######## freq_meter ########
## src/rtl/freq_meter_pkg.sv

```systemverilog
// freq_meter_pkg: shared counter width and FSM state type for freq_meter
package freq_meter_pkg;
  localparam int COUNT_W = 32;
  typedef enum logic [1:0] {IDLE, COUNT, LATCH} fm_state_t;
endpackage

```

## src/rtl/edge_sync.sv

```systemverilog
// edge_sync: rising-edge detector for sig_in; FREQ_METER_SYNC_EN adds a two-flop synchronizer
module edge_sync (
  input  logic in_clk,
  input  logic reset_n,
  input  logic sig_in,
  output logic rise
);
  logic sig_s, sig_prev_q, sig_prev_d;
`ifdef FREQ_METER_SYNC_EN
  logic [1:0] sync_q, sync_d;
  always_comb sync_d = {sync_q[0], sig_in};
  always_ff @(posedge in_clk or negedge reset_n)
    if (!reset_n) sync_q <= '0;
    else sync_q <= sync_d;
  assign sig_s = sync_q[1];
`else
  assign sig_s = sig_in;
`endif
  always_comb sig_prev_d = sig_s;
  always_ff @(posedge in_clk or negedge reset_n)
    if (!reset_n) sig_prev_q <= 1'b0;
    else sig_prev_q <= sig_prev_d;
  assign rise = sig_s & ~sig_prev_q;
endmodule

```

## src/rtl/freq_meter.sv

```systemverilog
// freq_meter: counts sig_in rising edges over a GATE_CYCLES window; FREQ_METER_SYNC_EN enables input sync
module freq_meter
  import freq_meter_pkg::*;
#(
  parameter logic [31:0] IN_CLOCK_FREQ = 32'd50_000_000,
  parameter logic [31:0] GATE_CYCLES   = IN_CLOCK_FREQ
) (
  input  logic               in_clk,
  input  logic               reset_n,
  input  logic               sig_in,
  input  logic               start,
  input  logic               continuous,
  output logic               busy,
  output logic               done,
  output logic [COUNT_W-1:0] count,
  output logic               overflow
);
  localparam logic [COUNT_W-1:0] LAST = COUNT_W'(GATE_CYCLES - 32'd1);
  localparam logic [COUNT_W-1:0] MAX  = '1;
  fm_state_t state_q, state_d;
  logic [COUNT_W-1:0] gate_q, gate_d, edge_q, edge_d, count_q, count_d, edge_inc;
  logic sat_q, sat_d, overflow_q, overflow_d, sat_inc, rise;

  edge_sync u_edge_sync (.in_clk(in_clk), .reset_n(reset_n), .sig_in(sig_in), .rise(rise));

  always_comb begin
    edge_inc   = (rise && edge_q != MAX) ? edge_q + COUNT_W'(1) : edge_q;
    sat_inc    = sat_q | (rise & (edge_q == MAX));
    state_d    = state_q;
    gate_d     = gate_q;
    edge_d     = edge_q;
    sat_d      = sat_q;
    count_d    = count_q;
    overflow_d = overflow_q;
    case (state_q)
      IDLE: if (start | continuous) begin
        state_d = COUNT;
        gate_d  = '0;
        edge_d  = '0;
        sat_d   = 1'b0;
      end
      COUNT: begin
        gate_d = gate_q + COUNT_W'(1);
        edge_d = edge_inc;
        sat_d  = sat_inc;
        // results are captured on entry to LATCH so they are valid while done is high
        if (gate_q == LAST) begin
          state_d    = LATCH;
          count_d    = edge_inc;
          overflow_d = sat_inc;
        end
      end
      LATCH: begin
        state_d = continuous ? COUNT : IDLE;
        gate_d  = COUNT_W'(1);
        edge_d  = {{(COUNT_W-1){1'b0}}, rise};
        sat_d   = 1'b0;
      end
      default: state_d = IDLE;
    endcase
  end

  always_ff @(posedge in_clk or negedge reset_n)
    if (!reset_n) begin
      state_q    <= IDLE;
      gate_q     <= '0;
      edge_q     <= '0;
      sat_q      <= 1'b0;
      count_q    <= '0;
      overflow_q <= 1'b0;
    end else begin
      state_q    <= state_d;
      gate_q     <= gate_d;
      edge_q     <= edge_d;
      sat_q      <= sat_d;
      count_q    <= count_d;
      overflow_q <= overflow_d;
    end

  assign busy     = state_q != IDLE;
  assign done     = state_q == LATCH;
  assign count    = count_q;
  assign overflow = overflow_q;
endmodule

```

## config.mk

```make
export PLATFORM = sky130hd
export DESIGN_NAME = freq_meter
export DESIGN_NICKNAME = d
export VERILOG_FILES = /design/src/rtl/freq_meter_pkg.sv /design/src/rtl/edge_sync.sv /design/src/rtl/freq_meter.sv
export SDC_FILE = /design/constraint.sdc
export NUM_CORES = 1
export LEC_CHECK = 0
export ABC_CLOCK_PERIOD_IN_PS = 2600
export CAP_MARGIN = 20
export CORE_UTILIZATION = 55
export CTS_BUF_LIST = sky130_fd_sc_hd__clkbuf_4 sky130_fd_sc_hd__clkbuf_8
export CTS_CLUSTER_DIAMETER = 50
export DETAILED_ROUTE_END_ITERATION = 8
export PLACE_DENSITY = 0.78
export SLEW_MARGIN = 20
export SYNTH_ARGS = -nofsm -noshare
export SYNTH_HDL_FRONTEND = slang
export SYNTH_SLANG_ARGS = --single-unit
export TNS_END_PERCENT = 10
```

## constraint.sdc

```tcl
create_clock -name in_clk -period 2.6 [get_ports in_clk]
set_clock_uncertainty 0.15 [all_clocks]
set_input_delay 0.52 -clock in_clk [delete_from_list [all_inputs] [get_ports in_clk]]
set_output_delay 0.52 -clock in_clk [all_outputs]
set_load 0.01 [all_outputs]
```

######## oven_cook_timer_flat ########
==> src/rtl/oven_pkg.sv <==
// Shared types and widths for the oven cook-cycle executor.
package oven_pkg;

  typedef enum logic [2:0] {
    IDLE    = 3'd0,
    PREHEAT = 3'd1,
    COOK    = 3'd2,
    PAUSE   = 3'd3,
    DONE    = 3'd4
  } state_t;

  localparam int LVL_W = 2;
  localparam int REM_W = 8;

  // Parameter limits keep every product inside 8 bits.
  function automatic logic [REM_W-1:0] phase_load(input logic [LVL_W-1:0] k,
                                                  input logic [REM_W-1:0] sec);
    return REM_W'(k) * sec;
  endfunction

endpackage

==> src/rtl/oven_cook_timer_if.sv <==
// Panel-side command and status bundle of the cook timer.
interface oven_cook_timer_if;
  import oven_pkg::*;

  logic             start;
  logic [LVL_W-1:0] temp;
  logic [LVL_W-1:0] temp_time;
  logic             door_open;
  logic             cancel;
  logic [LVL_W-1:0] heater_level;
  logic             busy;
  logic [REM_W-1:0] remaining;
  logic             done;
  logic             buzzer;

  modport master (
    output start, temp, temp_time, door_open, cancel,
    input  heater_level, busy, remaining, done, buzzer
  );

  modport slave (
    input  start, temp, temp_time, door_open, cancel,
    output heater_level, busy, remaining, done, buzzer
  );

endinterface

==> src/rtl/oven_tick_gen.sv <==
// One-second prescaler: tick is high on the last cycle of each second.
module oven_tick_gen #(
  parameter int TICK_DIV = 1000
) (
  input  logic clk,
  input  logic rst_n,
  input  logic en,
  input  logic clr,
  output logic tick
);

  localparam int CW = $clog2(TICK_DIV);

  logic [CW-1:0] cnt;

  assign tick = en && (cnt == CW'(TICK_DIV - 1));

  always_ff @(posedge clk or negedge rst_n) begin
    if (!rst_n)     cnt <= '0;
    else if (clr)   cnt <= '0;
    else if (en)    cnt <= tick ? '0 : cnt + 1'b1;
  end

endmodule

==> src/rtl/oven_cook_timer.sv <==
// Cook-cycle executor: preheat, timed cook, door pause, cancel and buzzer.
module oven_cook_timer
  import oven_pkg::*;
#(
  parameter int TICK_DIV    = 1000,
  parameter int PREHEAT_SEC = 5,
  parameter int STEP_SEC    = 30,
  parameter int BEEP_SEC    = 3
) (
  input  logic               clk,
  input  logic               rst_n,
  oven_cook_timer_if.slave   bus
);

  state_t           state, nxt, saved, saved_n;
  logic [LVL_W-1:0] lt, lt_n, ltt, ltt_n;
  logic [REM_W-1:0] rem, rem_n, beep, beep_n;
  logic             tick, tick_en, accept;

  assign accept  = bus.start && (bus.temp != '0) && (bus.temp_time != '0) && !bus.door_open;
  assign tick_en = (state == PREHEAT) || (state == COOK) || (state == DONE);

  // Clearing on every state change restarts a partial second after a pause.
  oven_tick_gen #(.TICK_DIV(TICK_DIV)) u_tick (
    .clk  (clk),
    .rst_n(rst_n),
    .en   (tick_en),
    .clr  (nxt != state),
    .tick (tick)
  );

  always_comb begin
    nxt     = state;
    saved_n = saved;
    lt_n    = lt;
    ltt_n   = ltt;
    rem_n   = rem;
    beep_n  = beep;
    if (bus.cancel) begin
      nxt    = IDLE;
      rem_n  = '0;
      beep_n = '0;
    end else begin
      case (state)
        IDLE: if (accept) begin
          nxt   = PREHEAT;
          lt_n  = bus.temp;
          ltt_n = bus.temp_time;
          rem_n = phase_load(bus.temp, REM_W'(PREHEAT_SEC));
        end
        PREHEAT, COOK: begin
          if (bus.door_open) begin
            nxt     = PAUSE;
            saved_n = state;
          end else if (tick) begin
            if (rem <= 8'd1) begin
              if (state == PREHEAT) begin
                nxt   = COOK;
                rem_n = phase_load(ltt, REM_W'(STEP_SEC));
              end else begin
                nxt    = DONE;
                rem_n  = '0;
                beep_n = REM_W'(BEEP_SEC);
              end
            end else begin
              rem_n = rem - 8'd1;
            end
          end
        end
        PAUSE: if (!bus.door_open) nxt = saved;
        DONE: begin
          if (tick && (beep <= 8'd1)) begin
            nxt    = IDLE;
            beep_n = '0;
          end else if (accept) begin
            nxt    = PREHEAT;
            beep_n = '0;
            lt_n   = bus.temp;
            ltt_n  = bus.temp_time;
            rem_n  = phase_load(bus.temp, REM_W'(PREHEAT_SEC));
          end else if (tick) begin
            beep_n = beep - 8'd1;
          end
        end
        default: nxt = IDLE;
      endcase
    end
  end

  assign bus.remaining = rem;

  always_ff @(posedge clk or negedge rst_n) begin
    if (!rst_n) begin
      state            <= IDLE;
      saved            <= IDLE;
      lt               <= '0;
      ltt              <= '0;
      rem              <= '0;
      beep             <= '0;
      bus.heater_level <= '0;
      bus.busy         <= 1'b0;
      bus.done         <= 1'b0;
      bus.buzzer       <= 1'b0;
    end else begin
      state            <= nxt;
      saved            <= saved_n;
      lt               <= lt_n;
      ltt              <= ltt_n;
      rem              <= rem_n;
      beep             <= beep_n;
      bus.heater_level <= ((nxt == PREHEAT) || (nxt == COOK)) ? lt_n : '0;
      bus.busy         <= (nxt == PREHEAT) || (nxt == COOK) || (nxt == PAUSE);
      bus.done         <= (nxt == DONE) && (state != DONE);
      bus.buzzer       <= (nxt == DONE);
    end
  end

endmodule

==> src/flat_wrapper.sv <==
// flat-port wrapper written by rule: the top's interface ports become plain ports
module oven_cook_timer_flat import oven_pkg::*;
#(
  parameter int TICK_DIV    = 1000,
  parameter int PREHEAT_SEC = 5,
  parameter int STEP_SEC    = 30,
  parameter int BEEP_SEC    = 3
)
  (clk, rst_n, bus_start, bus_temp, bus_temp_time, bus_door_open, bus_cancel, bus_heater_level, bus_busy, bus_remaining, bus_done, bus_buzzer);
  oven_cook_timer_if bus_i ();
  input  logic clk;
  input  logic rst_n;
  input wire logic [$bits(bus_i.start)-1:0] bus_start;
  input wire logic [$bits(bus_i.temp)-1:0] bus_temp;
  input wire logic [$bits(bus_i.temp_time)-1:0] bus_temp_time;
  input wire logic [$bits(bus_i.door_open)-1:0] bus_door_open;
  input wire logic [$bits(bus_i.cancel)-1:0] bus_cancel;
  output wire logic [$bits(bus_i.heater_level)-1:0] bus_heater_level;
  output wire logic [$bits(bus_i.busy)-1:0] bus_busy;
  output wire logic [$bits(bus_i.remaining)-1:0] bus_remaining;
  output wire logic [$bits(bus_i.done)-1:0] bus_done;
  output wire logic [$bits(bus_i.buzzer)-1:0] bus_buzzer;
  assign bus_i.start = bus_start;
  assign bus_i.temp = bus_temp;
  assign bus_i.temp_time = bus_temp_time;
  assign bus_i.door_open = bus_door_open;
  assign bus_i.cancel = bus_cancel;
  assign bus_heater_level = bus_i.heater_level;
  assign bus_busy = bus_i.busy;
  assign bus_remaining = bus_i.remaining;
  assign bus_done = bus_i.done;
  assign bus_buzzer = bus_i.buzzer;
  oven_cook_timer #(.TICK_DIV(TICK_DIV), .PREHEAT_SEC(PREHEAT_SEC), .STEP_SEC(STEP_SEC), .BEEP_SEC(BEEP_SEC)) u_core (.clk(clk), .rst_n(rst_n), .bus(bus_i));
endmodule
==> config.mk <==
export PLATFORM = sky130hd
export DESIGN_NAME = oven_cook_timer_flat
export DESIGN_NICKNAME = d
export VERILOG_FILES = /design/src/rtl/oven_pkg.sv /design/src/rtl/oven_cook_timer_if.sv /design/src/rtl/oven_tick_gen.sv /design/src/rtl/oven_cook_timer.sv /design/src/flat_wrapper.sv
export SDC_FILE = /design/constraint.sdc
export NUM_CORES = 1
export LEC_CHECK = 0
export CAP_MARGIN = 5
export CORE_MARGIN = 4
export CORE_UTILIZATION = 30
export CTS_CLUSTER_DIAMETER = 50
export DETAILED_ROUTE_END_ITERATION = 6
export PLACE_DENSITY = 0.5
export SYNTH_ARGS = -nofsm -noshare
export SYNTH_HDL_FRONTEND = slang
export SYNTH_HIERARCHICAL = 1
export SYNTH_SLANG_ARGS = --single-unit
==> constraint.sdc <==
create_clock -name clk -period 12.2 [get_ports clk]
set_clock_uncertainty 0.1 [all_clocks]
set_input_delay 1.22 -clock clk [delete_from_list [all_inputs] [get_ports clk]]
set_output_delay 1.22 -clock clk [all_outputs]
set_load 0.03 [all_outputs]
######## bist_ctrl_param_flat ########
[src/rtl/bist_pkg.sv]
// Shared definitions for the BIST controller: FSM state type, the
// per-width maximal-length feedback taps and the table of supported widths.
package bist_pkg;

    typedef enum logic [2:0] {
        ST_IDLE,
        ST_INIT,
        ST_RUN,
        ST_FLUSH,
        ST_COMPARE,
        ST_DONE
    } bist_state_e;

    // Bit w is set when a vector width of w bits has a polynomial below.
    localparam logic [32:0] SUPPORTED_WIDTHS = 33'h1_0101_0100;

    // Fibonacci tap masks, bit i standing for polynomial term x^(i+1):
    // 8: x^8+x^6+x^5+x^4+1, 16: x^16+x^15+x^13+x^4+1,
    // 24: x^24+x^23+x^22+x^17+1, 32: x^32+x^22+x^2+x+1.
    function automatic logic [31:0] tap_mask(input int unsigned width);
        logic [31:0] mask;
        case (width)
            8:       mask = 32'h0000_00B8;
            16:      mask = 32'h0000_D008;
            24:      mask = 32'h00E1_0000;
            32:      mask = 32'h8020_0003;
            default: mask = 32'h0000_0000;
        endcase
        return mask;
    endfunction

endpackage

[src/rtl/bist_ctrl_param_if.sv]
// Handshake and CUT bus between the system/CUT side (master) and the BIST
// controller (slave).
interface bist_ctrl_param_if #(
    parameter int unsigned WIDTH = 8
) ();

    logic             bist_start;
    logic [WIDTH-1:0] cut_response;
    logic [WIDTH-1:0] test_vector;
    logic             test_mode;
    logic             bist_end;
    logic             pass_nfail;

    modport master (
        output bist_start,
        output cut_response,
        input  test_vector,
        input  test_mode,
        input  bist_end,
        input  pass_nfail
    );

    modport slave (
        input  bist_start,
        input  cut_response,
        output test_vector,
        output test_mode,
        output bist_end,
        output pass_nfail
    );

endinterface

[src/rtl/bist_lfsr.sv]
// Fibonacci shift register used both as the pattern generator (xor_in tied
// to zero) and as the response compactor (xor_in fed by the CUT response).
module bist_lfsr #(
    parameter int unsigned      WIDTH = 8,
    parameter logic [WIDTH-1:0] TAPS  = '0
) (
    input  logic             clk,
    input  logic             reset,
    input  logic             load,
    input  logic [WIDTH-1:0] load_value,
    input  logic             enable,
    input  logic [WIDTH-1:0] xor_in,
    output logic [WIDTH-1:0] state
);

    logic feedback;

    assign feedback = ^(state & TAPS);

    // Load has priority over a shift; a shift folds in the parallel input.
    always_ff @(posedge clk or negedge reset) begin
        if (!reset) begin
            state <= '0;
        end else if (load) begin
            state <= load_value;
        end else if (enable) begin
            state <= {state[WIDTH-2:0], feedback} ^ xor_in;
        end
    end

endmodule

[src/rtl/bist_ctrl_param.sv]
// BIST session controller: LFSR stimulus, MISR compaction, golden compare.
// Optional build macro BIST_SIG_READBACK_EN exposes the MISR on 'signature'.
module bist_ctrl_param
    import bist_pkg::*;
#(
    parameter int unsigned      WIDTH       = 8,
    parameter int unsigned      N_PATTERNS  = 10,
    parameter int unsigned      CUT_LATENCY = 0,
    parameter logic [WIDTH-1:0] SEED        = WIDTH'(1),
    parameter logic [WIDTH-1:0] GOLDEN      = '0
) (
    input  logic             clk,
    input  logic             reset,
    bist_ctrl_param_if.slave bus
`ifdef BIST_SIG_READBACK_EN
    ,
    output logic [WIDTH-1:0] signature
`endif
);

    // Step counter spans RUN and FLUSH, so it must hold N_PATTERNS+CUT_LATENCY.
    localparam int unsigned      CNT_W      = WIDTH + 4;
    localparam logic [31:0]      TAP_FULL   = tap_mask(WIDTH);
    localparam logic [WIDTH-1:0] TAPS       = TAP_FULL[WIDTH-1:0];
    localparam logic [WIDTH-1:0] SEED_EFF   = (SEED == '0) ? WIDTH'(1) : SEED;
    localparam logic [CNT_W-1:0] N_CNT      = CNT_W'(N_PATTERNS);
    localparam logic [CNT_W-1:0] L_CNT      = CNT_W'(CUT_LATENCY);
    localparam logic [CNT_W-1:0] RUN_LAST   = N_CNT - CNT_W'(1);
    localparam logic [CNT_W-1:0] FLUSH_LAST = N_CNT + L_CNT - CNT_W'(1);
    localparam bit               HAS_FLUSH  = (CUT_LATENCY != 0);

    if (!SUPPORTED_WIDTHS[WIDTH] || N_PATTERNS == 0 || CUT_LATENCY > 7) begin : g_bad_config
        $error("bist_ctrl_param: unsupported WIDTH, N_PATTERNS or CUT_LATENCY");
    end

    bist_state_e      state;
    bist_state_e      next_state;
    logic [CNT_W-1:0] step_cnt;
    logic             in_window;
    logic [WIDTH-1:0] lfsr_state;
    logic [WIDTH-1:0] misr_state;

    logic             lfsr_load;
    logic             lfsr_en;
    logic             misr_clr;
    logic             misr_en;
    logic             cnt_clr;
    logic             cnt_en;
    logic             mode_set;
    logic             mode_clr;
    logic             end_set;
    logic             end_clr;
    logic             pass_clr;
    logic             pass_load;

    logic             test_mode_q;
    logic             bist_end_q;
    logic             pass_nfail_q;

    // The first CUT_LATENCY steps see responses to vectors not yet applied.
    if (HAS_FLUSH) begin : g_skip
        assign in_window = (step_cnt >= L_CNT);
    end else begin : g_noskip
        assign in_window = 1'b1;
    end

    // State register.
    always_ff @(posedge clk or negedge reset) begin
        if (!reset) begin
            state <= ST_IDLE;
        end else begin
            state <= next_state;
        end
    end

    // Next-state decode; bist_start only matters in IDLE and DONE.
    always_comb begin
        next_state = state;
        case (state)
            ST_IDLE:    if (bus.bist_start) next_state = ST_INIT;
            ST_INIT:    next_state = ST_RUN;
            ST_RUN:     if (step_cnt == RUN_LAST) next_state = HAS_FLUSH ? ST_FLUSH : ST_COMPARE;
            ST_FLUSH:   if (step_cnt == FLUSH_LAST) next_state = ST_COMPARE;
            ST_COMPARE: next_state = ST_DONE;
            ST_DONE:    if (!bus.bist_start) next_state = ST_IDLE;
            default:    next_state = ST_IDLE;
        endcase
    end

    // Per-state strobes; the generator stops on the last RUN edge so the
    // final vector stays on the CUT inputs through FLUSH.
    always_comb begin
        lfsr_load = 1'b0;
        lfsr_en   = 1'b0;
        misr_clr  = 1'b0;
        misr_en   = 1'b0;
        cnt_clr   = 1'b0;
        cnt_en    = 1'b0;
        mode_set  = 1'b0;
        mode_clr  = 1'b0;
        end_set   = 1'b0;
        end_clr   = 1'b0;
        pass_clr  = 1'b0;
        pass_load = 1'b0;
        case (state)
            ST_INIT: begin
                lfsr_load = 1'b1;
                misr_clr  = 1'b1;
                cnt_clr   = 1'b1;
                mode_set  = 1'b1;
                pass_clr  = 1'b1;
            end
            ST_RUN: begin
                cnt_en  = 1'b1;
                lfsr_en = (step_cnt != RUN_LAST);
                misr_en = in_window;
            end
            ST_FLUSH: begin
                cnt_en  = 1'b1;
                misr_en = in_window;
            end
            ST_COMPARE: begin
                pass_load = 1'b1;
                mode_clr  = 1'b1;
                end_set   = 1'b1;
            end
            ST_DONE: begin
                end_clr = !bus.bist_start;
            end
            default: begin
            end
        endcase
    end

    // Step counter across RUN and FLUSH.
    always_ff @(posedge clk or negedge reset) begin
        if (!reset) begin
            step_cnt <= '0;
        end else if (cnt_clr) begin
            step_cnt <= '0;
        end else if (cnt_en) begin
            step_cnt <= step_cnt + CNT_W'(1);
        end
    end

    // Registered handshake outputs; pass_nfail survives until the next INIT.
    always_ff @(posedge clk or negedge reset) begin
        if (!reset) begin
            test_mode_q  <= 1'b0;
            bist_end_q   <= 1'b0;
            pass_nfail_q <= 1'b0;
        end else begin
            if (mode_set) begin
                test_mode_q <= 1'b1;
            end else if (mode_clr) begin
                test_mode_q <= 1'b0;
            end
            if (end_set) begin
                bist_end_q <= 1'b1;
            end else if (end_clr) begin
                bist_end_q <= 1'b0;
            end
            if (pass_clr) begin
                pass_nfail_q <= 1'b0;
            end else if (pass_load) begin
                pass_nfail_q <= (misr_state == GOLDEN);
            end
        end
    end

    bist_lfsr #(
        .WIDTH (WIDTH),
        .TAPS  (TAPS)
    ) u_gen (
        .clk        (clk),
        .reset      (reset),
        .load       (lfsr_load),
        .load_value (SEED_EFF),
        .enable     (lfsr_en),
        .xor_in     ('0),
        .state      (lfsr_state)
    );

    bist_lfsr #(
        .WIDTH (WIDTH),
        .TAPS  (TAPS)
    ) u_misr (
        .clk        (clk),
        .reset      (reset),
        .load       (misr_clr),
        .load_value ('0),
        .enable     (misr_en),
        .xor_in     (bus.cut_response),
        .state      (misr_state)
    );

    assign bus.test_vector = lfsr_state;
    assign bus.test_mode   = test_mode_q;
    assign bus.bist_end    = bist_end_q;
    assign bus.pass_nfail  = pass_nfail_q;

`ifdef BIST_SIG_READBACK_EN
    assign signature = misr_state;
`endif

endmodule

[src/flat_wrapper.sv]
// flat-port wrapper written by rule: the top's interface ports become plain ports
module bist_ctrl_param_flat import bist_pkg::*;
#(
    parameter int unsigned      WIDTH       = 8,
    parameter int unsigned      N_PATTERNS  = 10,
    parameter int unsigned      CUT_LATENCY = 0,
    parameter logic [WIDTH-1:0] SEED        = WIDTH'(1),
    parameter logic [WIDTH-1:0] GOLDEN      = '0
)
  (clk, reset, bus_bist_start, bus_cut_response, bus_test_vector, bus_test_mode, bus_bist_end, bus_pass_nfail);
  bist_ctrl_param_if #(.WIDTH(WIDTH)) bus_i ();
  input  logic clk;
  input  logic reset;
  input wire logic [$bits(bus_i.bist_start)-1:0] bus_bist_start;
  input wire logic [$bits(bus_i.cut_response)-1:0] bus_cut_response;
  output wire logic [$bits(bus_i.test_vector)-1:0] bus_test_vector;
  output wire logic [$bits(bus_i.test_mode)-1:0] bus_test_mode;
  output wire logic [$bits(bus_i.bist_end)-1:0] bus_bist_end;
  output wire logic [$bits(bus_i.pass_nfail)-1:0] bus_pass_nfail;
  assign bus_i.bist_start = bus_bist_start;
  assign bus_i.cut_response = bus_cut_response;
  assign bus_test_vector = bus_i.test_vector;
  assign bus_test_mode = bus_i.test_mode;
  assign bus_bist_end = bus_i.bist_end;
  assign bus_pass_nfail = bus_i.pass_nfail;
  bist_ctrl_param #(.WIDTH(WIDTH), .N_PATTERNS(N_PATTERNS), .CUT_LATENCY(CUT_LATENCY), .SEED(SEED), .GOLDEN(GOLDEN)) u_core (.clk(clk), .reset(reset), .bus(bus_i));
endmodule
[config.mk]
export PLATFORM = sky130hd
export DESIGN_NAME = bist_ctrl_param_flat
export DESIGN_NICKNAME = d
export VERILOG_FILES = /design/src/rtl/bist_pkg.sv /design/src/rtl/bist_ctrl_param_if.sv /design/src/rtl/bist_lfsr.sv /design/src/rtl/bist_ctrl_param.sv /design/src/flat_wrapper.sv
export SDC_FILE = /design/constraint.sdc
export NUM_CORES = 1
export LEC_CHECK = 0
export ABC_AREA = 1
export CAP_MARGIN = 20
export CORE_ASPECT_RATIO = 1.4
export CORE_UTILIZATION = 52
export CTS_BUF_LIST = sky130_fd_sc_hd__clkbuf_4 sky130_fd_sc_hd__clkbuf_8
export CTS_CLUSTER_DIAMETER = 60
export CTS_CLUSTER_SIZE = 16
export DETAILED_ROUTE_END_ITERATION = 10
export PLACE_DENSITY = 0.89
export SYNTH_ARGS = -nofsm -noshare
export SYNTH_HDL_FRONTEND = slang
export SYNTH_SLANG_ARGS = --single-unit
[constraint.sdc]
create_clock -name clk -period 1.3 [get_ports clk]
set_input_delay 0.26 -clock clk [delete_from_list [all_inputs] [get_ports clk]]
set_output_delay 0.26 -clock clk [all_outputs]
set_load 0.1 [all_outputs]
######## button_event_decoder ########
===== config.mk =====
export PLATFORM = sky130hd
export DESIGN_NAME = button_event_decoder
export DESIGN_NICKNAME = d
export VERILOG_FILES = /design/src/rtl/dino_input_pkg.sv /design/src/rtl/activity_timer.sv /design/src/rtl/button_event_decoder.sv
export SDC_FILE = /design/constraint.sdc
export NUM_CORES = 1
export LEC_CHECK = 0
export CAP_MARGIN = 10
export CORE_MARGIN = 10
export CORE_UTILIZATION = 55
export CTS_BUF_LIST = sky130_fd_sc_hd__clkbuf_8
export DETAILED_ROUTE_END_ITERATION = 6
export GPL_ROUTABILITY_DRIVEN = 0
export PLACE_DENSITY = 0.74
export SETUP_SLACK_MARGIN = 0.05
export SLEW_MARGIN = 15
export SYNTH_ARGS = -nofsm -noshare
export SYNTH_HDL_FRONTEND = slang
export SYNTH_SLANG_ARGS = --single-unit
export TNS_END_PERCENT = 1

===== constraint.sdc =====
create_clock -name clk -period 5.8 [get_ports clk]
set_input_delay 0.87 -clock clk [delete_from_list [all_inputs] [get_ports clk]]
set_output_delay 0.87 -clock clk [all_outputs]
set_load 0.05 [all_outputs]

===== src/rtl/dino_input_pkg.sv =====
`default_nettype none
// ============================================================================
//  Module      : dino_input_pkg
//  Description : Shared types and timing constants for the Dino input path
//                (debouncer and button event decoder).
//  Revision    : 1.0 - initial release
// ============================================================================
package dino_input_pkg;

    // Decoder hold-tracking states
    typedef enum logic [1:0] {
        ST_IDLE    = 2'd0,
        ST_PRESSED = 2'd1,
        ST_LONG    = 2'd2
    } state_t;

    // Debouncer auto-repeat toggle half-period while a button is held
    localparam int DEBOUNCE_HALF_PERIOD = 256;

    // Silence needed before a release is declared; must exceed the toggle half-period
    localparam int DEFAULT_WINDOW       = 300;

    // Continuous hold before a long press is reported
    localparam int DEFAULT_LONG_CYCLES  = 4096;

    // Counter width able to hold max(DEFAULT_WINDOW, DEFAULT_LONG_CYCLES)
    localparam int DEFAULT_CNT_W        = 16;

endpackage : dino_input_pkg
`default_nettype wire


===== src/rtl/activity_timer.sv =====
`default_nettype none
// ============================================================================
//  Module      : activity_timer
//  Description : Saturating up-counter with synchronous clear and increment
//                enable; flags when the count equals LIMIT.
//  Revision    : 1.0 - initial release
// ============================================================================
module activity_timer #(
    parameter int CNT_W = 16,
    parameter int LIMIT = 299,
    parameter int SAT   = 300
) (
    input  logic clk,
    input  logic rst,
    input  logic clear,
    input  logic inc,
    output logic at_limit
);

    localparam logic [CNT_W-1:0] c_limit = CNT_W'(LIMIT);
    localparam logic [CNT_W-1:0] c_sat   = CNT_W'(SAT);

    logic [CNT_W-1:0] r_count;

    // Count up while enabled, stick at SAT so the value never wraps; clear wins
    always_ff @(posedge clk) begin
        if (rst || clear) begin
            r_count <= '0;
        end else if (inc && (r_count != c_sat)) begin
            r_count <= r_count + 1'b1;
        end
    end

    assign at_limit = (r_count == c_limit);

endmodule : activity_timer
`default_nettype wire


===== src/rtl/button_event_decoder.sv =====
`default_nettype none
// ============================================================================
//  Module      : button_event_decoder
//  Description : Collapses the debouncer's auto-repeat toggle train into one
//                hold interval, emits press / release / long-press pulses and
//                raises a jump request with a req/ack handshake.
//  Revision    : 1.0 - initial release
// ============================================================================
module button_event_decoder
    import dino_input_pkg::*;
#(
    parameter int WINDOW      = DEFAULT_WINDOW,
    parameter int LONG_CYCLES = DEFAULT_LONG_CYCLES,
    parameter int CNT_W       = DEFAULT_CNT_W
) (
    input  logic clk,
    input  logic rst,
    input  logic button_state,
    input  logic jump_ack,
    output logic jump_req,
    output logic press_pulse,
    output logic release_pulse,
    output logic long_pulse,
    output logic held,
    output logic ducking
);

    state_t r_state;
    state_t w_state_next;

    logic r_prev_bs;
    logic r_seen_low;
    logic r_jump_req;
    logic r_press_pulse;
    logic r_release_pulse;
    logic r_long_pulse;
    logic r_held;
    logic r_ducking;

    logic w_edge;
    logic w_in_hold;
    logic w_press;
    logic w_release;
    logic w_long;
    logic w_hold_at_long;
    logic w_silence_at_window;
    logic w_silence_clear;
    logic w_silence_inc;

    logic w_jump_req_d;
    logic w_held_d;
    logic w_ducking_d;

    assign w_edge    = button_state ^ r_prev_bs;
    assign w_in_hold = (r_state != ST_IDLE);

    // A press needs a genuine 0->1 transition; r_seen_low keeps a level that was
    // already high across reset from being mistaken for a new press.
    assign w_press   = (r_state == ST_IDLE) && button_state && !r_prev_bs && r_seen_low;

    // Release beats long-press when both land on the same edge
    assign w_release = w_in_hold && w_silence_at_window && !button_state;
    assign w_long    = (r_state == ST_PRESSED) && w_hold_at_long && !w_release;

    // Silence restarts on any edge or while the level is high
    assign w_silence_clear = !w_in_hold || w_edge || button_state;
    assign w_silence_inc   = w_in_hold && !w_edge && !button_state;

    activity_timer #(
        .CNT_W (CNT_W),
        .LIMIT (LONG_CYCLES - 1),
        .SAT   (LONG_CYCLES)
    ) u_hold_timer (
        .clk      (clk),
        .rst      (rst),
        .clear    (!w_in_hold),
        .inc      (w_in_hold),
        .at_limit (w_hold_at_long)
    );

    activity_timer #(
        .CNT_W (CNT_W),
        .LIMIT (WINDOW - 1),
        .SAT   (WINDOW)
    ) u_silence_timer (
        .clk      (clk),
        .rst      (rst),
        .clear    (w_silence_clear),
        .inc      (w_silence_inc),
        .at_limit (w_silence_at_window)
    );

    // State, edge history and registered outputs
    always_ff @(posedge clk) begin
        if (rst) begin
            r_state         <= ST_IDLE;
            r_prev_bs       <= 1'b0;
            r_seen_low      <= !button_state;
            r_jump_req      <= 1'b0;
            r_press_pulse   <= 1'b0;
            r_release_pulse <= 1'b0;
            r_long_pulse    <= 1'b0;
            r_held          <= 1'b0;
            r_ducking       <= 1'b0;
        end else begin
            r_state         <= w_state_next;
            r_prev_bs       <= button_state;
            r_seen_low      <= r_seen_low || !button_state;
            r_jump_req      <= w_jump_req_d;
            r_press_pulse   <= w_press;
            r_release_pulse <= w_release;
            r_long_pulse    <= w_long;
            r_held          <= w_held_d;
            r_ducking       <= w_ducking_d;
        end
    end

    // Next-state decision for the hold tracker
    always_comb begin
        w_state_next = r_state;
        case (r_state)
            ST_IDLE: begin
                if (w_press) begin
                    w_state_next = ST_PRESSED;
                end
            end
            ST_PRESSED: begin
                if (w_release) begin
                    w_state_next = ST_IDLE;
                end else if (w_long) begin
                    w_state_next = ST_LONG;
                end
            end
            ST_LONG: begin
                if (w_release) begin
                    w_state_next = ST_IDLE;
                end
            end
            default: begin
                w_state_next = ST_IDLE;
            end
        endcase
    end

    // Next values of the level outputs and the jump handshake
    always_comb begin
        w_held_d     = (w_state_next != ST_IDLE);
        w_ducking_d  = (w_state_next == ST_LONG);
        // A press sets the request even if ack arrives on the same edge
        w_jump_req_d = w_press || (r_jump_req && !jump_ack);
    end

    assign jump_req      = r_jump_req;
    assign press_pulse   = r_press_pulse;
    assign release_pulse = r_release_pulse;
    assign long_pulse    = r_long_pulse;
    assign held          = r_held;
    assign ducking       = r_ducking;

endmodule : button_event_decoder
`default_nettype wire

bist_ctrl_param_flat/m2.png
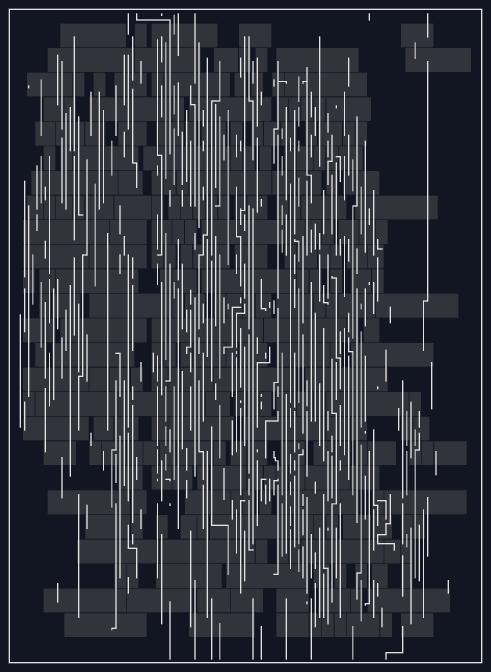
nets with wire on the layer = 248
longest straight run = 37.1 um
main direction = vertical

bist_ctrl_param_flat/clock_wires.png
Bar = 20 um.
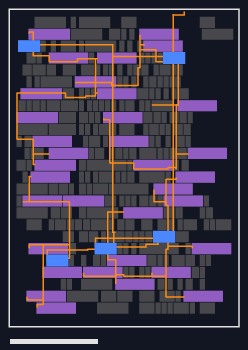
blue -> clock-net drivers  # count 5
orange -> clock wires  # length 517 um
purple -> flip-flops  # count 34
flops lie = widely spread
routed clock nets = 6

==> results.toml, bist_ctrl_param_flat <==
# physical design summary
[grt]
grt_usage = 0.259
grt_pass1_wl_mm = 7.04
antenna_found_initial = 0
grt-busiest-layer = "met2"
grt_max_degree = 35
use_met1 = 0.272

[layout]
stdcell_count = 319
final-clk-cell-share = 0.0378
n_clock_buffer = 7
nFillCells = 226

[setup_path]
reg2reg_depth = 9
ff2ff_setup_slack_ns = -0.03
cp-end-kind = "flip-flop"
crit_path_top_delay_cell = "dfrtp_1"
cp-endpoint = "u_core.u_gen.state[0]$_DFFE_PN0P_"

[logic_synthesis]
edf_count = 0
syn-num-nets = 254
synth_flops = 34

[power]
switchingPower_w = 0.00328
seqPwrFrac = 0.286

[drt]
wl_per_cell_um = 14.2
post-route-drc-count = 0
via_count = 1708
drt-met1-wl_mm = 1.67

[place]
dp.cells = 310

[final_timing]
setup_viol = 3
maxSlewHeadroom = 0.831
layout_setup_ws_ns = -0.0266
fin_crit_ns = 1.33
finClkSkew_ns = 0.0111
rsz0062_at_grt = "yes"

[cts]
cts_sinks = 34
clk_path_buf_depth = 2
cts-root-buf = "clkbuf_8"
cts_max_level = 2

[outcome]
violations = "setup timing"
status = "complete, but fails checks"

[floorplan]
rows = 25
die_h_um = 72.2
die_area_um2 = 3760
-- bist_ctrl_param_flat: sequential cells by signal, summed over array words and instances (netlist names) --
signal and cells:
u_core.step_cnt 12, u_core.u_gen.state 8, u_core.u_misr.state 8, u_core.state 3, u_core.bus.bist_end 1, u_core.bus.pass_nfail 1
u_core.bus.test_mode 1
-- bist_ctrl_param_flat: power by group through the flow --
| stage | sequential (W) | combinational (W) | clock, W |
|---|---|---|---|
| after global routing | 0.00195 | 0.00419 | 0.000900 |
| final | 0.00190 | 0.00390 | 0.000851 |
| after detailed placement | 0.00186 | 0.00345 | 0 |
| after floorplan | 0.00269 | 0.00146 | 0 |
| after global placement | 0.00185 | 0.00335 | 0 |
| after CTS | 0.00185 | 0.00352 | 0.000862 |
-- bist_ctrl_param_flat: stage by stage --
step                      cell area (um2)  power [W]
after floorplan                      1830    0.00415
after global placement               2300    0.00521
after detailed placement             2300    0.00531
after CTS                            2400    0.00624
after global routing                 2520    0.00704
final                                2520    0.00665
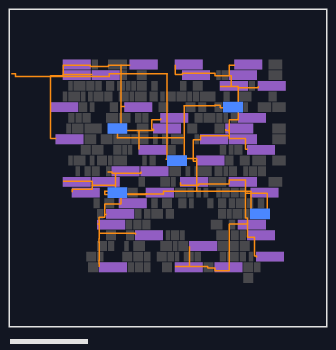
button_event_decoder/clock_wires.png
Bar = 20 um.
orange -> clock wires  # length 493 um
blue -> clock-net drivers  # count 5
purple -> flip-flops  # count 42
routed clock nets = 6

==> results.toml, button_event_decoder <==
# physical design summary
[outcome]
status = "completed"

[power]
peakVddDrop_mv = 0.164
maxPowerGroup = "sequential cells"
clk-power_w = 0.000191
pg_seq_w = 0.000295
switchingPower_w = 0.000116
power_frac_clock = 0.373

[final_timing]
rsz0062_at_grt = "no"
fin_crit_ns = 2.64
fmax_mhz = 378

[cts]
cts_max_level = 2
cts_tree = "built"
cts_sinks = 42
numCtsBuffers = 5
cts-root-buf = "clkbuf_8"

[setup_path]
cp-end-kind = "flip-flop"
path_max_fanout = 14
reg2reg_to = "u_silence_timer.r_count[9]$_SDFFE_PP0P_"
cp_num_buf_inv = 1
slowest_delay_ns = 0.63

[floorplan]
die_area_um2 = 6480
die_w_um = 80.5

[logic_synthesis]
synth_top_cell_by_area = "dfxtp_1"
common_cells = "42 x dfxtp_1, 25 x a21oi_1, 15 x or4_1"
edf_count = 0

[worst_hold_path]
worstHoldEndpoint = "jump_req$_SDFF_PP0_"

[grt]
use_met2 = 0.187
use_met1 = 0.171
grt_pass1_vias = 1511

[drt]
final_antenna_net_count = 0
dr_wl_met3_um = 299

[layout]
largestRegisters = "u_hold_timer.r_count (16), u_silence_timer.r_count (16), r_state (2)"
nets = 247
mostFrequentLayoutCells = "42 x dfxtp_1, 25 x a21oi_1, 15 x or4_1"
## button_event_decoder: through the flow
stage / hold WS [ns] / std cells / power [W] / area (um2)
2_1_floorplan: 0.445 / 235 / 0.000319 / 2010
3_3_place_gp: 0.455 / 278 / 0.000328 / 2110
3_5_place_dp: 0.474 / 278 / 0.000328 / 2110
4_1_cts: 0.485 / 286 / 0.000515 / 2200
5_1_grt: 0.510 / 286 / 0.000535 / 2200
6_report: 0.480 / 286 / 0.000512 / 2200
## button_event_decoder: kinds of logic after synthesis
group,after synthesis,synth area share
and+or+nand+nor,102,0.303
AOI/OAI and AO/OA,55,0.168
DFF,42,0.417
buffers and inverters,23,0.0466
xor gates and xnor gates,8,0.0348
adders and majority gates,4,0.0248
muxes,1,0.00497
## button_event_decoder: layout make-up
cell class / instances / area [um2] / area share
Clock inverter: 2 / 8.76 / 0.00398
Inverter: 11 / 41.3 / 0.0188
Tap cell: 46 / 57.6 / 0.0262
Sequential cell: 42 / 841 / 0.382
Multi-Input combinational cell: 170 / 1080 / 0.491
Clock buffer: 6 / 82.6 / 0.0375
Timing Repair Buffer: 9 / 90.1 / 0.0409
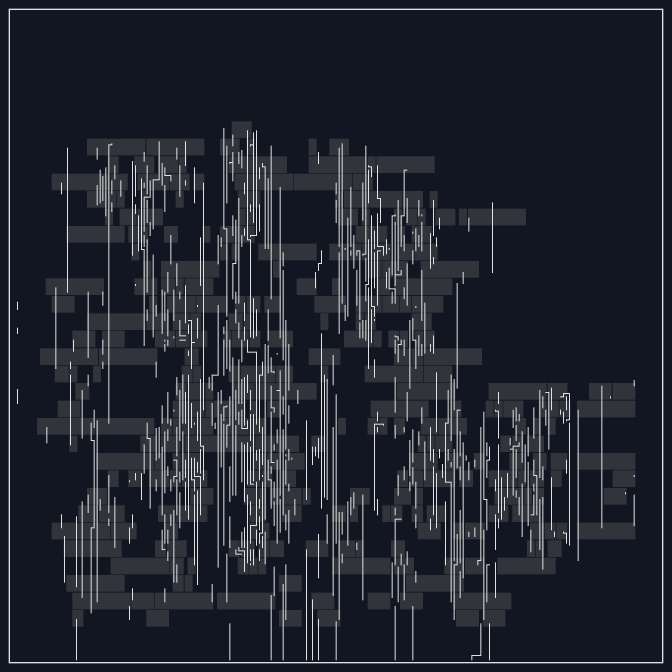
oven_cook_timer_flat/m2.png
wire length on this layer = 2920 um
nets with wire on the layer = 278
share of all routed wire = 45%
longest straight run = 43.3 um
vias: 2294
WL final: 6.55 mm
GR Util met2: 0.198

==> results.toml, oven_cook_timer_flat <==
# physical design summary
[cts]
holdBufCountCts = 0

[grt]
antenna_found_initial = 0
use_met1 = 0.205

[place]
port_buffers = 21

[setup_path]
reg2reg_to = "u_core/u_tick/cnt[8]$_DFFE_PN0P_"
reg2reg_depth = 15
arrival_ns = 5.01

[drt]
route.met2.wl_mm = 2.92
final_antenna_net_count = 0

[floorplan]
rows = 33

[logic_synthesis]
synth-simple-area-share = 0.277
synth_cell_type_count = 65

[worst_hold_path]
worstHoldEndpoint = "u_core/saved[2]$_DFFE_PN0P_"

[final_timing]
setup_viol = 0
tns_ns = 0
maxSlewHeadroom = 0.362

[layout]
n_antenna_cell = 0
drive_above_1_share = 0.0895

[outcome]
status = "completed"
[oven_cook_timer_flat: layout by cell type, fill, tap and decap left out, types with 4 or more instances in the layout]
master,n
a211o_1,5
a21oi_1,11
a22o_1,6
a31oi_1,6
and3_1,6
clkbuf_8,5
clkdlybuf4s50_1,20
dfrtp_1,41
ha_1,8
inv_1,16
nand2_1,29
nand2b_1,4
nand3_1,11
nor2_1,28
nor3_1,12
nor4_1,5
o21ai_0,13
o31ai_1,6
xnor2_1,5
xor2_1,5
[oven_cook_timer_flat: kinds of logic (layout without fill, tap and decap cells)]
kind of cell | count (synthesis) | in the layout
AOI/OAI and AO/OA | 72 | 72
xor gates and xnor gates | 10 | 10
adders and majority gates | 8 | 8
buffers and inverters | 24 | 46
DFF | 41 | 41
muxes | 4 | 4
and+or+nand+nor | 132 | 132
[oven_cook_timer_flat: where the power goes]
group          leakage [nW]  total [W]  switching, W  internal [W]
Sequential            0.545   0.000163     0.0000145      0.000149
Combinational         0.686   0.000109     0.0000651     0.0000437
Clock                0.0543   0.000115     0.0000533     0.0000613
freq_meter/clock_wires.png
Bar = 20 um.
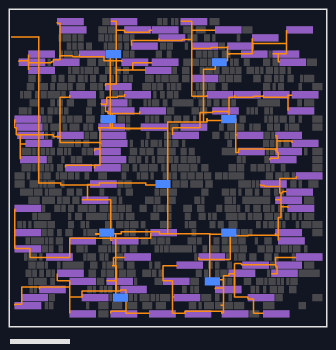
blue -> clock-net drivers  # count 9
orange -> clock wires  # length 1210 um
purple -> flip-flops  # count 101
routed clock nets = 10
flops lie = widely spread

==> results.toml, freq_meter <==
# physical design summary
[layout]
comb_share = 0.443
drive_above_1_share = 0.152
n_antenna_cell = 0
final-clk-cell-share = 0.0274
final_area_um2 = 7070
regArea_um2 = 2530

[final_timing]
worstMarginPinSlew_ns = 0.667
maxSlewHeadroom = 0.555

[setup_path]
cp_num_buf_inv = 2
critical_path.top_delay_family = "simple AND/OR/NAND/NOR gates"
critPathKind = "reg2reg"

[outcome]
status = "completed"

[logic_synthesis]
synthArstFlopShare = 1.00
common_cells = "101 x dfrtp_1, 86 x nand2_1, 60 x o21ai_0"
synth_top_cell_by_area = "dfrtp_1"

[floorplan]
die_w_um = 106
core-area_um2 = 10400

[power]
leakagePower_nw = 2.81

[cts]
clk_latency_ns = 0.39
-- freq_meter: flip-flops by register name (all words and copies together) (netlist names) --
signal                  count
count                      32
edge_q                     32
gate_q                     32
state_q                     2
overflow                    1
sat_q                       1
u_edge_sync.sig_prev_q      1
-- freq_meter: worst reg2reg max path, cell delays in order, from the launching register on --
cell	delay, ns
dfrtp_1	0.45
inv_1	0.10
ha_1	0.38
and2_1	0.17
nand3_1	0.31
buf_12	0.28
or4_1	0.52
nand3_1	0.10
-- freq_meter: placed cells by master, fill, tap and decap left out, types with 4 or more instances in the layout --
master             n
xor2_1             7
inv_1             19
and4_1             4
clkbuf_8           9
and3_1             4
nor4_1             7
nand4_1           26
nand3_1           48
xnor2_1            9
a311oi_1           4
clkdlybuf4s50_1   38
nor2_1            50
buf_12             4
a31oi_1           21
a21o_1             6
ha_1               6
o21ai_0           60
buf_4             67
a21oi_1           22
dfrtp_1          101
o31ai_1            9
nor3_1            17
or4_1             19
o211ai_1          23
nand3b_1           4
nand2_1           86
or3_1             20
-- freq_meter: power by group --
part / switching [W] / leakage [nW] / internal, W
logic: 0.000788 / 1.48 / 0.000387
registers: 0.0000301 / 1.23 / 0.00160
clock network: 0.000618 / 0.0947 / 0.000371

==> screenshots <==
Placed cells, one color a class.
Bar = 20 um.
image #1
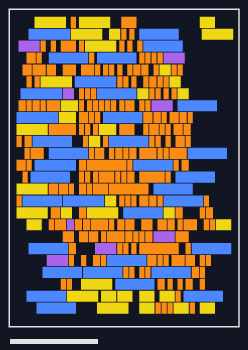
image #2
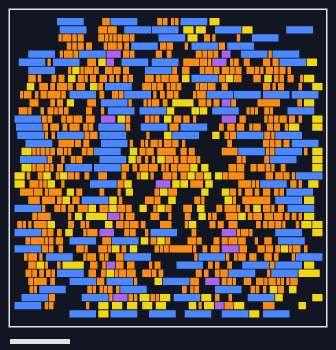
image #3
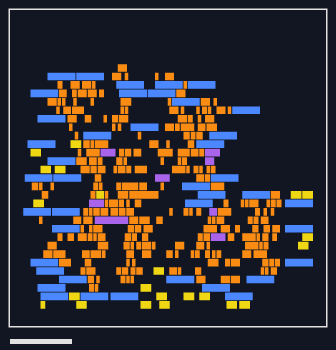
image #4
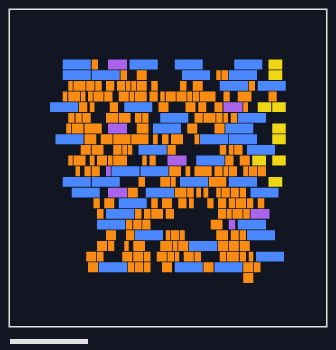
- bist_ctrl_param_flat = image #1
- freq_meter = image #2
- oven_cook_timer_flat = image #3
- button_event_decoder = image #4
Of these, lowest utilization: image #3
Of these, most sequential cells: image #2


######## balance_cntrl_gen ########
balance_cntrl_gen/class_map.png
Bar = 50 um.
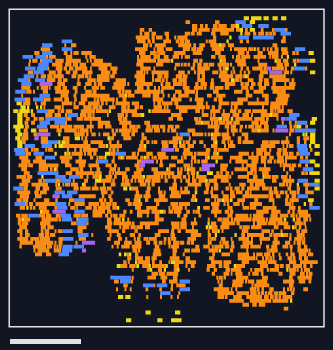

`src/rtl/balance_pkg.sv`:
```
// Shared constants and saturating helpers for the balance controller.
package balance_pkg;

  // Default loop coefficients and torque-shaping constants.
  localparam int P_COEFF_DEF         = 14;
  localparam int D_COEFF_DEF         = 20;
  localparam int LOW_TORQUE_BAND_DEF = 70;
  localparam int GAIN_MULT_DEF       = 15;
  localparam int MIN_DUTY_DEF        = 980;

  // Wide signed carrier used by the helpers; every datapath value fits.
  typedef logic signed [63:0] wide_t;

  // Clamp x into the signed range of a w-bit two's complement number.
  function automatic wide_t saturate(input wide_t x, input int unsigned w);
    wide_t hi;
    wide_t lo;
    hi = (wide_t'(1) <<< (w - 1)) - wide_t'(1);
    lo = -(wide_t'(1) <<< (w - 1));
    if (x > hi) return hi;
    if (x < lo) return lo;
    return x;
  endfunction

  // Magnitude of x, clamped to the largest w-bit unsigned value.
  function automatic logic [63:0] abs_clamp(input wide_t x, input int unsigned w);
    wide_t mag;
    wide_t lim;
    mag = (x < 0) ? -x : x;
    lim = (wide_t'(1) <<< w) - wide_t'(1);
    return (mag > lim) ? lim : mag;
  endfunction

endpackage

```
`src/rtl/balance_cntrl_gen_torque_shaper.sv`:
```
// Torque shaper: low-torque gain or minimum-duty offset, then sign/magnitude split.
module torque_shaper
  import balance_pkg::*;
#(
  parameter int IN_W     = 36,
  parameter int SPD_W    = 11,
  parameter int BAND     = LOW_TORQUE_BAND_DEF,
  parameter int GAIN     = GAIN_MULT_DEF,
  parameter int MIN_DUTY = MIN_DUTY_DEF
) (
  input  logic signed [IN_W-1:0]  t,
  output logic        [SPD_W-1:0] spd,
  output logic                    rev
);

  wide_t t_w;
  wide_t shaped;

  // Shape the torque demand and split it into reverse flag and clamped speed.
  always_comb begin
    // NOTE: every output of a combinational block is assigned on every path
    // (defaults first), otherwise synthesis infers a latch.
    t_w    = wide_t'(t);
    shaped = '0;
    if (t_w >= wide_t'(BAND) || t_w <= -wide_t'(BAND)) begin
      shaped = (t_w < 0) ? t_w - wide_t'(MIN_DUTY) : t_w + wide_t'(MIN_DUTY);
    end else begin
      shaped = t_w * wide_t'(GAIN);
    end
    rev = (shaped < 0);
    spd = SPD_W'(abs_clamp(shaped, SPD_W));
  end

endmodule

```
`src/rtl/balance_cntrl_gen.sv`:
```
// Two-stage PID balance controller: stage 1 captures error, history and
// integrator; stage 2 registers the shaped left/right motor commands.
module balance_cntrl_gen
  import balance_pkg::*;
#(
  parameter int PTCH_W          = 16,
  parameter int LD_W            = 12,
  parameter int SPD_W           = 11,
  parameter int ERR_W           = 10,
  parameter int INT_W           = 18,
  parameter int I_SHIFT         = 6,
  parameter int D_DEPTH         = 2,
  parameter int P_COEFF         = P_COEFF_DEF,
  parameter int D_COEFF         = D_COEFF_DEF,
  parameter int STEER_SHIFT     = 3,
  parameter int LOW_TORQUE_BAND = LOW_TORQUE_BAND_DEF,
  parameter int GAIN_MULT       = GAIN_MULT_DEF,
  parameter int MIN_DUTY        = MIN_DUTY_DEF
) (
  input  logic                    clk,
  input  logic                    rst,
  input  logic                    vld,
  input  logic signed [PTCH_W-1:0] ptch,
  input  logic signed [LD_W-1:0]  ld_cell_diff,
  input  logic                    rider_off,
  input  logic                    en_steer,
  output logic        [SPD_W-1:0] lft_spd,
  output logic                    lft_rev,
  output logic        [SPD_W-1:0] rght_spd,
  output logic                    rght_rev,
  output logic                    out_vld
);

  localparam int PID_W = ERR_W + INT_W + 8;
  typedef logic signed [PID_W-1:0] pid_t;

  // Stage 1 state. hist[0] is the current error; hist[D_DEPTH] is the
  // sample the derivative is taken against.
  logic signed [ERR_W-1:0] hist_q [0:D_DEPTH];
  logic signed [ERR_W-1:0] hist_d [0:D_DEPTH];
  logic signed [INT_W-1:0] integ_q, integ_d;
  logic signed [INT_W-1:0] i_src_q, i_src_d;   // integrator as seen by this sample
  logic signed [LD_W-1:0]  ld_q, ld_d;
  logic                    steer_q, steer_d;
  logic                    s1_vld_q, s1_vld_d;
  logic                    s1_off_q, s1_off_d;

  // Stage 2 state.
  logic [SPD_W-1:0] lft_spd_q, lft_spd_d, rght_spd_q, rght_spd_d;
  logic             lft_rev_q, lft_rev_d, rght_rev_q, rght_rev_d;
  logic             out_vld_q, out_vld_d;

  logic signed [ERR_W-1:0] err_in;
  wide_t                   integ_sum;
  logic signed [6:0]       diff7;
  pid_t                    pid, steer, lft_t, rght_t;
  logic [SPD_W-1:0]        l_spd, r_spd;
  logic                    l_rev, r_rev;

  // Stage 1 next state: rider_off clears, vld captures, otherwise hold.
  always_comb begin
    hist_d    = hist_q;
    integ_d   = integ_q;
    i_src_d   = i_src_q;
    ld_d      = ld_q;
    steer_d   = steer_q;
    s1_vld_d  = 1'b0;
    s1_off_d  = rider_off;
    err_in    = ERR_W'(saturate(64'(ptch), ERR_W));
    integ_sum = wide_t'(integ_q) + wide_t'(err_in);
    if (rider_off) begin
      for (int k = 0; k <= D_DEPTH; k++) hist_d[k] = '0;
      integ_d = '0;
      i_src_d = '0;
    end else if (vld) begin
      hist_d[0] = err_in;
      for (int k = 1; k <= D_DEPTH; k++) hist_d[k] = hist_q[k-1];
      i_src_d  = integ_q;
      integ_d  = INT_W'(saturate(integ_sum, INT_W));
      ld_d     = ld_cell_diff;
      steer_d  = en_steer;
      s1_vld_d = 1'b1;
    end
  end

  // Stage 1 registers with synchronous reset.
  always_ff @(posedge clk) begin
    // NOTE: state updates use <= so all flops sample pre-edge values together.
    if (rst) begin
      // NOTE: the history array is reset explicitly because the derivative
      // reads it as zero until it fills; it is a few flops, not a RAM.
      for (int k = 0; k <= D_DEPTH; k++) hist_q[k] <= '0;
      integ_q  <= '0;
      i_src_q  <= '0;
      ld_q     <= '0;
      steer_q  <= 1'b0;
      s1_vld_q <= 1'b0;
      s1_off_q <= 1'b0;
    end else begin
      hist_q   <= hist_d;
      integ_q  <= integ_d;
      i_src_q  <= i_src_d;
      ld_q     <= ld_d;
      steer_q  <= steer_d;
      s1_vld_q <= s1_vld_d;
      s1_off_q <= s1_off_d;
    end
  end

  // PID sum and steering split from the stage 1 registers.
  always_comb begin
    diff7  = 7'(saturate(wide_t'(hist_q[0]) - wide_t'(hist_q[D_DEPTH]), 7));
    pid    = pid_t'(P_COEFF) * pid_t'(hist_q[0])
           + (pid_t'(i_src_q) >>> I_SHIFT)
           + pid_t'(D_COEFF) * pid_t'(diff7);
    steer  = pid_t'(ld_q) >>> STEER_SHIFT;
    lft_t  = steer_q ? pid - steer : pid;
    rght_t = steer_q ? pid + steer : pid;
  end

  torque_shaper #(
    .IN_W(PID_W), .SPD_W(SPD_W), .BAND(LOW_TORQUE_BAND),
    .GAIN(GAIN_MULT), .MIN_DUTY(MIN_DUTY)
  ) u_shape_lft (
    .t(lft_t), .spd(l_spd), .rev(l_rev)
  );

  torque_shaper #(
    .IN_W(PID_W), .SPD_W(SPD_W), .BAND(LOW_TORQUE_BAND),
    .GAIN(GAIN_MULT), .MIN_DUTY(MIN_DUTY)
  ) u_shape_rght (
    .t(rght_t), .spd(r_spd), .rev(r_rev)
  );

  // Stage 2 next state: rider off forces zero, a valid sample loads, else hold.
  always_comb begin
    lft_spd_d  = lft_spd_q;
    lft_rev_d  = lft_rev_q;
    rght_spd_d = rght_spd_q;
    rght_rev_d = rght_rev_q;
    out_vld_d  = 1'b0;
    if (s1_off_q) begin
      lft_spd_d  = '0;
      lft_rev_d  = 1'b0;
      rght_spd_d = '0;
      rght_rev_d = 1'b0;
    end else if (s1_vld_q) begin
      lft_spd_d  = l_spd;
      lft_rev_d  = l_rev;
      rght_spd_d = r_spd;
      rght_rev_d = r_rev;
      out_vld_d  = 1'b1;
    end
  end

  // Stage 2 output registers with synchronous reset.
  always_ff @(posedge clk) begin
    if (rst) begin
      lft_spd_q  <= '0;
      lft_rev_q  <= 1'b0;
      rght_spd_q <= '0;
      rght_rev_q <= 1'b0;
      out_vld_q  <= 1'b0;
    end else begin
      lft_spd_q  <= lft_spd_d;
      lft_rev_q  <= lft_rev_d;
      rght_spd_q <= rght_spd_d;
      rght_rev_q <= rght_rev_d;
      out_vld_q  <= out_vld_d;
    end
  end

  assign lft_spd  = lft_spd_q;
  assign lft_rev  = lft_rev_q;
  assign rght_spd = rght_spd_q;
  assign rght_rev = rght_rev_q;
  assign out_vld  = out_vld_q;

endmodule

```
`config.mk`:
```
export PLATFORM = sky130hd
export DESIGN_NAME = balance_cntrl_gen
export DESIGN_NICKNAME = d
export VERILOG_FILES = /design/src/rtl/balance_pkg.sv /design/src/rtl/balance_cntrl_gen_torque_shaper.sv /design/src/rtl/balance_cntrl_gen.sv
export SDC_FILE = /design/constraint.sdc
export NUM_CORES = 1
export LEC_CHECK = 0
export CORE_AREA = 2 2 218 220
export CTS_CLUSTER_SIZE = 16
export DETAILED_ROUTE_END_ITERATION = 12
export DIE_AREA = 0 0 220 222
export GPL_ROUTABILITY_DRIVEN = 1
export GPL_TIMING_DRIVEN = 0
export SLEW_MARGIN = 20
export SYNTH_ARGS = -nofsm -noshare
export SYNTH_HDL_FRONTEND = slang
export SYNTH_SLANG_ARGS = --single-unit
```
`constraint.sdc`:
```
create_clock -name clk -period 16.78 [get_ports clk]
set_input_delay 2.517 -clock clk [delete_from_list [all_inputs] [get_ports clk]]
set_output_delay 2.517 -clock clk [all_outputs]
set_load 0.02 [all_outputs]
```
######## pico_memory_flat ########
===== config.mk =====
export PLATFORM = sky130hd
export DESIGN_NAME = pico_memory_flat
export DESIGN_NICKNAME = d
export VERILOG_FILES = /design/src/rtl/pico_memory_pkg.sv /design/src/rtl/pico_memory_if.sv /design/src/rtl/pico_ram_sp.sv /design/src/rtl/pico_memory.sv /design/src/flat_wrapper.sv
export SDC_FILE = /design/constraint.sdc
export NUM_CORES = 1
export LEC_CHECK = 0
export CORE_ASPECT_RATIO = 1.5
export CORE_MARGIN = 2
export CORE_UTILIZATION = 62
export DETAILED_ROUTE_END_ITERATION = 8
export MAX_ROUTING_LAYER = met4
export PLACE_DENSITY_LB_ADDON = 0.1
export SLEW_MARGIN = 10
export SYNTH_ARGS = -nofsm -noshare
export SYNTH_HDL_FRONTEND = slang
export SYNTH_SLANG_ARGS = --single-unit

===== constraint.sdc =====
create_clock -name clk -period 3.83 [get_ports clk]
set_input_delay 0.766 -clock clk [delete_from_list [all_inputs] [get_ports clk]]
set_output_delay 0.766 -clock clk [all_outputs]
set_load 0.03 [all_outputs]

===== src/rtl/pico_memory_pkg.sv =====
// Shared constants for the pico memory and the CPU that talks to it:
// default geometry and the two-state controller encoding.
package pico_memory_pkg;

    localparam int DEF_ADDR_WIDTH = 6;
    localparam int DEF_DATA_WIDTH = 16;

    // Controller states: zero the array after reset, then serve requests.
    localparam logic [0:0] CLEAR = 1'b0;
    localparam logic [0:0] SERVE = 1'b1;

endpackage


===== src/rtl/pico_memory_if.sv =====
// CPU and program-loader port bundle of the pico memory.
// master = CPU/loader side, slave = memory side.
interface pico_memory_if
    import pico_memory_pkg::*;
#(
    parameter int ADDR_WIDTH = DEF_ADDR_WIDTH,
    parameter int DATA_WIDTH = DEF_DATA_WIDTH
);

    logic                  mem_we;
    logic [ADDR_WIDTH-1:0] mem_addr;
    logic [DATA_WIDTH-1:0] mem_data;
    logic [DATA_WIDTH-1:0] mem_out;
    logic                  ready;

    logic                  ld_valid;
    logic [ADDR_WIDTH-1:0] ld_addr;
    logic [DATA_WIDTH-1:0] ld_data;
    logic                  ld_ready;

    modport master (
        output mem_we, mem_addr, mem_data, ld_valid, ld_addr, ld_data,
        input  mem_out, ready, ld_ready
    );

    modport slave (
        input  mem_we, mem_addr, mem_data, ld_valid, ld_addr, ld_data,
        output mem_out, ready, ld_ready
    );

endinterface


===== src/rtl/pico_ram_sp.sv =====
// Single-write-port synchronous RAM, registered read-first output.
// Latency 1 cycle on read; no backpressure (write accepted every cycle).
module pico_ram_sp #(
    parameter int ADDR_WIDTH = 6,
    parameter int DATA_WIDTH = 16
) (
    input  logic                  clk,
    input  logic                  we,
    input  logic [ADDR_WIDTH-1:0] addr,
    input  logic [DATA_WIDTH-1:0] wdata,
    input  logic [ADDR_WIDTH-1:0] rd_addr,
    output logic [DATA_WIDTH-1:0] rdata
);

    localparam int DEPTH = 2 ** ADDR_WIDTH;

    logic [DATA_WIDTH-1:0] mem [DEPTH];

    // Read and write in the same block so a same-address access returns the old word.
    always_ff @(posedge clk) begin
        if (we) begin
            mem[addr] <= wdata;
        end
        rdata <= mem[rd_addr];
    end

endmodule


===== src/rtl/pico_memory.sv =====
// Program/data memory: zeroes itself after reset, then serves a CPU port and a loader port.
// Read latency 1 cycle; loader is stalled (ld_ready=0) while clearing or when the CPU writes.
module pico_memory
    import pico_memory_pkg::*;
#(
    parameter int ADDR_WIDTH = DEF_ADDR_WIDTH,
    parameter int DATA_WIDTH = DEF_DATA_WIDTH
) (
    input  logic          clk,
    input  logic          rst,
    pico_memory_if.slave  bus
);

    localparam logic [ADDR_WIDTH-1:0] LAST_ADDR = '1;

    logic [0:0]            state;
    logic [ADDR_WIDTH-1:0] clr_cnt;
    logic                  out_vld;
    logic                  in_serve;

    logic                  ram_we;
    logic [ADDR_WIDTH-1:0] ram_addr;
    logic [DATA_WIDTH-1:0] ram_wdata;
    logic [DATA_WIDTH-1:0] ram_rdata;

    assign in_serve     = (state == SERVE);
    assign bus.ready    = in_serve;
    assign bus.ld_ready = in_serve && !bus.mem_we && !rst;

    // Write-port priority: clear, then CPU, then loader; nothing on a reset cycle.
    always_comb begin
        ram_we    = 1'b0;
        ram_addr  = bus.mem_addr;
        ram_wdata = bus.mem_data;
        if (rst) begin
            ram_we = 1'b0;
        end else if (!in_serve) begin
            ram_we    = 1'b1;
            ram_addr  = clr_cnt;
            ram_wdata = '0;
        end else if (bus.mem_we) begin
            ram_we = 1'b1;
        end else if (bus.ld_valid) begin
            ram_we    = 1'b1;
            ram_addr  = bus.ld_addr;
            ram_wdata = bus.ld_data;
        end
    end

    always_ff @(posedge clk) begin
        if (rst) begin
            state   <= CLEAR;
            clr_cnt <= '0;
            out_vld <= 1'b0;
        end else begin
            out_vld <= in_serve;
            if (!in_serve) begin
                if (clr_cnt == LAST_ADDR) begin
                    state <= SERVE;
                end else begin
                    clr_cnt <= clr_cnt + 1'b1;
                end
            end
        end
    end

    pico_ram_sp #(
        .ADDR_WIDTH (ADDR_WIDTH),
        .DATA_WIDTH (DATA_WIDTH)
    ) u_ram (
        .clk     (clk),
        .we      (ram_we),
        .addr    (ram_addr),
        .wdata   (ram_wdata),
        .rd_addr (bus.mem_addr),
        .rdata   (ram_rdata)
    );

    // Reads launched while clearing (or on the final clear edge) never reach the CPU.
    assign bus.mem_out = out_vld ? ram_rdata : '0;

endmodule


===== src/flat_wrapper.sv =====
// flat-port wrapper written by rule: the top's interface ports become plain ports
module pico_memory_flat import pico_memory_pkg::*;
#(
    parameter int ADDR_WIDTH = DEF_ADDR_WIDTH,
    parameter int DATA_WIDTH = DEF_DATA_WIDTH
)
  (clk, rst, bus_mem_we, bus_mem_addr, bus_mem_data, bus_ld_valid, bus_ld_addr, bus_ld_data, bus_mem_out, bus_ready, bus_ld_ready);
  pico_memory_if #(.ADDR_WIDTH(ADDR_WIDTH), .DATA_WIDTH(DATA_WIDTH)) bus_i ();
  input  logic clk;
  input  logic rst;
  input wire logic [$bits(bus_i.mem_we)-1:0] bus_mem_we;
  input wire logic [$bits(bus_i.mem_addr)-1:0] bus_mem_addr;
  input wire logic [$bits(bus_i.mem_data)-1:0] bus_mem_data;
  input wire logic [$bits(bus_i.ld_valid)-1:0] bus_ld_valid;
  input wire logic [$bits(bus_i.ld_addr)-1:0] bus_ld_addr;
  input wire logic [$bits(bus_i.ld_data)-1:0] bus_ld_data;
  output wire logic [$bits(bus_i.mem_out)-1:0] bus_mem_out;
  output wire logic [$bits(bus_i.ready)-1:0] bus_ready;
  output wire logic [$bits(bus_i.ld_ready)-1:0] bus_ld_ready;
  assign bus_i.mem_we = bus_mem_we;
  assign bus_i.mem_addr = bus_mem_addr;
  assign bus_i.mem_data = bus_mem_data;
  assign bus_i.ld_valid = bus_ld_valid;
  assign bus_i.ld_addr = bus_ld_addr;
  assign bus_i.ld_data = bus_ld_data;
  assign bus_mem_out = bus_i.mem_out;
  assign bus_ready = bus_i.ready;
  assign bus_ld_ready = bus_i.ld_ready;
  pico_memory #(.ADDR_WIDTH(ADDR_WIDTH), .DATA_WIDTH(DATA_WIDTH)) u_core (.clk(clk), .rst(rst), .bus(bus_i));
endmodule

######## mux_stream_n_flat ########
File: src/rtl/mux_stream_n_if.sv
// Stream-out multiplexer bus: frame load handshake plus per-beat output handshake.
interface mux_stream_n_if #(
    parameter int WIDTH    = 16,
    parameter int CHANNELS = 16,
    parameter int SEL_W    = $clog2(CHANNELS)
);
    logic [CHANNELS*WIDTH-1:0] in_bus;
    logic [SEL_W:0]            count;
    logic                      load_valid;
    logic                      load_ready;
    logic [WIDTH-1:0]          out_data;
    logic [SEL_W-1:0]          out_sel;
    logic                      out_valid;
    logic                      out_ready;
    logic                      out_last;

    // Environment side: supplies frames and consumes beats.
    modport master (
        output in_bus, count, load_valid, out_ready,
        input  load_ready, out_data, out_sel, out_valid, out_last
    );

    // Block side: accepts frames and produces beats.
    modport slave (
        input  in_bus, count, load_valid, out_ready,
        output load_ready, out_data, out_sel, out_valid, out_last
    );
endinterface

File: src/rtl/mux_stream_n.sv
// Captures a frame of CHANNELS words and streams the first N of them out one
// beat per accepted transfer, tagging each beat with its channel index.
module mux_stream_n #(
    parameter int WIDTH    = 16,
    parameter int CHANNELS = 16,
    parameter int SEL_W    = $clog2(CHANNELS)
) (
    input  logic          clk,
    input  logic          rst_n,
    mux_stream_n_if.slave bus
);

    typedef enum logic {
        IDLE,
        STREAM
    } state_t;

    // Beat count used when the requested count is 0 or out of range.
    localparam logic [SEL_W:0] CNT_MAX = (SEL_W + 1)'(CHANNELS);

    state_t           state_q, state_d;
    logic [WIDTH-1:0] frame_q [CHANNELS];
    logic [WIDTH-1:0] frame_d [CHANNELS];
    logic [SEL_W:0]   cnt_q, cnt_d;
    logic [SEL_W-1:0] sel_q, sel_d;
    logic             last_beat;

    // State register: frame store, effective count, beat index and FSM state.
    always_ff @(posedge clk) begin
        if (!rst_n) begin
            // NOTE: the frame store is reset on purpose so an aborted frame leaves
            // no stale data visible on out_data.
            state_q <= IDLE;
            frame_q <= '{default: '0};
            cnt_q   <= '0;
            sel_q   <= '0;
        end else begin
            // NOTE: non-blocking assignments keep every flop updating from the
            // values of the previous cycle, independent of statement order.
            state_q <= state_d;
            frame_q <= frame_d;
            cnt_q   <= cnt_d;
            sel_q   <= sel_d;
        end
    end

    // Next-state logic: load a frame in IDLE, advance the index on each accepted beat.
    always_comb begin
        // NOTE: hold-by-default assignments first, so no path leaves a signal
        // unassigned and no latch is inferred.
        state_d   = state_q;
        frame_d   = frame_q;
        cnt_d     = cnt_q;
        sel_d     = sel_q;
        last_beat = ({1'b0, sel_q} == (cnt_q - 1'b1));

        case (state_q)
            IDLE: begin
                if (bus.load_valid) begin
                    for (int k = 0; k < CHANNELS; k++) begin
                        frame_d[k] = bus.in_bus[k*WIDTH +: WIDTH];
                    end
                    if (bus.count == '0 || bus.count > CNT_MAX) begin
                        cnt_d = CNT_MAX;
                    end else begin
                        cnt_d = bus.count;
                    end
                    sel_d   = '0;
                    state_d = STREAM;
                end
            end
            STREAM: begin
                if (bus.out_ready) begin
                    if (last_beat) begin
                        sel_d   = '0;
                        state_d = IDLE;
                    end else begin
                        sel_d = sel_q + 1'b1;
                    end
                end
            end
            default: state_d = IDLE;
        endcase
    end

    // Output decode: handshakes follow the state, data comes from the frame store.
    always_comb begin
        bus.load_ready = (state_q == IDLE);
        bus.out_valid  = (state_q == STREAM);
        bus.out_last   = (state_q == STREAM) && last_beat;
        bus.out_sel    = sel_q;
        bus.out_data   = frame_q[sel_q];
    end

endmodule

File: src/flat_wrapper.sv
// flat-port wrapper written by rule: the top's interface ports become plain ports
module mux_stream_n_flat 
#(
    parameter int WIDTH    = 16,
    parameter int CHANNELS = 16,
    parameter int SEL_W    = $clog2(CHANNELS)
)
  (clk, rst_n, bus_in_bus, bus_count, bus_load_valid, bus_out_ready, bus_load_ready, bus_out_data, bus_out_sel, bus_out_valid, bus_out_last);
  mux_stream_n_if #(.WIDTH(WIDTH), .CHANNELS(CHANNELS), .SEL_W(SEL_W)) bus_i ();
  input  logic clk;
  input  logic rst_n;
  input wire logic [$bits(bus_i.in_bus)-1:0] bus_in_bus;
  input wire logic [$bits(bus_i.count)-1:0] bus_count;
  input wire logic [$bits(bus_i.load_valid)-1:0] bus_load_valid;
  input wire logic [$bits(bus_i.out_ready)-1:0] bus_out_ready;
  output wire logic [$bits(bus_i.load_ready)-1:0] bus_load_ready;
  output wire logic [$bits(bus_i.out_data)-1:0] bus_out_data;
  output wire logic [$bits(bus_i.out_sel)-1:0] bus_out_sel;
  output wire logic [$bits(bus_i.out_valid)-1:0] bus_out_valid;
  output wire logic [$bits(bus_i.out_last)-1:0] bus_out_last;
  assign bus_i.in_bus = bus_in_bus;
  assign bus_i.count = bus_count;
  assign bus_i.load_valid = bus_load_valid;
  assign bus_i.out_ready = bus_out_ready;
  assign bus_load_ready = bus_i.load_ready;
  assign bus_out_data = bus_i.out_data;
  assign bus_out_sel = bus_i.out_sel;
  assign bus_out_valid = bus_i.out_valid;
  assign bus_out_last = bus_i.out_last;
  mux_stream_n #(.WIDTH(WIDTH), .CHANNELS(CHANNELS), .SEL_W(SEL_W)) u_core (.clk(clk), .rst_n(rst_n), .bus(bus_i));
endmodule
File: config.mk
export PLATFORM = sky130hd
export DESIGN_NAME = mux_stream_n_flat
export DESIGN_NICKNAME = d
export VERILOG_FILES = /design/src/rtl/mux_stream_n_if.sv /design/src/rtl/mux_stream_n.sv /design/src/flat_wrapper.sv
export SDC_FILE = /design/constraint.sdc
export NUM_CORES = 1
export LEC_CHECK = 0
export ABC_AREA = 1
export CORE_UTILIZATION = 50
export CTS_CLUSTER_SIZE = 14
export DETAILED_ROUTE_END_ITERATION = 10
export PLACE_DENSITY = 0.87
export SYNTH_ARGS = -nofsm -noshare
export SYNTH_HDL_FRONTEND = slang
export SYNTH_SLANG_ARGS = --single-unit
File: constraint.sdc
create_clock -name clk -period 2 [get_ports clk]
set_input_delay 0.3 -clock clk [delete_from_list [all_inputs] [get_ports clk]]
set_output_delay 0.3 -clock clk [all_outputs]
set_load 0.05 [all_outputs]
######## riscv_dmem_arbiter_flat ########
<file path="src/rtl/riscv_dmem_arbiter_if.sv">
// Bus bundle between the MEM stage / debug loader and the data RAM arbiter.
// The arbiter takes the slave view; requesters and the RAM side take the master view.
interface riscv_dmem_arbiter_if #(
   parameter int ADDR_W = 14
);
   logic              cpu_req;
   logic              cpu_we;
   logic [1:0]        cpu_size;
   logic              cpu_unsigned;
   logic [31:0]       cpu_addr;
   logic [31:0]       cpu_wdata;
   logic              cpu_ready;
   logic              cpu_misalign;
   logic [31:0]       cpu_rdata;
   logic              dbg_req;
   logic              dbg_we;
   logic [ADDR_W-1:0] dbg_addr;
   logic [31:0]       dbg_wdata;
   logic              dbg_ready;
   logic [31:0]       dbg_rdata;
   logic [3:0]        ram_we;
   logic [ADDR_W-1:0] ram_addr;
   logic [31:0]       ram_din;
   logic [31:0]       ram_dout;

   modport slave (
      input  cpu_req, cpu_we, cpu_size, cpu_unsigned, cpu_addr, cpu_wdata,
      output cpu_ready, cpu_misalign, cpu_rdata,
      input  dbg_req, dbg_we, dbg_addr, dbg_wdata,
      output dbg_ready, dbg_rdata,
      output ram_we, ram_addr, ram_din,
      input  ram_dout
   );

   modport master (
      output cpu_req, cpu_we, cpu_size, cpu_unsigned, cpu_addr, cpu_wdata,
      input  cpu_ready, cpu_misalign, cpu_rdata,
      output dbg_req, dbg_we, dbg_addr, dbg_wdata,
      input  dbg_ready, dbg_rdata,
      input  ram_we, ram_addr, ram_din,
      output ram_dout
   );
endinterface

</file>
<file path="src/rtl/riscv_dmem_arbiter.sv">
// Data RAM arbiter: CPU-priority grant with a debug starvation guard, store lane
// steering, load extraction/extension and misalignment detection for the CPU port.
module riscv_dmem_arbiter #(
   parameter int ADDR_W     = 14,
   parameter int STARVE_MAX = 4
) (
   input  logic                 clk,
   input  logic                 rst,
   riscv_dmem_arbiter_if.slave  bus
);
   localparam int CW = $clog2(STARVE_MAX + 1);

   typedef enum logic [1:0] {IDLE, CPU_ACK, DBG_ACK} state_t;

   state_t            state, state_nxt;
   logic [CW-1:0]     starve_cnt, starve_nxt;
   logic [ADDR_W-1:0] addr_q, ram_addr_c;
   logic [1:0]        lane_q, size_q;
   logic              uns_q, we_q, mis_q, dbg_we_q;
   logic              gnt_cpu, gnt_dbg, cpu_mis;
   logic [3:0]        ram_we_c;
   logic [31:0]       ram_din_c, cpu_rdata_c, dbg_rdata_c, shifted;
   logic [1:0]        lane;

   assign lane = bus.cpu_addr[1:0];

   // Byte address bits above the RAM window are ignored on purpose.
   logic unused_addr_hi;
   assign unused_addr_hi = ^bus.cpu_addr[31:ADDR_W+2];

   always_ff @(posedge clk) begin
      if (rst) begin
         state      <= IDLE;
         starve_cnt <= '0;
         addr_q     <= '0;
         lane_q     <= '0;
         size_q     <= '0;
         uns_q      <= 1'b0;
         we_q       <= 1'b0;
         mis_q      <= 1'b0;
         dbg_we_q   <= 1'b0;
      end else begin
         state      <= state_nxt;
         starve_cnt <= starve_nxt;
         addr_q     <= ram_addr_c;
         if (gnt_cpu) begin
            lane_q <= lane;
            size_q <= bus.cpu_size;
            uns_q  <= bus.cpu_unsigned;
            we_q   <= bus.cpu_we;
            mis_q  <= cpu_mis;
         end
         if (gnt_dbg) dbg_we_q <= bus.dbg_we;
      end
   end

   always_comb begin
      state_nxt   = state;
      starve_nxt  = starve_cnt;
      gnt_cpu     = 1'b0;
      gnt_dbg     = 1'b0;
      ram_we_c    = 4'b0000;
      ram_din_c   = '0;
      ram_addr_c  = addr_q;
      cpu_rdata_c = '0;
      dbg_rdata_c = '0;
      shifted     = bus.ram_dout >> {lane_q, 3'b000};
      cpu_mis     = (bus.cpu_size == 2'b11) ||
                    (bus.cpu_size == 2'b01 && lane[0]) ||
                    (bus.cpu_size == 2'b10 && lane != 2'b00);

      // No grant while rst is high, so a reset cycle can never write the RAM.
      case (state)
         IDLE: if (!rst) begin
            if (bus.dbg_req && (!bus.cpu_req || starve_cnt == CW'(STARVE_MAX))) begin
               gnt_dbg   = 1'b1;
               state_nxt = DBG_ACK;
            end else if (bus.cpu_req) begin
               gnt_cpu   = 1'b1;
               state_nxt = CPU_ACK;
            end
         end
         default: state_nxt = IDLE;
      endcase

      if (!bus.dbg_req || gnt_dbg)
         starve_nxt = '0;
      else if (gnt_cpu && starve_cnt != CW'(STARVE_MAX))
         starve_nxt = starve_cnt + 1'b1;

      if (gnt_dbg) begin
         ram_addr_c = bus.dbg_addr;
         if (bus.dbg_we) begin
            ram_we_c  = 4'b1111;
            ram_din_c = bus.dbg_wdata;
         end
      end else if (gnt_cpu) begin
         ram_addr_c = bus.cpu_addr[ADDR_W+1:2];
         if (bus.cpu_we && !cpu_mis) begin
            case (bus.cpu_size)
               2'b00: begin
                  ram_we_c  = 4'b0001 << lane;
                  ram_din_c = {4{bus.cpu_wdata[7:0]}};
               end
               2'b01: begin
                  ram_we_c  = lane[1] ? 4'b1100 : 4'b0011;
                  ram_din_c = {2{bus.cpu_wdata[15:0]}};
               end
               default: begin
                  ram_we_c  = 4'b1111;
                  ram_din_c = bus.cpu_wdata;
               end
            endcase
         end
      end

      if (state == CPU_ACK && !we_q && !mis_q) begin
         case (size_q)
            2'b00:   cpu_rdata_c = {{24{~uns_q & shifted[7]}}, shifted[7:0]};
            2'b01:   cpu_rdata_c = lane_q[1] ?
                                   {{16{~uns_q & bus.ram_dout[31]}}, bus.ram_dout[31:16]} :
                                   {{16{~uns_q & bus.ram_dout[15]}}, bus.ram_dout[15:0]};
            default: cpu_rdata_c = bus.ram_dout;
         endcase
      end
      if (state == DBG_ACK && !dbg_we_q) dbg_rdata_c = bus.ram_dout;
   end

   assign bus.ram_we       = ram_we_c;
   assign bus.ram_addr     = ram_addr_c;
   assign bus.ram_din      = ram_din_c;
   assign bus.cpu_ready    = (state == CPU_ACK);
   assign bus.cpu_misalign = (state == CPU_ACK) && mis_q;
   assign bus.cpu_rdata    = cpu_rdata_c;
   assign bus.dbg_ready    = (state == DBG_ACK);
   assign bus.dbg_rdata    = dbg_rdata_c;
endmodule
</file>
<file path="src/flat_wrapper.sv">
// flat-port wrapper written by rule: the top's interface ports become plain ports
module riscv_dmem_arbiter_flat 
#(
   parameter int ADDR_W     = 14,
   parameter int STARVE_MAX = 4
)
  (clk, rst, bus_cpu_req, bus_cpu_we, bus_cpu_size, bus_cpu_unsigned, bus_cpu_addr, bus_cpu_wdata, bus_cpu_ready, bus_cpu_misalign, bus_cpu_rdata, bus_dbg_req, bus_dbg_we, bus_dbg_addr, bus_dbg_wdata, bus_dbg_ready, bus_dbg_rdata, bus_ram_we, bus_ram_addr, bus_ram_din, bus_ram_dout);
  riscv_dmem_arbiter_if #(.ADDR_W(ADDR_W)) bus_i ();
  input  logic clk;
  input  logic rst;
  input wire logic [$bits(bus_i.cpu_req)-1:0] bus_cpu_req;
  input wire logic [$bits(bus_i.cpu_we)-1:0] bus_cpu_we;
  input wire logic [$bits(bus_i.cpu_size)-1:0] bus_cpu_size;
  input wire logic [$bits(bus_i.cpu_unsigned)-1:0] bus_cpu_unsigned;
  input wire logic [$bits(bus_i.cpu_addr)-1:0] bus_cpu_addr;
  input wire logic [$bits(bus_i.cpu_wdata)-1:0] bus_cpu_wdata;
  output wire logic [$bits(bus_i.cpu_ready)-1:0] bus_cpu_ready;
  output wire logic [$bits(bus_i.cpu_misalign)-1:0] bus_cpu_misalign;
  output wire logic [$bits(bus_i.cpu_rdata)-1:0] bus_cpu_rdata;
  input wire logic [$bits(bus_i.dbg_req)-1:0] bus_dbg_req;
  input wire logic [$bits(bus_i.dbg_we)-1:0] bus_dbg_we;
  input wire logic [$bits(bus_i.dbg_addr)-1:0] bus_dbg_addr;
  input wire logic [$bits(bus_i.dbg_wdata)-1:0] bus_dbg_wdata;
  output wire logic [$bits(bus_i.dbg_ready)-1:0] bus_dbg_ready;
  output wire logic [$bits(bus_i.dbg_rdata)-1:0] bus_dbg_rdata;
  output wire logic [$bits(bus_i.ram_we)-1:0] bus_ram_we;
  output wire logic [$bits(bus_i.ram_addr)-1:0] bus_ram_addr;
  output wire logic [$bits(bus_i.ram_din)-1:0] bus_ram_din;
  input wire logic [$bits(bus_i.ram_dout)-1:0] bus_ram_dout;
  assign bus_i.cpu_req = bus_cpu_req;
  assign bus_i.cpu_we = bus_cpu_we;
  assign bus_i.cpu_size = bus_cpu_size;
  assign bus_i.cpu_unsigned = bus_cpu_unsigned;
  assign bus_i.cpu_addr = bus_cpu_addr;
  assign bus_i.cpu_wdata = bus_cpu_wdata;
  assign bus_cpu_ready = bus_i.cpu_ready;
  assign bus_cpu_misalign = bus_i.cpu_misalign;
  assign bus_cpu_rdata = bus_i.cpu_rdata;
  assign bus_i.dbg_req = bus_dbg_req;
  assign bus_i.dbg_we = bus_dbg_we;
  assign bus_i.dbg_addr = bus_dbg_addr;
  assign bus_i.dbg_wdata = bus_dbg_wdata;
  assign bus_dbg_ready = bus_i.dbg_ready;
  assign bus_dbg_rdata = bus_i.dbg_rdata;
  assign bus_ram_we = bus_i.ram_we;
  assign bus_ram_addr = bus_i.ram_addr;
  assign bus_ram_din = bus_i.ram_din;
  assign bus_i.ram_dout = bus_ram_dout;
  riscv_dmem_arbiter #(.ADDR_W(ADDR_W), .STARVE_MAX(STARVE_MAX)) u_core (.clk(clk), .rst(rst), .bus(bus_i));
endmodule
</file>
<file path="config.mk">
export PLATFORM = sky130hd
export DESIGN_NAME = riscv_dmem_arbiter_flat
export DESIGN_NICKNAME = d
export VERILOG_FILES = /design/src/rtl/riscv_dmem_arbiter_if.sv /design/src/rtl/riscv_dmem_arbiter.sv /design/src/flat_wrapper.sv
export SDC_FILE = /design/constraint.sdc
export NUM_CORES = 1
export LEC_CHECK = 0
export ABC_CLOCK_PERIOD_IN_PS = 5000
export CAP_MARGIN = 20
export CORE_AREA = 3 3 103 105
export CTS_CLUSTER_DIAMETER = 50
export DETAILED_ROUTE_END_ITERATION = 12
export DIE_AREA = 0 0 106 108
export HOLD_SLACK_MARGIN = 0.05
export PLACE_DENSITY = 0.78
export RECOVER_POWER = 100
export SYNTH_ARGS = -nofsm -noshare
export SYNTH_HDL_FRONTEND = slang
export SYNTH_SLANG_ARGS = --single-unit
</file>
<file path="constraint.sdc">
create_clock -name clk -period 5 [get_ports clk]
set_input_delay 1 -clock clk [delete_from_list [all_inputs] [get_ports clk]]
set_output_delay 1 -clock clk [all_outputs]
set_load 0.05 [all_outputs]
</file>

## Gallery

Cell placement.
(a)
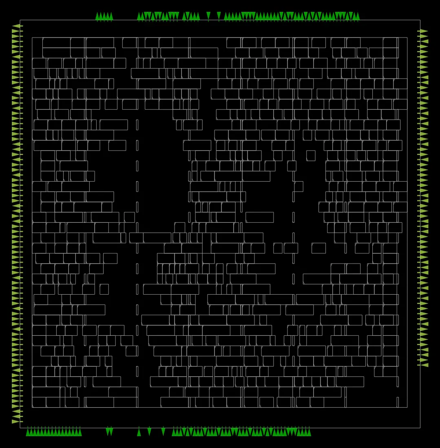
(b)
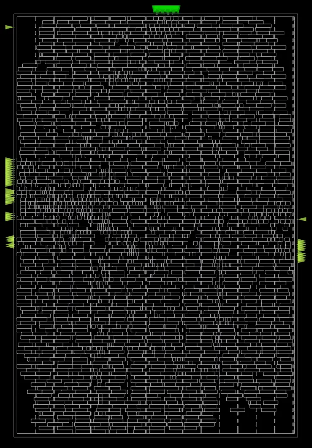
(c)
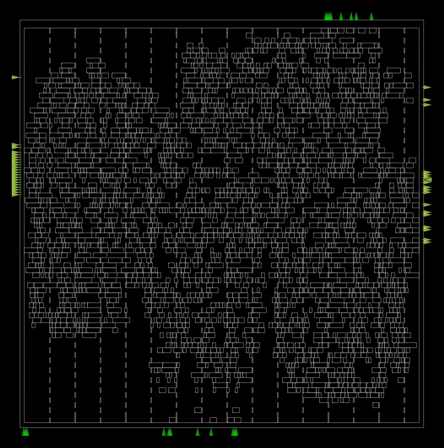
(d)
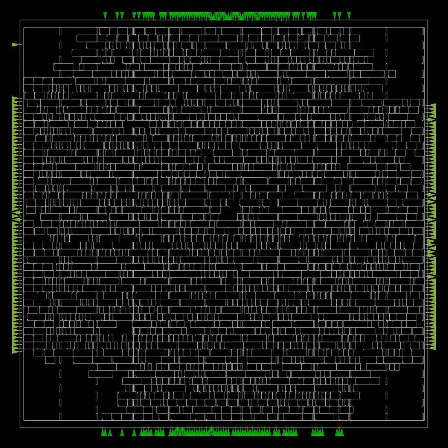
The one with the fewest sequential cells is (a).
- (d) = mux_stream_n_flat
- (c) = balance_cntrl_gen
- (b) = pico_memory_flat
- (a) = riscv_dmem_arbiter_flat

mux_stream_n_flat/m2.png
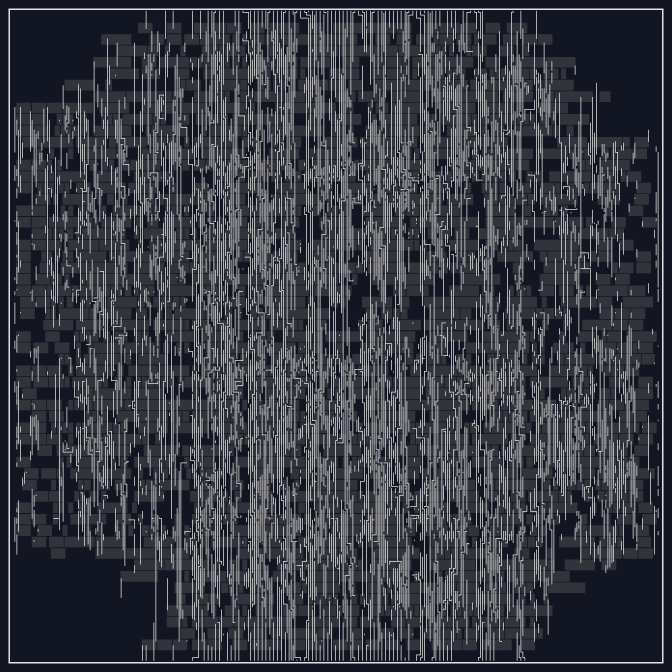
wire length on this layer = 18300 um
share of all routed wire = 43%
nets with wire on the layer = 1785

==> results.toml, mux_stream_n_flat <==
# physical design summary
[layout]
largest_register = "u_core.frame_q"
regArea_um2 = 5340
largest_reg_flops = 256
nets = 2156

[logic_synthesis]
edf_count = 0
xor_share = 0
logic_family = "AND-OR/OR-AND gates"
ys_seq_share = 0.453
synth-simple-area-share = 0.193
synthArstFlopShare = 0

[setup_path]
required_ns = 1.70
crit_path_start_kind = "flip-flop"

[cts]
holdBufCountCts = 0
cts_max_level = 1

[outcome]
status = "complete, but fails checks"
violations = "setup timing"

[grt]
grt_pass1_vias = 11882
grt_max_degree = 73
grt.overflow.total = 0

[final_timing]
setup_viol = 17
layout_setup_ws_ns = -0.437
fin_crit_sh = 1.22

[floorplan]
taps = 313

[drt]
via_count = 12751
mux_stream_n_flat: through the flow:
| stage | util | setup TNS [ns] | setup WS (ns) | cells | cell area, um2 |
|---|---|---|---|---|---|
| 3_5_place_dp | 0.658 | -0.404 | -0.167 | 2157 | 15000 |
| 4_1_cts | 0.709 | -5.87 | -0.376 | 2215 | 16200 |
| 2_1_floorplan | - | -0.00849 | -0.00849 | 1641 | 11700 |
| 6_report | 0.713 | -6.65 | -0.437 | 2219 | 16300 |
| 5_1_grt | 0.713 | -7.73 | -0.516 | 2219 | 16300 |
| 3_3_place_gp | 0.658 | -0.282 | -0.166 | 2157 | 15000 |
mux_stream_n_flat: layer usage:
layer,part of all wire,GRT usage
met5,0,0
met4,0.046,0.163
met3,0.12,0.0755
met2,0.43,0.508
met1,0.40,0.456
mux_stream_n_flat: worst paths after layout:
kind	endpoint	slack, ns	depth (start not counted)
worst min-delay path	u_core.frame_q[61]$_SDFFE_PN0P_	0.21	3
worst max register to register	u_core.bus.out_sel[0]$_SDFFE_PN0P_	0.27	11
worst min register to register	u_core.frame_q[162]$_SDFFE_PN0P_	0.46	2
worst max-delay path	bus_out_data[7]	-0.44	7
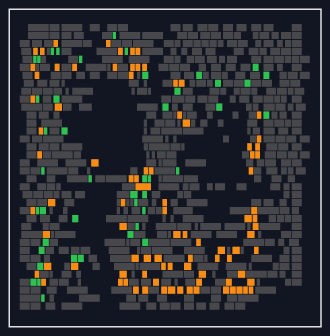
riscv_dmem_arbiter_flat/gates.png
green -> nand cells  # cells 44, most used nand2b_1
orange -> aoi and oai cells  # cells 90, most used a21oi_1, where widely spread
Final Non-Filler Cells: 760
dominant logic cell type in the layout: clkdlybuf4s50_1
combinational fraction of the cell area: 0.369

==> results.toml, riscv_dmem_arbiter_flat <==
# physical design summary
[drt]
top_layer = "met4"
route.met2.wl_mm = 6.77
viasPerCell = 5.19
drt_iter0_drc = 158
dr_wl_met3_mm = 1.12

[final_timing]
fin_crit_ns = 4.54
tns_ns = 0
hold_slack_ns = 0.490
fmax_mhz = 220
maxSlewViolCount = 0

[setup_path]
slowest_delay_ns = 0.61
critPathKind = "in2out"

[grt]
grt_usage = 0.214
use_met1 = 0.212

[logic_synthesis]
compound_area_frac = 0.343
yosys_warnings = 0

[outcome]
status = "completed"

[floorplan]
num_io_pins = 268

[layout]
nets = 781
final-clk-cell-share = 0.00840

[cts]
numCtsBuffers = 3
riscv_dmem_arbiter_flat: cell usage in the layout, fill, tap and decap left out, types with 2 or more instances in the layout:
cell type,instances
clkbuf_8,3
a21o_1,16
nand2b_1,21
a21oi_1,33
a22o_1,18
nand3_1,2
nor3_1,4
o221a_2,7
ha_1,2
clkbuf_2,5
dfxtp_1,27
dlygate4sd3_1,67
buf_4,7
mux2i_1,30
nor2_1,43
a211oi_1,20
clkdlybuf4s50_1,134
o311a_1,9
o21ai_0,19
nor3b_1,7
inv_1,5
o22ai_1,15
nor2b_1,16
nand2_1,19
buf_12,44
and2_1,34
riscv_dmem_arbiter_flat: how the worst max path moves through the flow:
| stage | end | cells past startpoint | startpoint |
|---|---|---|---|
| after CTS | bus_cpu_rdata[13] | 6 | bus_ram_dout[31] |
| after global placement | bus_cpu_rdata[13] | 6 | bus_ram_dout[7] |
| after detailed placement | bus_cpu_rdata[13] | 6 | bus_ram_dout[31] |
| after global routing | bus_ram_din[30] | 7 | rst |
| after floorplan | bus_ram_din[10] | 5 | rst |
| final | bus_ram_addr[3] | 7 | rst |
balance_cntrl_gen/gates.png
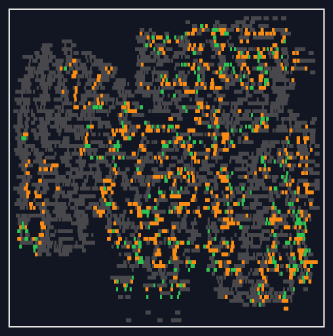
orange -> aoi and oai cells  # cells 540, most used a21oi_1, where widely spread
green -> nand cells  # cells 280, most used nand2_1

## Picture notes: balance_cntrl_gen/class_map.png
blue -> registers  # cells 97
yellow -> remaining buffers and delay cells  # cells 159
purple -> clock drivers and dummy loads  # cells 16
orange -> remaining logic cells  # cells 2210

==> results.toml, balance_cntrl_gen <==
# physical design summary
[outcome]
status = "completed"

[logic_synthesis]
synthArstFlopShare = 0
edf_count = 0
ys_seq_share = 0.106
ys_area_um2 = 18300
ys_cells = 2414
synth.area.top_cells = "ha_1 15%, dfxtp_1 11%, fa_1 8.6%, xnor2_1 5.3%, inv_1 4.7%"
logic_family = "AND-OR/OR-AND gates"

[floorplan]
num_io_pins = 58
core-area_um2 = 46300

[cts]
cts-root-buf = "clkbuf_16"
cts_tree = "built"

[grt]
use_met1 = 0.298

[final_timing]
layout_setup_ws_ns = 1.18
fmax_mhz = 64.1

[setup_path]
critical_path.top_delay_family = "AND-OR/OR-AND gates"
cp-end-kind = "flip-flop"
cp_num_buf_inv = 10

[layout]
n_antenna_cell = 0
final_core_util = 0.431

[drt]
drt_iter0_drc = 1452
via_count = 18055
-- balance_cntrl_gen: sequential cells by signal, indices dropped and copies added (netlist names) --
name      count
i_src_q      12
rght_rev      1
ld_q          9
out_vld       1
integ_q      18
rght_spd     11
s1_vld_q      1
s1_off_q      1
steer_q       1
lft_rev       1
lft_spd      11
hist_q       30
-- balance_cntrl_gen: worst paths after layout --
check	slack, ns	to	cells past startpoint	from
worst max-delay path	1.18	rght_spd[6]$_SDFFE_PP0P_	59	hist_q[21]$_SDFFE_PP0P_
worst max register to register	1.18	rght_spd[6]$_SDFFE_PP0P_	59	hist_q[21]$_SDFFE_PP0P_
worst min-delay path	0.47	out_vld$_SDFF_PP0_	1	s1_off_q$_SDFF_PP0_
worst min register to register	0.47	out_vld$_SDFF_PP0_	1	s1_off_q$_SDFF_PP0_
-- balance_cntrl_gen: final cells by class --
cell class              count  area (um2)
flip-flops and latches     97        1940
repair buffers             52         520
clock inverters             6        61.3
inverters                 253         953
multi-input cells        1957       14900
well taps                 607         759
plain buffers             107         499
fillers                  4785       26300
clock buffers              10         239
pico_memory_flat/class_map.png
Bar = 50 um.
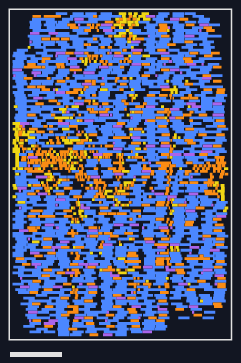
blue -> registers  # cells 1048
orange -> remaining logic cells  # cells 759
purple -> clock drivers and dummy loads  # cells 169
yellow -> remaining buffers and delay cells  # cells 224

==> results.toml, pico_memory_flat <==
# physical design summary
[outcome]
status = "completed"

[cts]
post_cts_buffers = 0
path_clk_slew_ns = 0.06

[layout]
stdcell_count = 3077
nets = 2174
numSequentialCells = 1048
nonClkBufAreaFrac = 0.0479

[logic_synthesis]
synth_top_cell_by_area = "edfxtp_1"
common_cells = "1024 x edfxtp_1, 227 x mux4_2, 76 x nor2_1"
yosysTopAreaCellShare = 0.756
syn-num-nets = 1959
avgSynthCellArea_um2 = 21.3
ys.flop_type = "edfxtp_1"
synth_cells = 1910

[grt]
grt_max_degree = 65
use_met3 = 0.0452
grt-busiest-layer = "met2"
grt.overflow.total = 0
grt_pass1_wl_mm = 141

[final_timing]
tns_ns = 0
fin_crit_ns = 3.34

[drt]
top_layer = "met4"
via_count = 20047
wirelength_mm = 98.7
post-route-drc-count = 0

[place]
dp.cells = 2908

[run]
max_cap_viol_count = 0

[setup_path]
arrival_ns = 2.58

[worst_hold_path]
worstHoldEndpoint = "u_core.clr_cnt[4]$_SDFFE_PP0P_"

[floorplan]
fp_util = 0.624
## pico_memory_flat: registers in the layout, summed over array words and instances (netlist names)
| signal | flops |
|---|---|
| u_core.out_vld | 1 |
| u_core.bus.ready | 1 |
| u_core.u_ram.mem | 1024 |
| u_core.u_ram.rdata | 16 |
| u_core.clr_cnt | 6 |
## pico_memory_flat: cells by family after synthesis
family	after synthesis
AND-OR/OR-AND	197
XOR/XNOR	2
adder cells (fa/ha/maj)	1
buffers and inverters	106
flip-flops	1048
multiplexers	333
AND/OR/NAND/NOR	223
## pico_memory_flat: per-stage QoR
| step | setup slack [ns] | instance area [um2] | util |
|---|---|---|---|
| finish | 0.487 | 46400 | 0.712 |
| global route | 0.313 | 46400 | 0.712 |
| CTS | 0.512 | 46400 | 0.712 |
| detailed placement | 0.165 | 43500 | 0.667 |
| global placement | 0.315 | 43500 | 0.667 |
| floorplan | 0.345 | 40700 | - |
## pico_memory_flat: critical path: cells and delay by family (launching register included)
kind | cells | cell delay (ns)
flops | 1 | 0.81
buf+inv | 1 | 0.70
simple gates | 2 | 0.40

######## pipe_hazard_ctrl ########
pipe_hazard_ctrl/placed.png
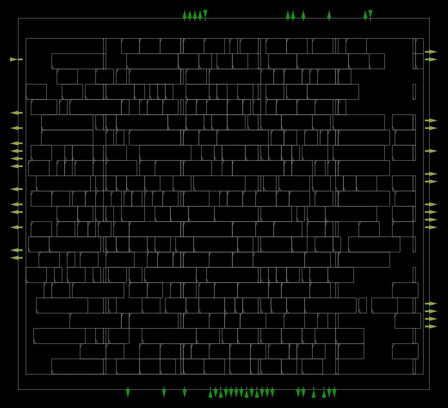

### config.mk
export PLATFORM = sky130hd
export DESIGN_NAME = pipe_hazard_ctrl
export DESIGN_NICKNAME = d
export VERILOG_FILES = /design/src/rtl/pipe_hazard_ctrl.sv
export SDC_FILE = /design/constraint.sdc
export NUM_CORES = 1
export LEC_CHECK = 0
export ABC_CLOCK_PERIOD_IN_PS = 2500
export CORE_ASPECT_RATIO = 0.9
export CORE_UTILIZATION = 48
export CTS_CLUSTER_DIAMETER = 30
export DETAILED_ROUTE_END_ITERATION = 8
export HOLD_SLACK_MARGIN = 0.02
export PLACE_DENSITY = 0.9
export SETUP_SLACK_MARGIN = 0.3
export SKIP_CTS_REPAIR_TIMING = 1
export SYNTH_ARGS = -nofsm -noshare
export SYNTH_HDL_FRONTEND = slang
export SYNTH_SLANG_ARGS = --single-unit
### constraint.sdc
create_clock -name clk -period 2.5 [get_ports clk]
set_input_delay 0.25 -clock clk [delete_from_list [all_inputs] [get_ports clk]]
set_output_delay 0.25 -clock clk [all_outputs]
set_load 0.005 [all_outputs]
### src/rtl/pipe_hazard_ctrl.sv
// pipe_hazard_ctrl: pipeline stall/flush/redirect controller for branch and exception hazards
module pipe_hazard_ctrl #(
  parameter int NUM_STAGES  = 6,
  parameter int RN_STAGE    = 3,
  parameter int HOLD_CYCLES = 2,
  parameter int CNT_W       = 32
) (
  input  logic                  clk,
  input  logic                  rst_n,
  input  logic                  rob_full,
  input  logic                  rename_fail,
  input  logic                  inst_ready,
  input  logic                  branch_occur,
  input  logic                  exc_req,
  input  logic                  rob_empty,
  input  logic                  stall_cnt_clr,
  output logic                  inst_req,
  output logic [2:0]            pc_src_sel,
  output logic [NUM_STAGES-1:0] stall,
  output logic [NUM_STAGES-1:0] flush,
  output logic                  branch_flush,
  output logic                  exc_ack,
  output logic [1:0]            state_o,
  output logic [CNT_W-1:0]      stall_cnt
);
  localparam int HW = HOLD_CYCLES > 0 ? $clog2(HOLD_CYCLES + 1) : 1;
  localparam logic [HW-1:0] HOLD_LD = HW'(HOLD_CYCLES);
  localparam logic [1:0] RUN       = 2'b00;
  localparam logic [1:0] BR_HOLD   = 2'b01;
  localparam logic [1:0] EXC_DRAIN = 2'b10;
  localparam logic [1:0] EXC_REDIR = 2'b11;
  localparam logic [NUM_STAGES-1:0] ALL_M = {NUM_STAGES{1'b1}};
  localparam logic [NUM_STAGES-1:0] PRE_RN_M = ALL_M >> (NUM_STAGES - RN_STAGE);
  localparam logic [NUM_STAGES-1:0] PRE_EX_M = ALL_M >> 1;
  logic [1:0]       state_q, state_d;
  logic [HW-1:0]    hold_q, hold_d;
  logic [CNT_W-1:0] cnt_q, cnt_d;
  logic [NUM_STAGES-1:0] norm_stall, norm_flush;
  assign norm_stall = (rob_full ? PRE_EX_M : '0) | (rename_fail ? PRE_RN_M : '0) | NUM_STAGES'(!inst_ready);
  assign norm_flush = NUM_STAGES'(rename_fail & !rob_full) << RN_STAGE;
  assign state_o    = state_q;
  assign stall_cnt  = cnt_q;
  // Per-state output equations and next-state; a branch overrides outputs everywhere except the redirect cycle
  always_comb begin
    stall        = norm_stall;
    flush        = norm_flush;
    inst_req     = !(rob_full | rename_fail);
    pc_src_sel   = 3'b000;
    branch_flush = 1'b0;
    exc_ack      = 1'b0;
    state_d      = state_q;
    hold_d       = hold_q;
    case (state_q)
      BR_HOLD: begin
        stall[0] = 1'b1;
        inst_req = 1'b0;
        hold_d   = hold_q - HW'(1);
        state_d  = hold_q <= HW'(1) ? RUN : BR_HOLD;
      end
      EXC_DRAIN: begin
        stall    = PRE_EX_M;
        flush    = '0;
        inst_req = 1'b0;
        state_d  = rob_empty ? EXC_REDIR : EXC_DRAIN;
      end
      EXC_REDIR: begin
        stall      = '0;
        flush      = ALL_M;
        inst_req   = 1'b0;
        pc_src_sel = 3'b010;
        exc_ack    = 1'b1;
        state_d    = HOLD_CYCLES > 0 ? BR_HOLD : RUN;
        hold_d     = HOLD_LD;
      end
      default: state_d = exc_req ? EXC_DRAIN : RUN;
    endcase
    if (branch_occur && state_q != EXC_REDIR) begin
      branch_flush = 1'b1;
      flush        = ALL_M;
      stall        = NUM_STAGES'(!inst_ready);
      pc_src_sel   = 3'b001;
      inst_req     = 1'b0;
      if (state_q != EXC_DRAIN) begin
        state_d = HOLD_CYCLES > 0 ? BR_HOLD : RUN;
        hold_d  = HOLD_LD;
      end
    end
  end
  // Saturating fetch-stall counter; clear wins over increment
  always_comb cnt_d = stall_cnt_clr ? '0 : (stall[0] && !(&cnt_q)) ? cnt_q + CNT_W'(1) : cnt_q;
  // State, hold counter and stall counter registers
  always_ff @(posedge clk or negedge rst_n) begin
    if (!rst_n) begin
      state_q <= RUN;
      hold_q  <= '0;
      cnt_q   <= '0;
    end else begin
      state_q <= state_d;
      hold_q  <= hold_d;
      cnt_q   <= cnt_d;
    end
  end
endmodule

######## deserialize ########
File: config.mk
export PLATFORM = sky130hd
export DESIGN_NAME = deserialize
export DESIGN_NICKNAME = d
export VERILOG_FILES = /design/src/rtl/deserialize.sv
export SDC_FILE = /design/constraint.sdc
export NUM_CORES = 1
export LEC_CHECK = 0
export ABC_AREA = 1
export CAP_MARGIN = 20
export CORE_AREA = 2 2 144 111
export CTS_BUF_LIST = sky130_fd_sc_hd__clkbuf_8
export CTS_CLUSTER_DIAMETER = 120
export DETAILED_ROUTE_END_ITERATION = 10
export DIE_AREA = 0 0 146 113
export MAX_ROUTING_LAYER = met4
export PLACE_DENSITY = 0.65
export SYNTH_ARGS = -nofsm -noshare
export SYNTH_HDL_FRONTEND = slang
export SYNTH_SLANG_ARGS = --single-unit
export TNS_END_PERCENT = 20
File: constraint.sdc
create_clock -name iClk -period 1.9 [get_ports iClk]
set_clock_uncertainty 0.15 [all_clocks]
set_input_delay 0.38 -clock iClk [delete_from_list [all_inputs] [get_ports iClk]]
set_output_delay 0.38 -clock iClk [all_outputs]
set_load 0.005 [all_outputs]
File: src/rtl/deserialize.sv
// deserialize
//   Receive-side counterpart of the ciphertext serializer. Samples an
//   MSB-first serial stream framed by a high-active flag, rebuilds the
//   MSG_SIZE-bit word, checks the frame length and hands the word
//   downstream through a hold-until-read valid handshake.
//
// Ports
//   iClk          clock, rising edge
//   iRst          synchronous active-high reset
//   iEn           sampling enable; low freezes all frame state
//   iSerial_in    serial data bit, MSB first
//   iSerial_flag  frame flag, high for MSG_SIZE sampled cycles per frame
//   iRead         downstream consumes oMessage (acts even when iEn=0)
//   oMessage      last committed word
//   oValid        oMessage holds an unread word
//   oBit_counter  index of the next bit expected in the current frame
//   oBusy         receiver not idle
//   oFrame_error  one-cycle pulse on a short or overlong frame
//   oOverrun      one-cycle pulse when an unread word is overwritten
module deserialize #(
  parameter int MSG_SIZE = 64
) (
  input  logic                        iClk,
  input  logic                        iRst,
  input  logic                        iEn,
  input  logic                        iSerial_in,
  input  logic                        iSerial_flag,
  input  logic                        iRead,
  output logic [MSG_SIZE-1:0]         oMessage,
  output logic                        oValid,
  output logic [$clog2(MSG_SIZE)-1:0] oBit_counter,
  output logic                        oBusy,
  output logic                        oFrame_error,
  output logic                        oOverrun
);

  localparam int CW = $clog2(MSG_SIZE);

  typedef enum logic [1:0] {
    IDLE  = 2'd0,
    SHIFT = 2'd1,
    TRAIL = 2'd2,
    DRAIN = 2'd3
  } state_t;

  state_t              r_state;
  state_t              w_state_nxt;
  logic [CW-1:0]       r_cnt;
  logic [CW-1:0]       w_cnt_nxt;
  logic [MSG_SIZE-1:0] r_sr;
  logic [MSG_SIZE-1:0] w_sr_nxt;
  logic [MSG_SIZE-1:0] r_msg;
  logic                r_valid;
  logic                r_ferr;
  logic                r_ovr;
  logic                w_commit;
  logic                w_ferr;
  logic                w_last;

  assign w_last = (r_cnt == CW'(MSG_SIZE - 1));

  // Next-state / datapath decode. Nothing advances unless iEn is high, so a
  // stall leaves state, counter and shift register exactly where they were.
  always_comb begin
    w_state_nxt = r_state;
    w_cnt_nxt   = r_cnt;
    w_sr_nxt    = r_sr;
    w_commit    = 1'b0;
    w_ferr      = 1'b0;
    if (iEn) begin
      case (r_state)
        IDLE: begin
          if (iSerial_flag) begin
            // First bit lands at the bottom; MSG_SIZE-1 further shifts carry
            // it up to the MSB position.
            w_sr_nxt    = {{(MSG_SIZE-1){1'b0}}, iSerial_in};
            w_cnt_nxt   = CW'(1);
            w_state_nxt = SHIFT;
          end
        end
        SHIFT: begin
          if (iSerial_flag) begin
            w_sr_nxt = {r_sr[MSG_SIZE-2:0], iSerial_in};
            if (w_last) begin
              w_cnt_nxt   = '0;
              w_state_nxt = TRAIL;
            end else begin
              w_cnt_nxt = r_cnt + CW'(1);
            end
          end else begin
            // Flag dropped early: short frame, drop the partial word.
            w_ferr      = 1'b1;
            w_sr_nxt    = '0;
            w_cnt_nxt   = '0;
            w_state_nxt = IDLE;
          end
        end
        TRAIL: begin
          if (iSerial_flag) begin
            // Flag still high after the last bit: overlong frame.
            w_ferr      = 1'b1;
            w_state_nxt = DRAIN;
          end else begin
            w_commit    = 1'b1;
            w_state_nxt = IDLE;
          end
        end
        DRAIN: begin
          // Wait for the flag to fall before a new frame may start.
          if (!iSerial_flag) w_state_nxt = IDLE;
        end
        default: w_state_nxt = IDLE;
      endcase
    end
  end

  always_ff @(posedge iClk) begin
    if (iRst) begin
      r_state <= IDLE;
      r_cnt   <= '0;
      r_sr    <= '0;
      r_msg   <= '0;
      r_valid <= 1'b0;
      r_ferr  <= 1'b0;
      r_ovr   <= 1'b0;
    end else begin
      r_state <= w_state_nxt;
      r_cnt   <= w_cnt_nxt;
      r_sr    <= w_sr_nxt;
      r_ferr  <= w_ferr;
      // A commit that coincides with a read replaces a consumed word, so it
      // is not an overrun.
      r_ovr   <= w_commit & r_valid & ~iRead;
      if (w_commit) begin
        r_msg   <= r_sr;
        r_valid <= 1'b1;
      end else if (iRead) begin
        r_valid <= 1'b0;
      end
    end
  end

  assign oMessage     = r_msg;
  assign oValid       = r_valid;
  assign oBit_counter = r_cnt;
  assign oBusy        = (r_state != IDLE);
  assign oFrame_error = r_ferr;
  assign oOverrun     = r_ovr;

endmodule

######## branch_predictor_4bit ########
==> config.mk <==
export PLATFORM = sky130hd
export DESIGN_NAME = branch_predictor_4bit
export DESIGN_NICKNAME = d
export VERILOG_FILES = /design/src/rtl/branch_predictor_4bit.sv
export SDC_FILE = /design/constraint.sdc
export NUM_CORES = 1
export LEC_CHECK = 0
export CORE_MARGIN = 2
export CORE_UTILIZATION = 30
export DETAILED_ROUTE_END_ITERATION = 16
export PLACE_DENSITY = 0.46
export SLEW_MARGIN = 20
export SYNTH_ARGS = -nofsm -noshare
export SYNTH_HDL_FRONTEND = slang
export SYNTH_SLANG_ARGS = --single-unit
==> constraint.sdc <==
create_clock -name CLK -period 9.7 [get_ports CLK]
set_clock_uncertainty 0.15 [all_clocks]
set_input_delay 1.94 -clock CLK [delete_from_list [all_inputs] [get_ports CLK]]
set_output_delay 1.94 -clock CLK [all_outputs]
set_load 0.02 [all_outputs]
==> src/rtl/branch_predictor_4bit.sv <==
// Per-PC branch direction predictor: a table of 2-bit saturating counters
// plus an in-order in-flight queue that remembers each prediction until the
// branch resolves. The queue trains the counter, reports MISS, and flushes
// wrong-path entries on a mispredict.
module branch_predictor_4bit #(
   parameter int IDX_W = 4,
   parameter int DEPTH = 4
) (
   input  logic                   CLK,
   input  logic                   RESET_N,
   input  logic                   LOOKUP_VALID,
   input  logic [31:0]            LOOKUP_PC,
   output logic                   LOOKUP_READY,
   output logic                   PREDICTION,
   output logic                   PRED_VALID,
   input  logic                   RESOLVE_VALID,
   input  logic                   OUTCOME,
   output logic                   MISS,
   output logic                   MISS_VALID,
   output logic [$clog2(DEPTH):0] INFLIGHT
);

   localparam int         PTR_W   = $clog2(DEPTH);
   localparam int         ENTRIES = 1 << IDX_W;
   localparam logic [1:0] CTR_RST = 2'b01;
   localparam logic [1:0] CTR_MAX = 2'b11;
   localparam logic [1:0] CTR_MIN = 2'b00;

   logic [ENTRIES-1:0][1:0]   ctr_q, ctr_d;
   logic [DEPTH-1:0][IDX_W-1:0] qidx_q, qidx_d;
   logic [DEPTH-1:0]          qpred_q, qpred_d;
   logic [PTR_W-1:0]          wr_q, wr_d, rd_q, rd_d;
   logic [PTR_W:0]            cnt_q, cnt_d;
   logic                      pred_q, pred_d, pvld_q, pvld_d;
   logic                      miss_q, miss_d, mvld_q, mvld_d;

   logic [IDX_W-1:0] lk_idx, head_idx;
   logic             lk_pred, head_pred;
   logic             resolve, flush_now, accept;
   logic [1:0]       head_ctr;
   logic             unused_pc;

   // PC bits outside the index field do not affect the prediction
   assign unused_pc = ^{LOOKUP_PC[31:IDX_W+2], LOOKUP_PC[1:0]};

   assign lk_idx       = LOOKUP_PC[IDX_W+1:2];
   assign lk_pred      = ctr_q[lk_idx][1];
   assign head_idx     = qidx_q[rd_q];
   assign head_pred    = qpred_q[rd_q];
   assign head_ctr     = ctr_q[head_idx];
   assign LOOKUP_READY = (cnt_q < (PTR_W+1)'(DEPTH));
   assign resolve      = RESOLVE_VALID && (cnt_q != '0);
   assign flush_now    = resolve && (OUTCOME != head_pred);
   assign accept       = LOOKUP_VALID && LOOKUP_READY && !flush_now;

   assign PREDICTION = pred_q;
   assign PRED_VALID = pvld_q;
   assign MISS       = miss_q;
   assign MISS_VALID = mvld_q;
   assign INFLIGHT   = cnt_q;

   // Next state: train on resolve, push on accept, pop or flush the queue
   always_comb begin
      ctr_d   = ctr_q;
      qidx_d  = qidx_q;
      qpred_d = qpred_q;
      wr_d    = wr_q;
      rd_d    = rd_q;
      cnt_d   = cnt_q;
      pred_d  = pred_q;
      pvld_d  = 1'b0;
      miss_d  = miss_q;
      mvld_d  = 1'b0;

      if (resolve) begin
         if (OUTCOME) begin
            if (head_ctr != CTR_MAX) ctr_d[head_idx] = head_ctr + 2'd1;
         end else begin
            if (head_ctr != CTR_MIN) ctr_d[head_idx] = head_ctr - 2'd1;
         end
         miss_d = flush_now;
         mvld_d = 1'b1;
      end

      if (flush_now) begin
         // every younger entry is wrong-path: drop them all
         rd_d  = wr_q;
         cnt_d = '0;
      end else begin
         if (accept) begin
            qidx_d[wr_q]  = lk_idx;
            qpred_d[wr_q] = lk_pred;
            wr_d          = wr_q + 1'b1;
            pred_d        = lk_pred;
            pvld_d        = 1'b1;
         end
         if (resolve) rd_d = rd_q + 1'b1;
         cnt_d = cnt_q + {{PTR_W{1'b0}}, accept} - {{PTR_W{1'b0}}, resolve};
      end
   end

   // State registers with asynchronous active-low reset
   always_ff @(posedge CLK or negedge RESET_N) begin
      if (!RESET_N) begin
         ctr_q   <= {ENTRIES{CTR_RST}};
         qidx_q  <= '0;
         qpred_q <= '0;
         wr_q    <= '0;
         rd_q    <= '0;
         cnt_q   <= '0;
         pred_q  <= 1'b0;
         pvld_q  <= 1'b0;
         miss_q  <= 1'b0;
         mvld_q  <= 1'b0;
      end else begin
         ctr_q   <= ctr_d;
         qidx_q  <= qidx_d;
         qpred_q <= qpred_d;
         wr_q    <= wr_d;
         rd_q    <= rd_d;
         cnt_q   <= cnt_d;
         pred_q  <= pred_d;
         pvld_q  <= pvld_d;
         miss_q  <= miss_d;
         mvld_q  <= mvld_d;
      end
   end

endmodule

pipe_hazard_ctrl/m2.png
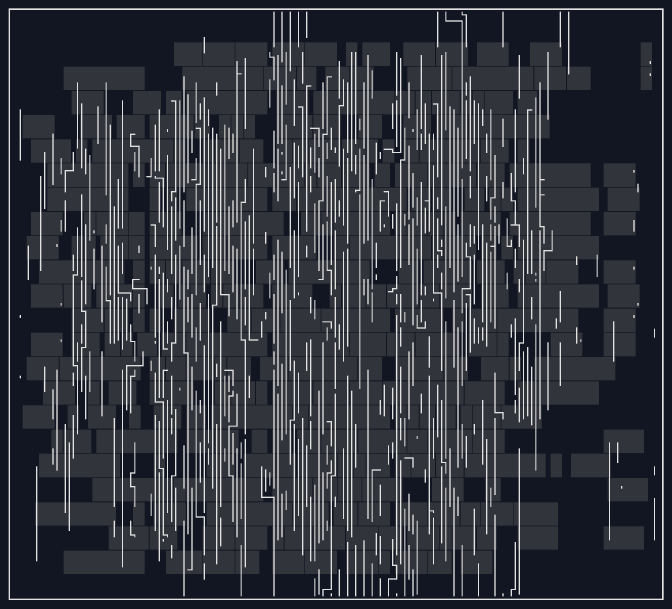
wire length on this layer = 3130 um
main direction = vertical

## Picture notes: pipe_hazard_ctrl/placed.png
n_taps: 60
core area: 4240 um2
# fillers: 292
num sequential: 36
Finished Core Util: 0.762

==> results.toml, pipe_hazard_ctrl <==
# physical design summary
[power]
peakVddDrop_mv = 0.537
combPwrFrac = 0.435
power_frac_clock = 0.219
pg_seq_w = 0.000690
maxPowerGroup = "combinational cells"
p_int_w = 0.00134

[layout]
inv_count = 7
area_growth_syn_to_layout_pct = 47.1
nonClkBufAreaFrac = 0.259

[cts]
cts_sinks = 36
cts_max_level = 2
cts_tree = "built"
numCtsBuffers = 5
clk_latency_ns = 0.30
cts-root-buf = "clkbuf_8"

[logic_synthesis]
yosys_warnings = 0
synth_area_um2 = 2200
synth-simple-area-share = 0.320
xor_share = 0.116
synthArstFlopShare = 1.00
ys_seq_share = 0.410
ys_cells = 238

[worst_hold_path]
hold_class = "in2async"

[setup_path]
crit_start = "state_o[0]$_DFF_PN0_"
critPathKind = "reg2out"
required_ns = 2.25
cp-end-kind = "output pin"
slowest_delay_ns = 0.54
arrival_ns = 2.04

[floorplan]
die_h_um = 66.2
die_w_um = 73.3

[grt]
grt_pass1_vias = 1834

[drt]
via_count = 2131
post-route-drc-count = 0
dr_wl_met3_um = 422

[place]
postPlaceCellArea_um2 = 2820

[outcome]
status = "completed"

[final_timing]
finClkSkew_ns = 0.00920
fin_crit_sh = 0.917
## pipe_hazard_ctrl: cells by family after synthesis
logic type	Yosys count
multiplexers	2
buffers and inverters	26
XOR/XNOR	29
adder cells (fa/ha/maj)	7
AND/OR/NAND/NOR	125
AND-OR/OR-AND	12
flip-flops	36
other	1
## pipe_hazard_ctrl: flip-flops by register name (all words and copies together) (netlist names)
register / count
stall_cnt: 32
hold_q: 2
state_o: 2
## pipe_hazard_ctrl: cell usage in the layout, fill, tap and decap left out, drive strengths merged
master	instances
clkdlybuf4s50	51
nor2	37
dfrtp	36
buf	31
xnor2	29
nor3	18
nand3	13
nand2	13
nor4	10
nand4	8
clkbuf	8
dlymetal6s2s	7
inv	7
ha	7
and4	5
a21oi	4
nor4b	4
nand2b	3
and2	3
nor3b	3
or3	2
o31a	2
and3	2
conb	2
nor2b	2
o21ai	2
mux2	2
or2	1
o22ai	1
o2111ai	1
o21a	1
nand4b	1
o311ai	1
## pipe_hazard_ctrl: worst max-delay path: cells and delay by family (launching register included)
kind,cells,cell delay (ns)
buffers and inverters,1,0.54
flip-flops,1,0.47
AND-OR/OR-AND,2,0.40
adder cells (fa/ha/maj),1,0.26
AND/OR/NAND/NOR,1,0.07
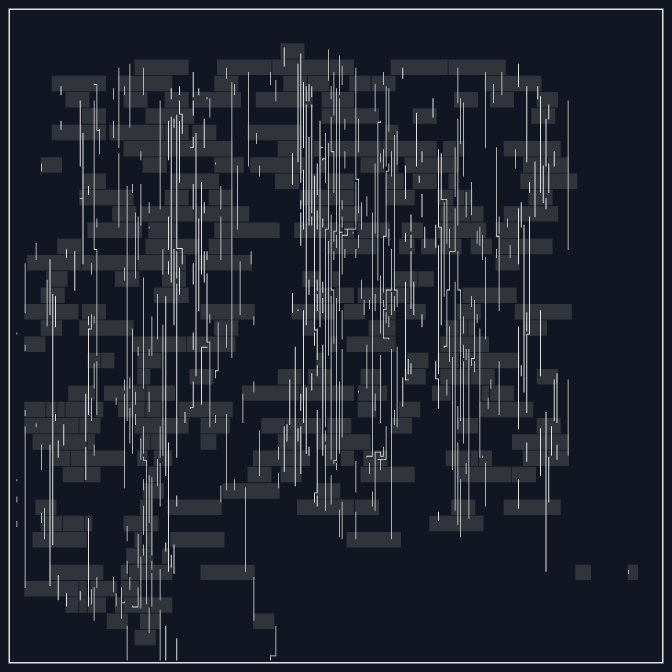
branch_predictor_4bit/m2.png
main direction = vertical
wire length on this layer = 3210 um

==> results.toml, branch_predictor_4bit <==
# physical design summary
[floorplan]
taps = 140

[final_timing]
tns_ns = 0

[power]
maxPowerGroup = "combinational cells"
power_frac_clock = 0.153
p_sw_frac = 0.412
combPwrFrac = 0.532

[outcome]
status = "completed"

[layout]
inv_count = 7
regArea_um2 = 1600
drive_above_1_share = 0.304
buffers_excl_clock = 18
final-clk-cell-share = 0.0537
sh_seq_area = 0.423

[drt]
first_pass_iters = 4
final_antenna_net_count = 0
wl_per_cell_um = 16.6

[logic_synthesis]
synth_cells = 242
synth_cell_type_count = 40
compound_area_frac = 0.0224

[run]
max_cap_viol_count = 0

[setup_path]
crit_start = "RESOLVE_VALID"
worstPathCellList = "clkdlybuf4s50_1, o31ai_2, clkinv_1, a21oi_4, inv_1, ha_1, inv_1, ha_1, inv_1, fa_1, xnor2_1, xnor2_1, nor2_1"
slowest_delay_ns = 0.41
ff2ff_setup_slack_ns = 5.21

[cts]
clk_path_buf_depth = 2
cts_sinks = 63

[grt]
grt_pass1_wl_mm = 11.4
grt.overflow.total = 0

[place]
place_hpwl_mm = 4.64
branch_predictor_4bit: layer usage:
layer,GRT usage,vias to the layer above,wire length [um]
met1,0.172,992,3200
met2,0.204,26,3210
met4,0.0330,0,67
met3,0.0359,9,217
met5,0,-,0
li1,-,895,-
branch_predictor_4bit: stage by stage:
step,worst slack (ns),utilization,hold slack [ns],power (W),std cells
global route,4.85,0.349,0.358,0.00168,403
finish,5.16,0.349,0.336,0.00154,403
detailed placement,4.77,0.331,0.323,0.00132,387
global placement,4.76,0.331,0.313,0.00132,387
floorplan,5.59,-,0.302,0.00110,242
CTS,5.12,0.349,0.343,0.00156,403
branch_predictor_4bit: synth_stat cells (2+ instances only):
library cell  number
mux4_2            10
nand4b_1           2
xnor2_1            4
clkbuf_1           5
or2_1              3
ha_1               8
mux2i_1           22
dfstp_2           16
nand2b_1           5
buf_6              2
o21ai_0            3
inv_1              6
mux2_2            28
and2_1             5
nor2_1            15
nand2_1            5
nor3_1             2
mux2_1            29
dfrtp_1           47
buf_2              5
deserialize/placed.png
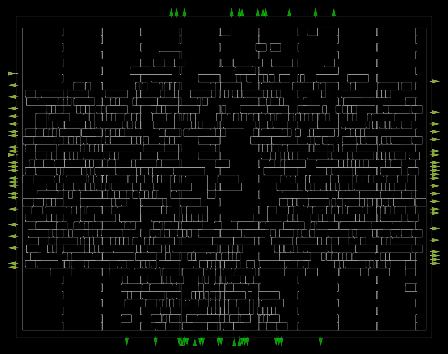
core area: 15000 um2
num sequential: 139
Final Non-Filler Cells: 941

deserialize/m2.png
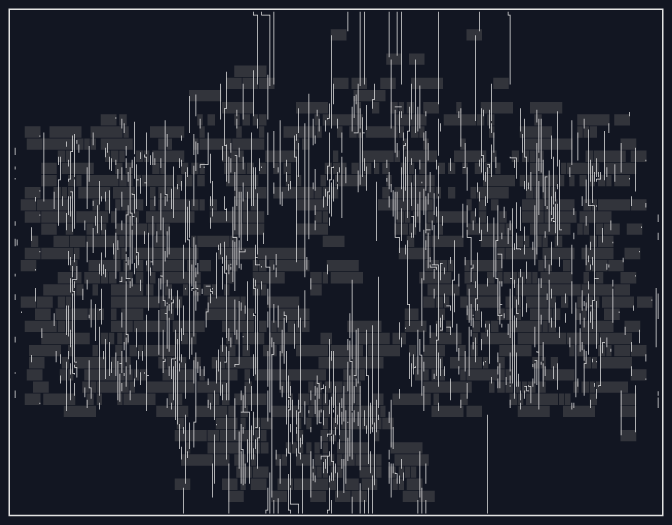
longest straight run = 39.1 um
wire length on this layer = 4920 um
WL final: 12.1 mm
vias: 4417
GR Util met2: 0.220

==> results.toml, deserialize <==
# physical design summary
[outcome]
status = "completed"

[final_timing]
rsz0062_at_grt = "no"
tns_ns = 0
hold_viol = 0
worstMarginPinSlew_ns = 0.411
fin_crit_sh = 0.976

[setup_path]
cp-endpoint = "oBit_counter[0]"
ff2ff_setup_slack_ns = 0.26
reg2reg_from = "r_state[0]$_SDFFE_PP0P_"
cp.depth = 1

[run]
warning_count = 26
max_cap_viol_count = 0

[logic_synthesis]
common_cells = "149 x nor2_1, 139 x dfxtp_1, 83 x o21ai_0"
avgSynthCellArea_um2 = 7.91
synth.area.top_cells = "dfxtp_1 54%, nor2_1 11%, o21ai_0 8.0%, a21oi_1 7.5%, nand2_1 4.8%"
yosysTopAreaCellShare = 0.539
mux_share = 0
synth_area_um2 = 5160
synth_flops = 139
syn-num-nets = 660
synth_top_cell_by_area = "dfxtp_1"

[grt]
grt_usage = 0.157
grt_pass1_vias = 4069
grt.overflow.total = 0
grt_pass1_wl_mm = 20.7

[layout]
final_area_um2 = 6700
mostFrequentLayoutCells = "149 x nor2_1, 130 x dfxtp_1, 83 x o21ai_0"

[power]
power.density_nw_per_um2 = 984
switchingPower_w = 0.00148
peakVddDrop_mv = 0.546
seqPwrFrac = 0.466

[floorplan]
num_io_pins = 80
rows = 39
die_w_um = 146
fp_util = 0.344

[worst_hold_path]
holdCritStartpoint = "r_sr[60]$_SDFFE_PP0P_"

[cts]
clk_latency_ns = 0.43
cts_sinks = 139
==> deserialize: worst reg2reg max path, stage by stage, from the launching register on <==
cell	delay, ns
dfxtp_4	0.35
buf_4	0.15
o21ai_2	0.24
inv_1	0.08
nand2_2	0.13
buf_12	0.21
nand2_1	0.10
a21oi_1	0.15
==> deserialize: stage by stage <==
step | cells | total power [W] | util
5_1_grt | 941 | 0.00685 | 0.446
3_3_place_gp | 908 | 0.00364 | 0.410
4_1_cts | 941 | 0.00664 | 0.445
3_5_place_dp | 908 | 0.00364 | 0.410
2_1_floorplan | 653 | 0.00345 | -
6_report | 941 | 0.00659 | 0.446
==> deserialize: cell type report <==
class,count,area (um2)
fill,1544,8330
sequential,139,2800
multi-input combinational,440,1990
timing repair buffer,100,1050
clock buffer,19,262
tap,205,256
clock inverter,13,245
inverter,25,93.8
==> deserialize: routing by layer <==
layer	GRT usage	up-vias	routed length, um
met5	-	-	0
met4	0.0427	0	95
met3	0.0375	9	658
met2	0.220	113	4920
met1	0.226	2006	6430
li1	-	2289	-
==> deserialize: flip-flops by register name, indices dropped and copies added, names as in the netlist <==
name          flops
oOverrun          1
r_sr             64
oValid            1
oFrame_error      1
r_state           2
oMessage         64
oBit_counter      6


==> layout pictures side by side <==
Logic cells by family.
panel A
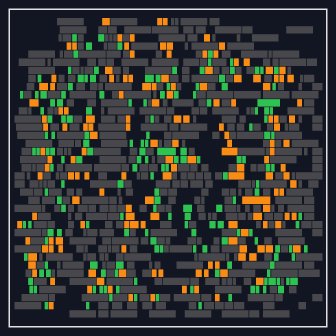
panel B
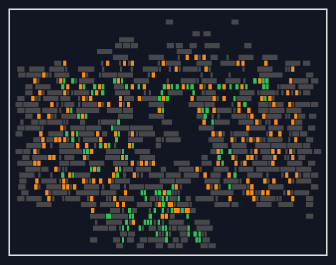
panel C
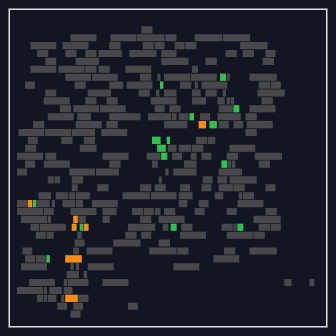
panel D
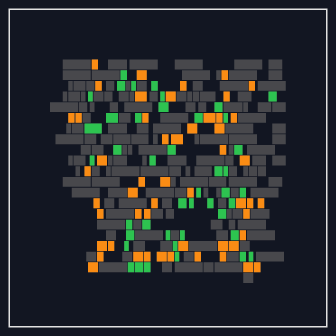
panel E
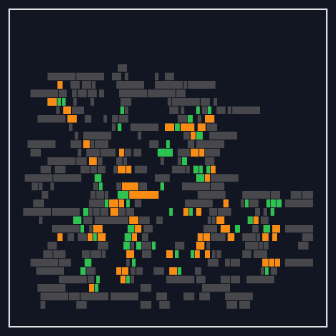
panel F
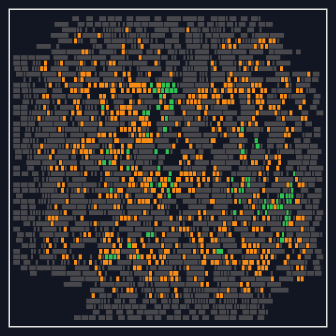
- most cells: panel F
- fewest cells: panel D
Panel A is freq_meter.
Panel F is mux_stream_n_flat.
Panel D is button_event_decoder.
Panel E is oven_cook_timer_flat.
Panel C is branch_predictor_4bit.
Panel B is deserialize.

Key to panel E:
orange -> aoi and oai cells  # cells 55, most used o21ai_0
green -> nand cells  # cells 51, most used nand2_1


## Gallery

Clock wires, drivers and flops.
picture 1
Bar = 50 um.
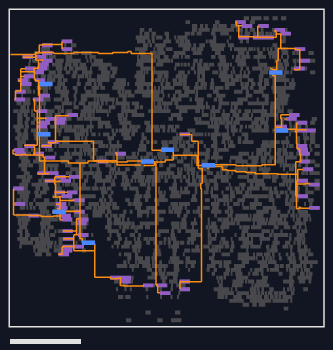
picture 2
Bar = 20 um.
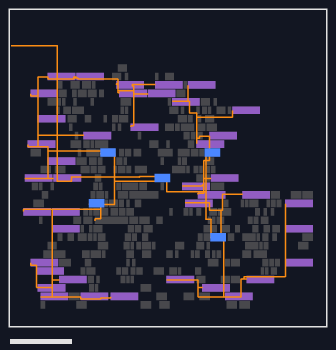
picture 3
Bar = 20 um.
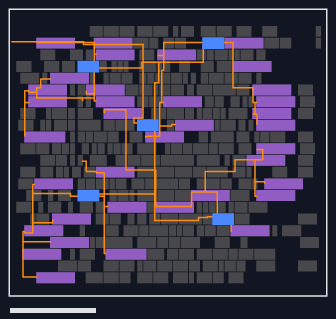
picture 4
Bar = 50 um.
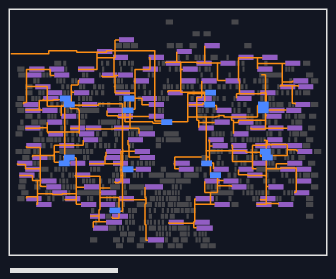
picture 5
Bar = 50 um.
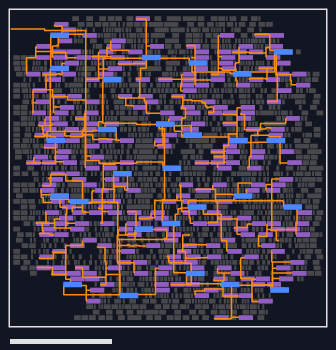
picture 6
Bar = 20 um.
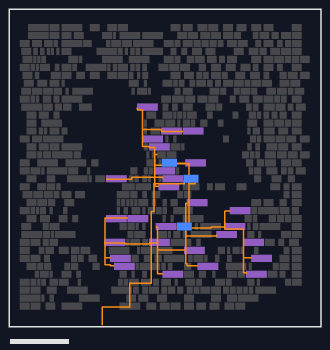
- deserialize = picture 4
- oven_cook_timer_flat = picture 2
- riscv_dmem_arbiter_flat = picture 6
- mux_stream_n_flat = picture 5
- balance_cntrl_gen = picture 1
- pipe_hazard_ctrl = picture 3
Of these, smallest die: picture 3
Of these, largest die: picture 1

Key to picture 3:
orange -> clock wires  # length 485 um
purple -> flip-flops  # count 36
blue -> clock-net drivers  # count 5
routed clock nets = 6

Power and IR drop assume default switching activity.
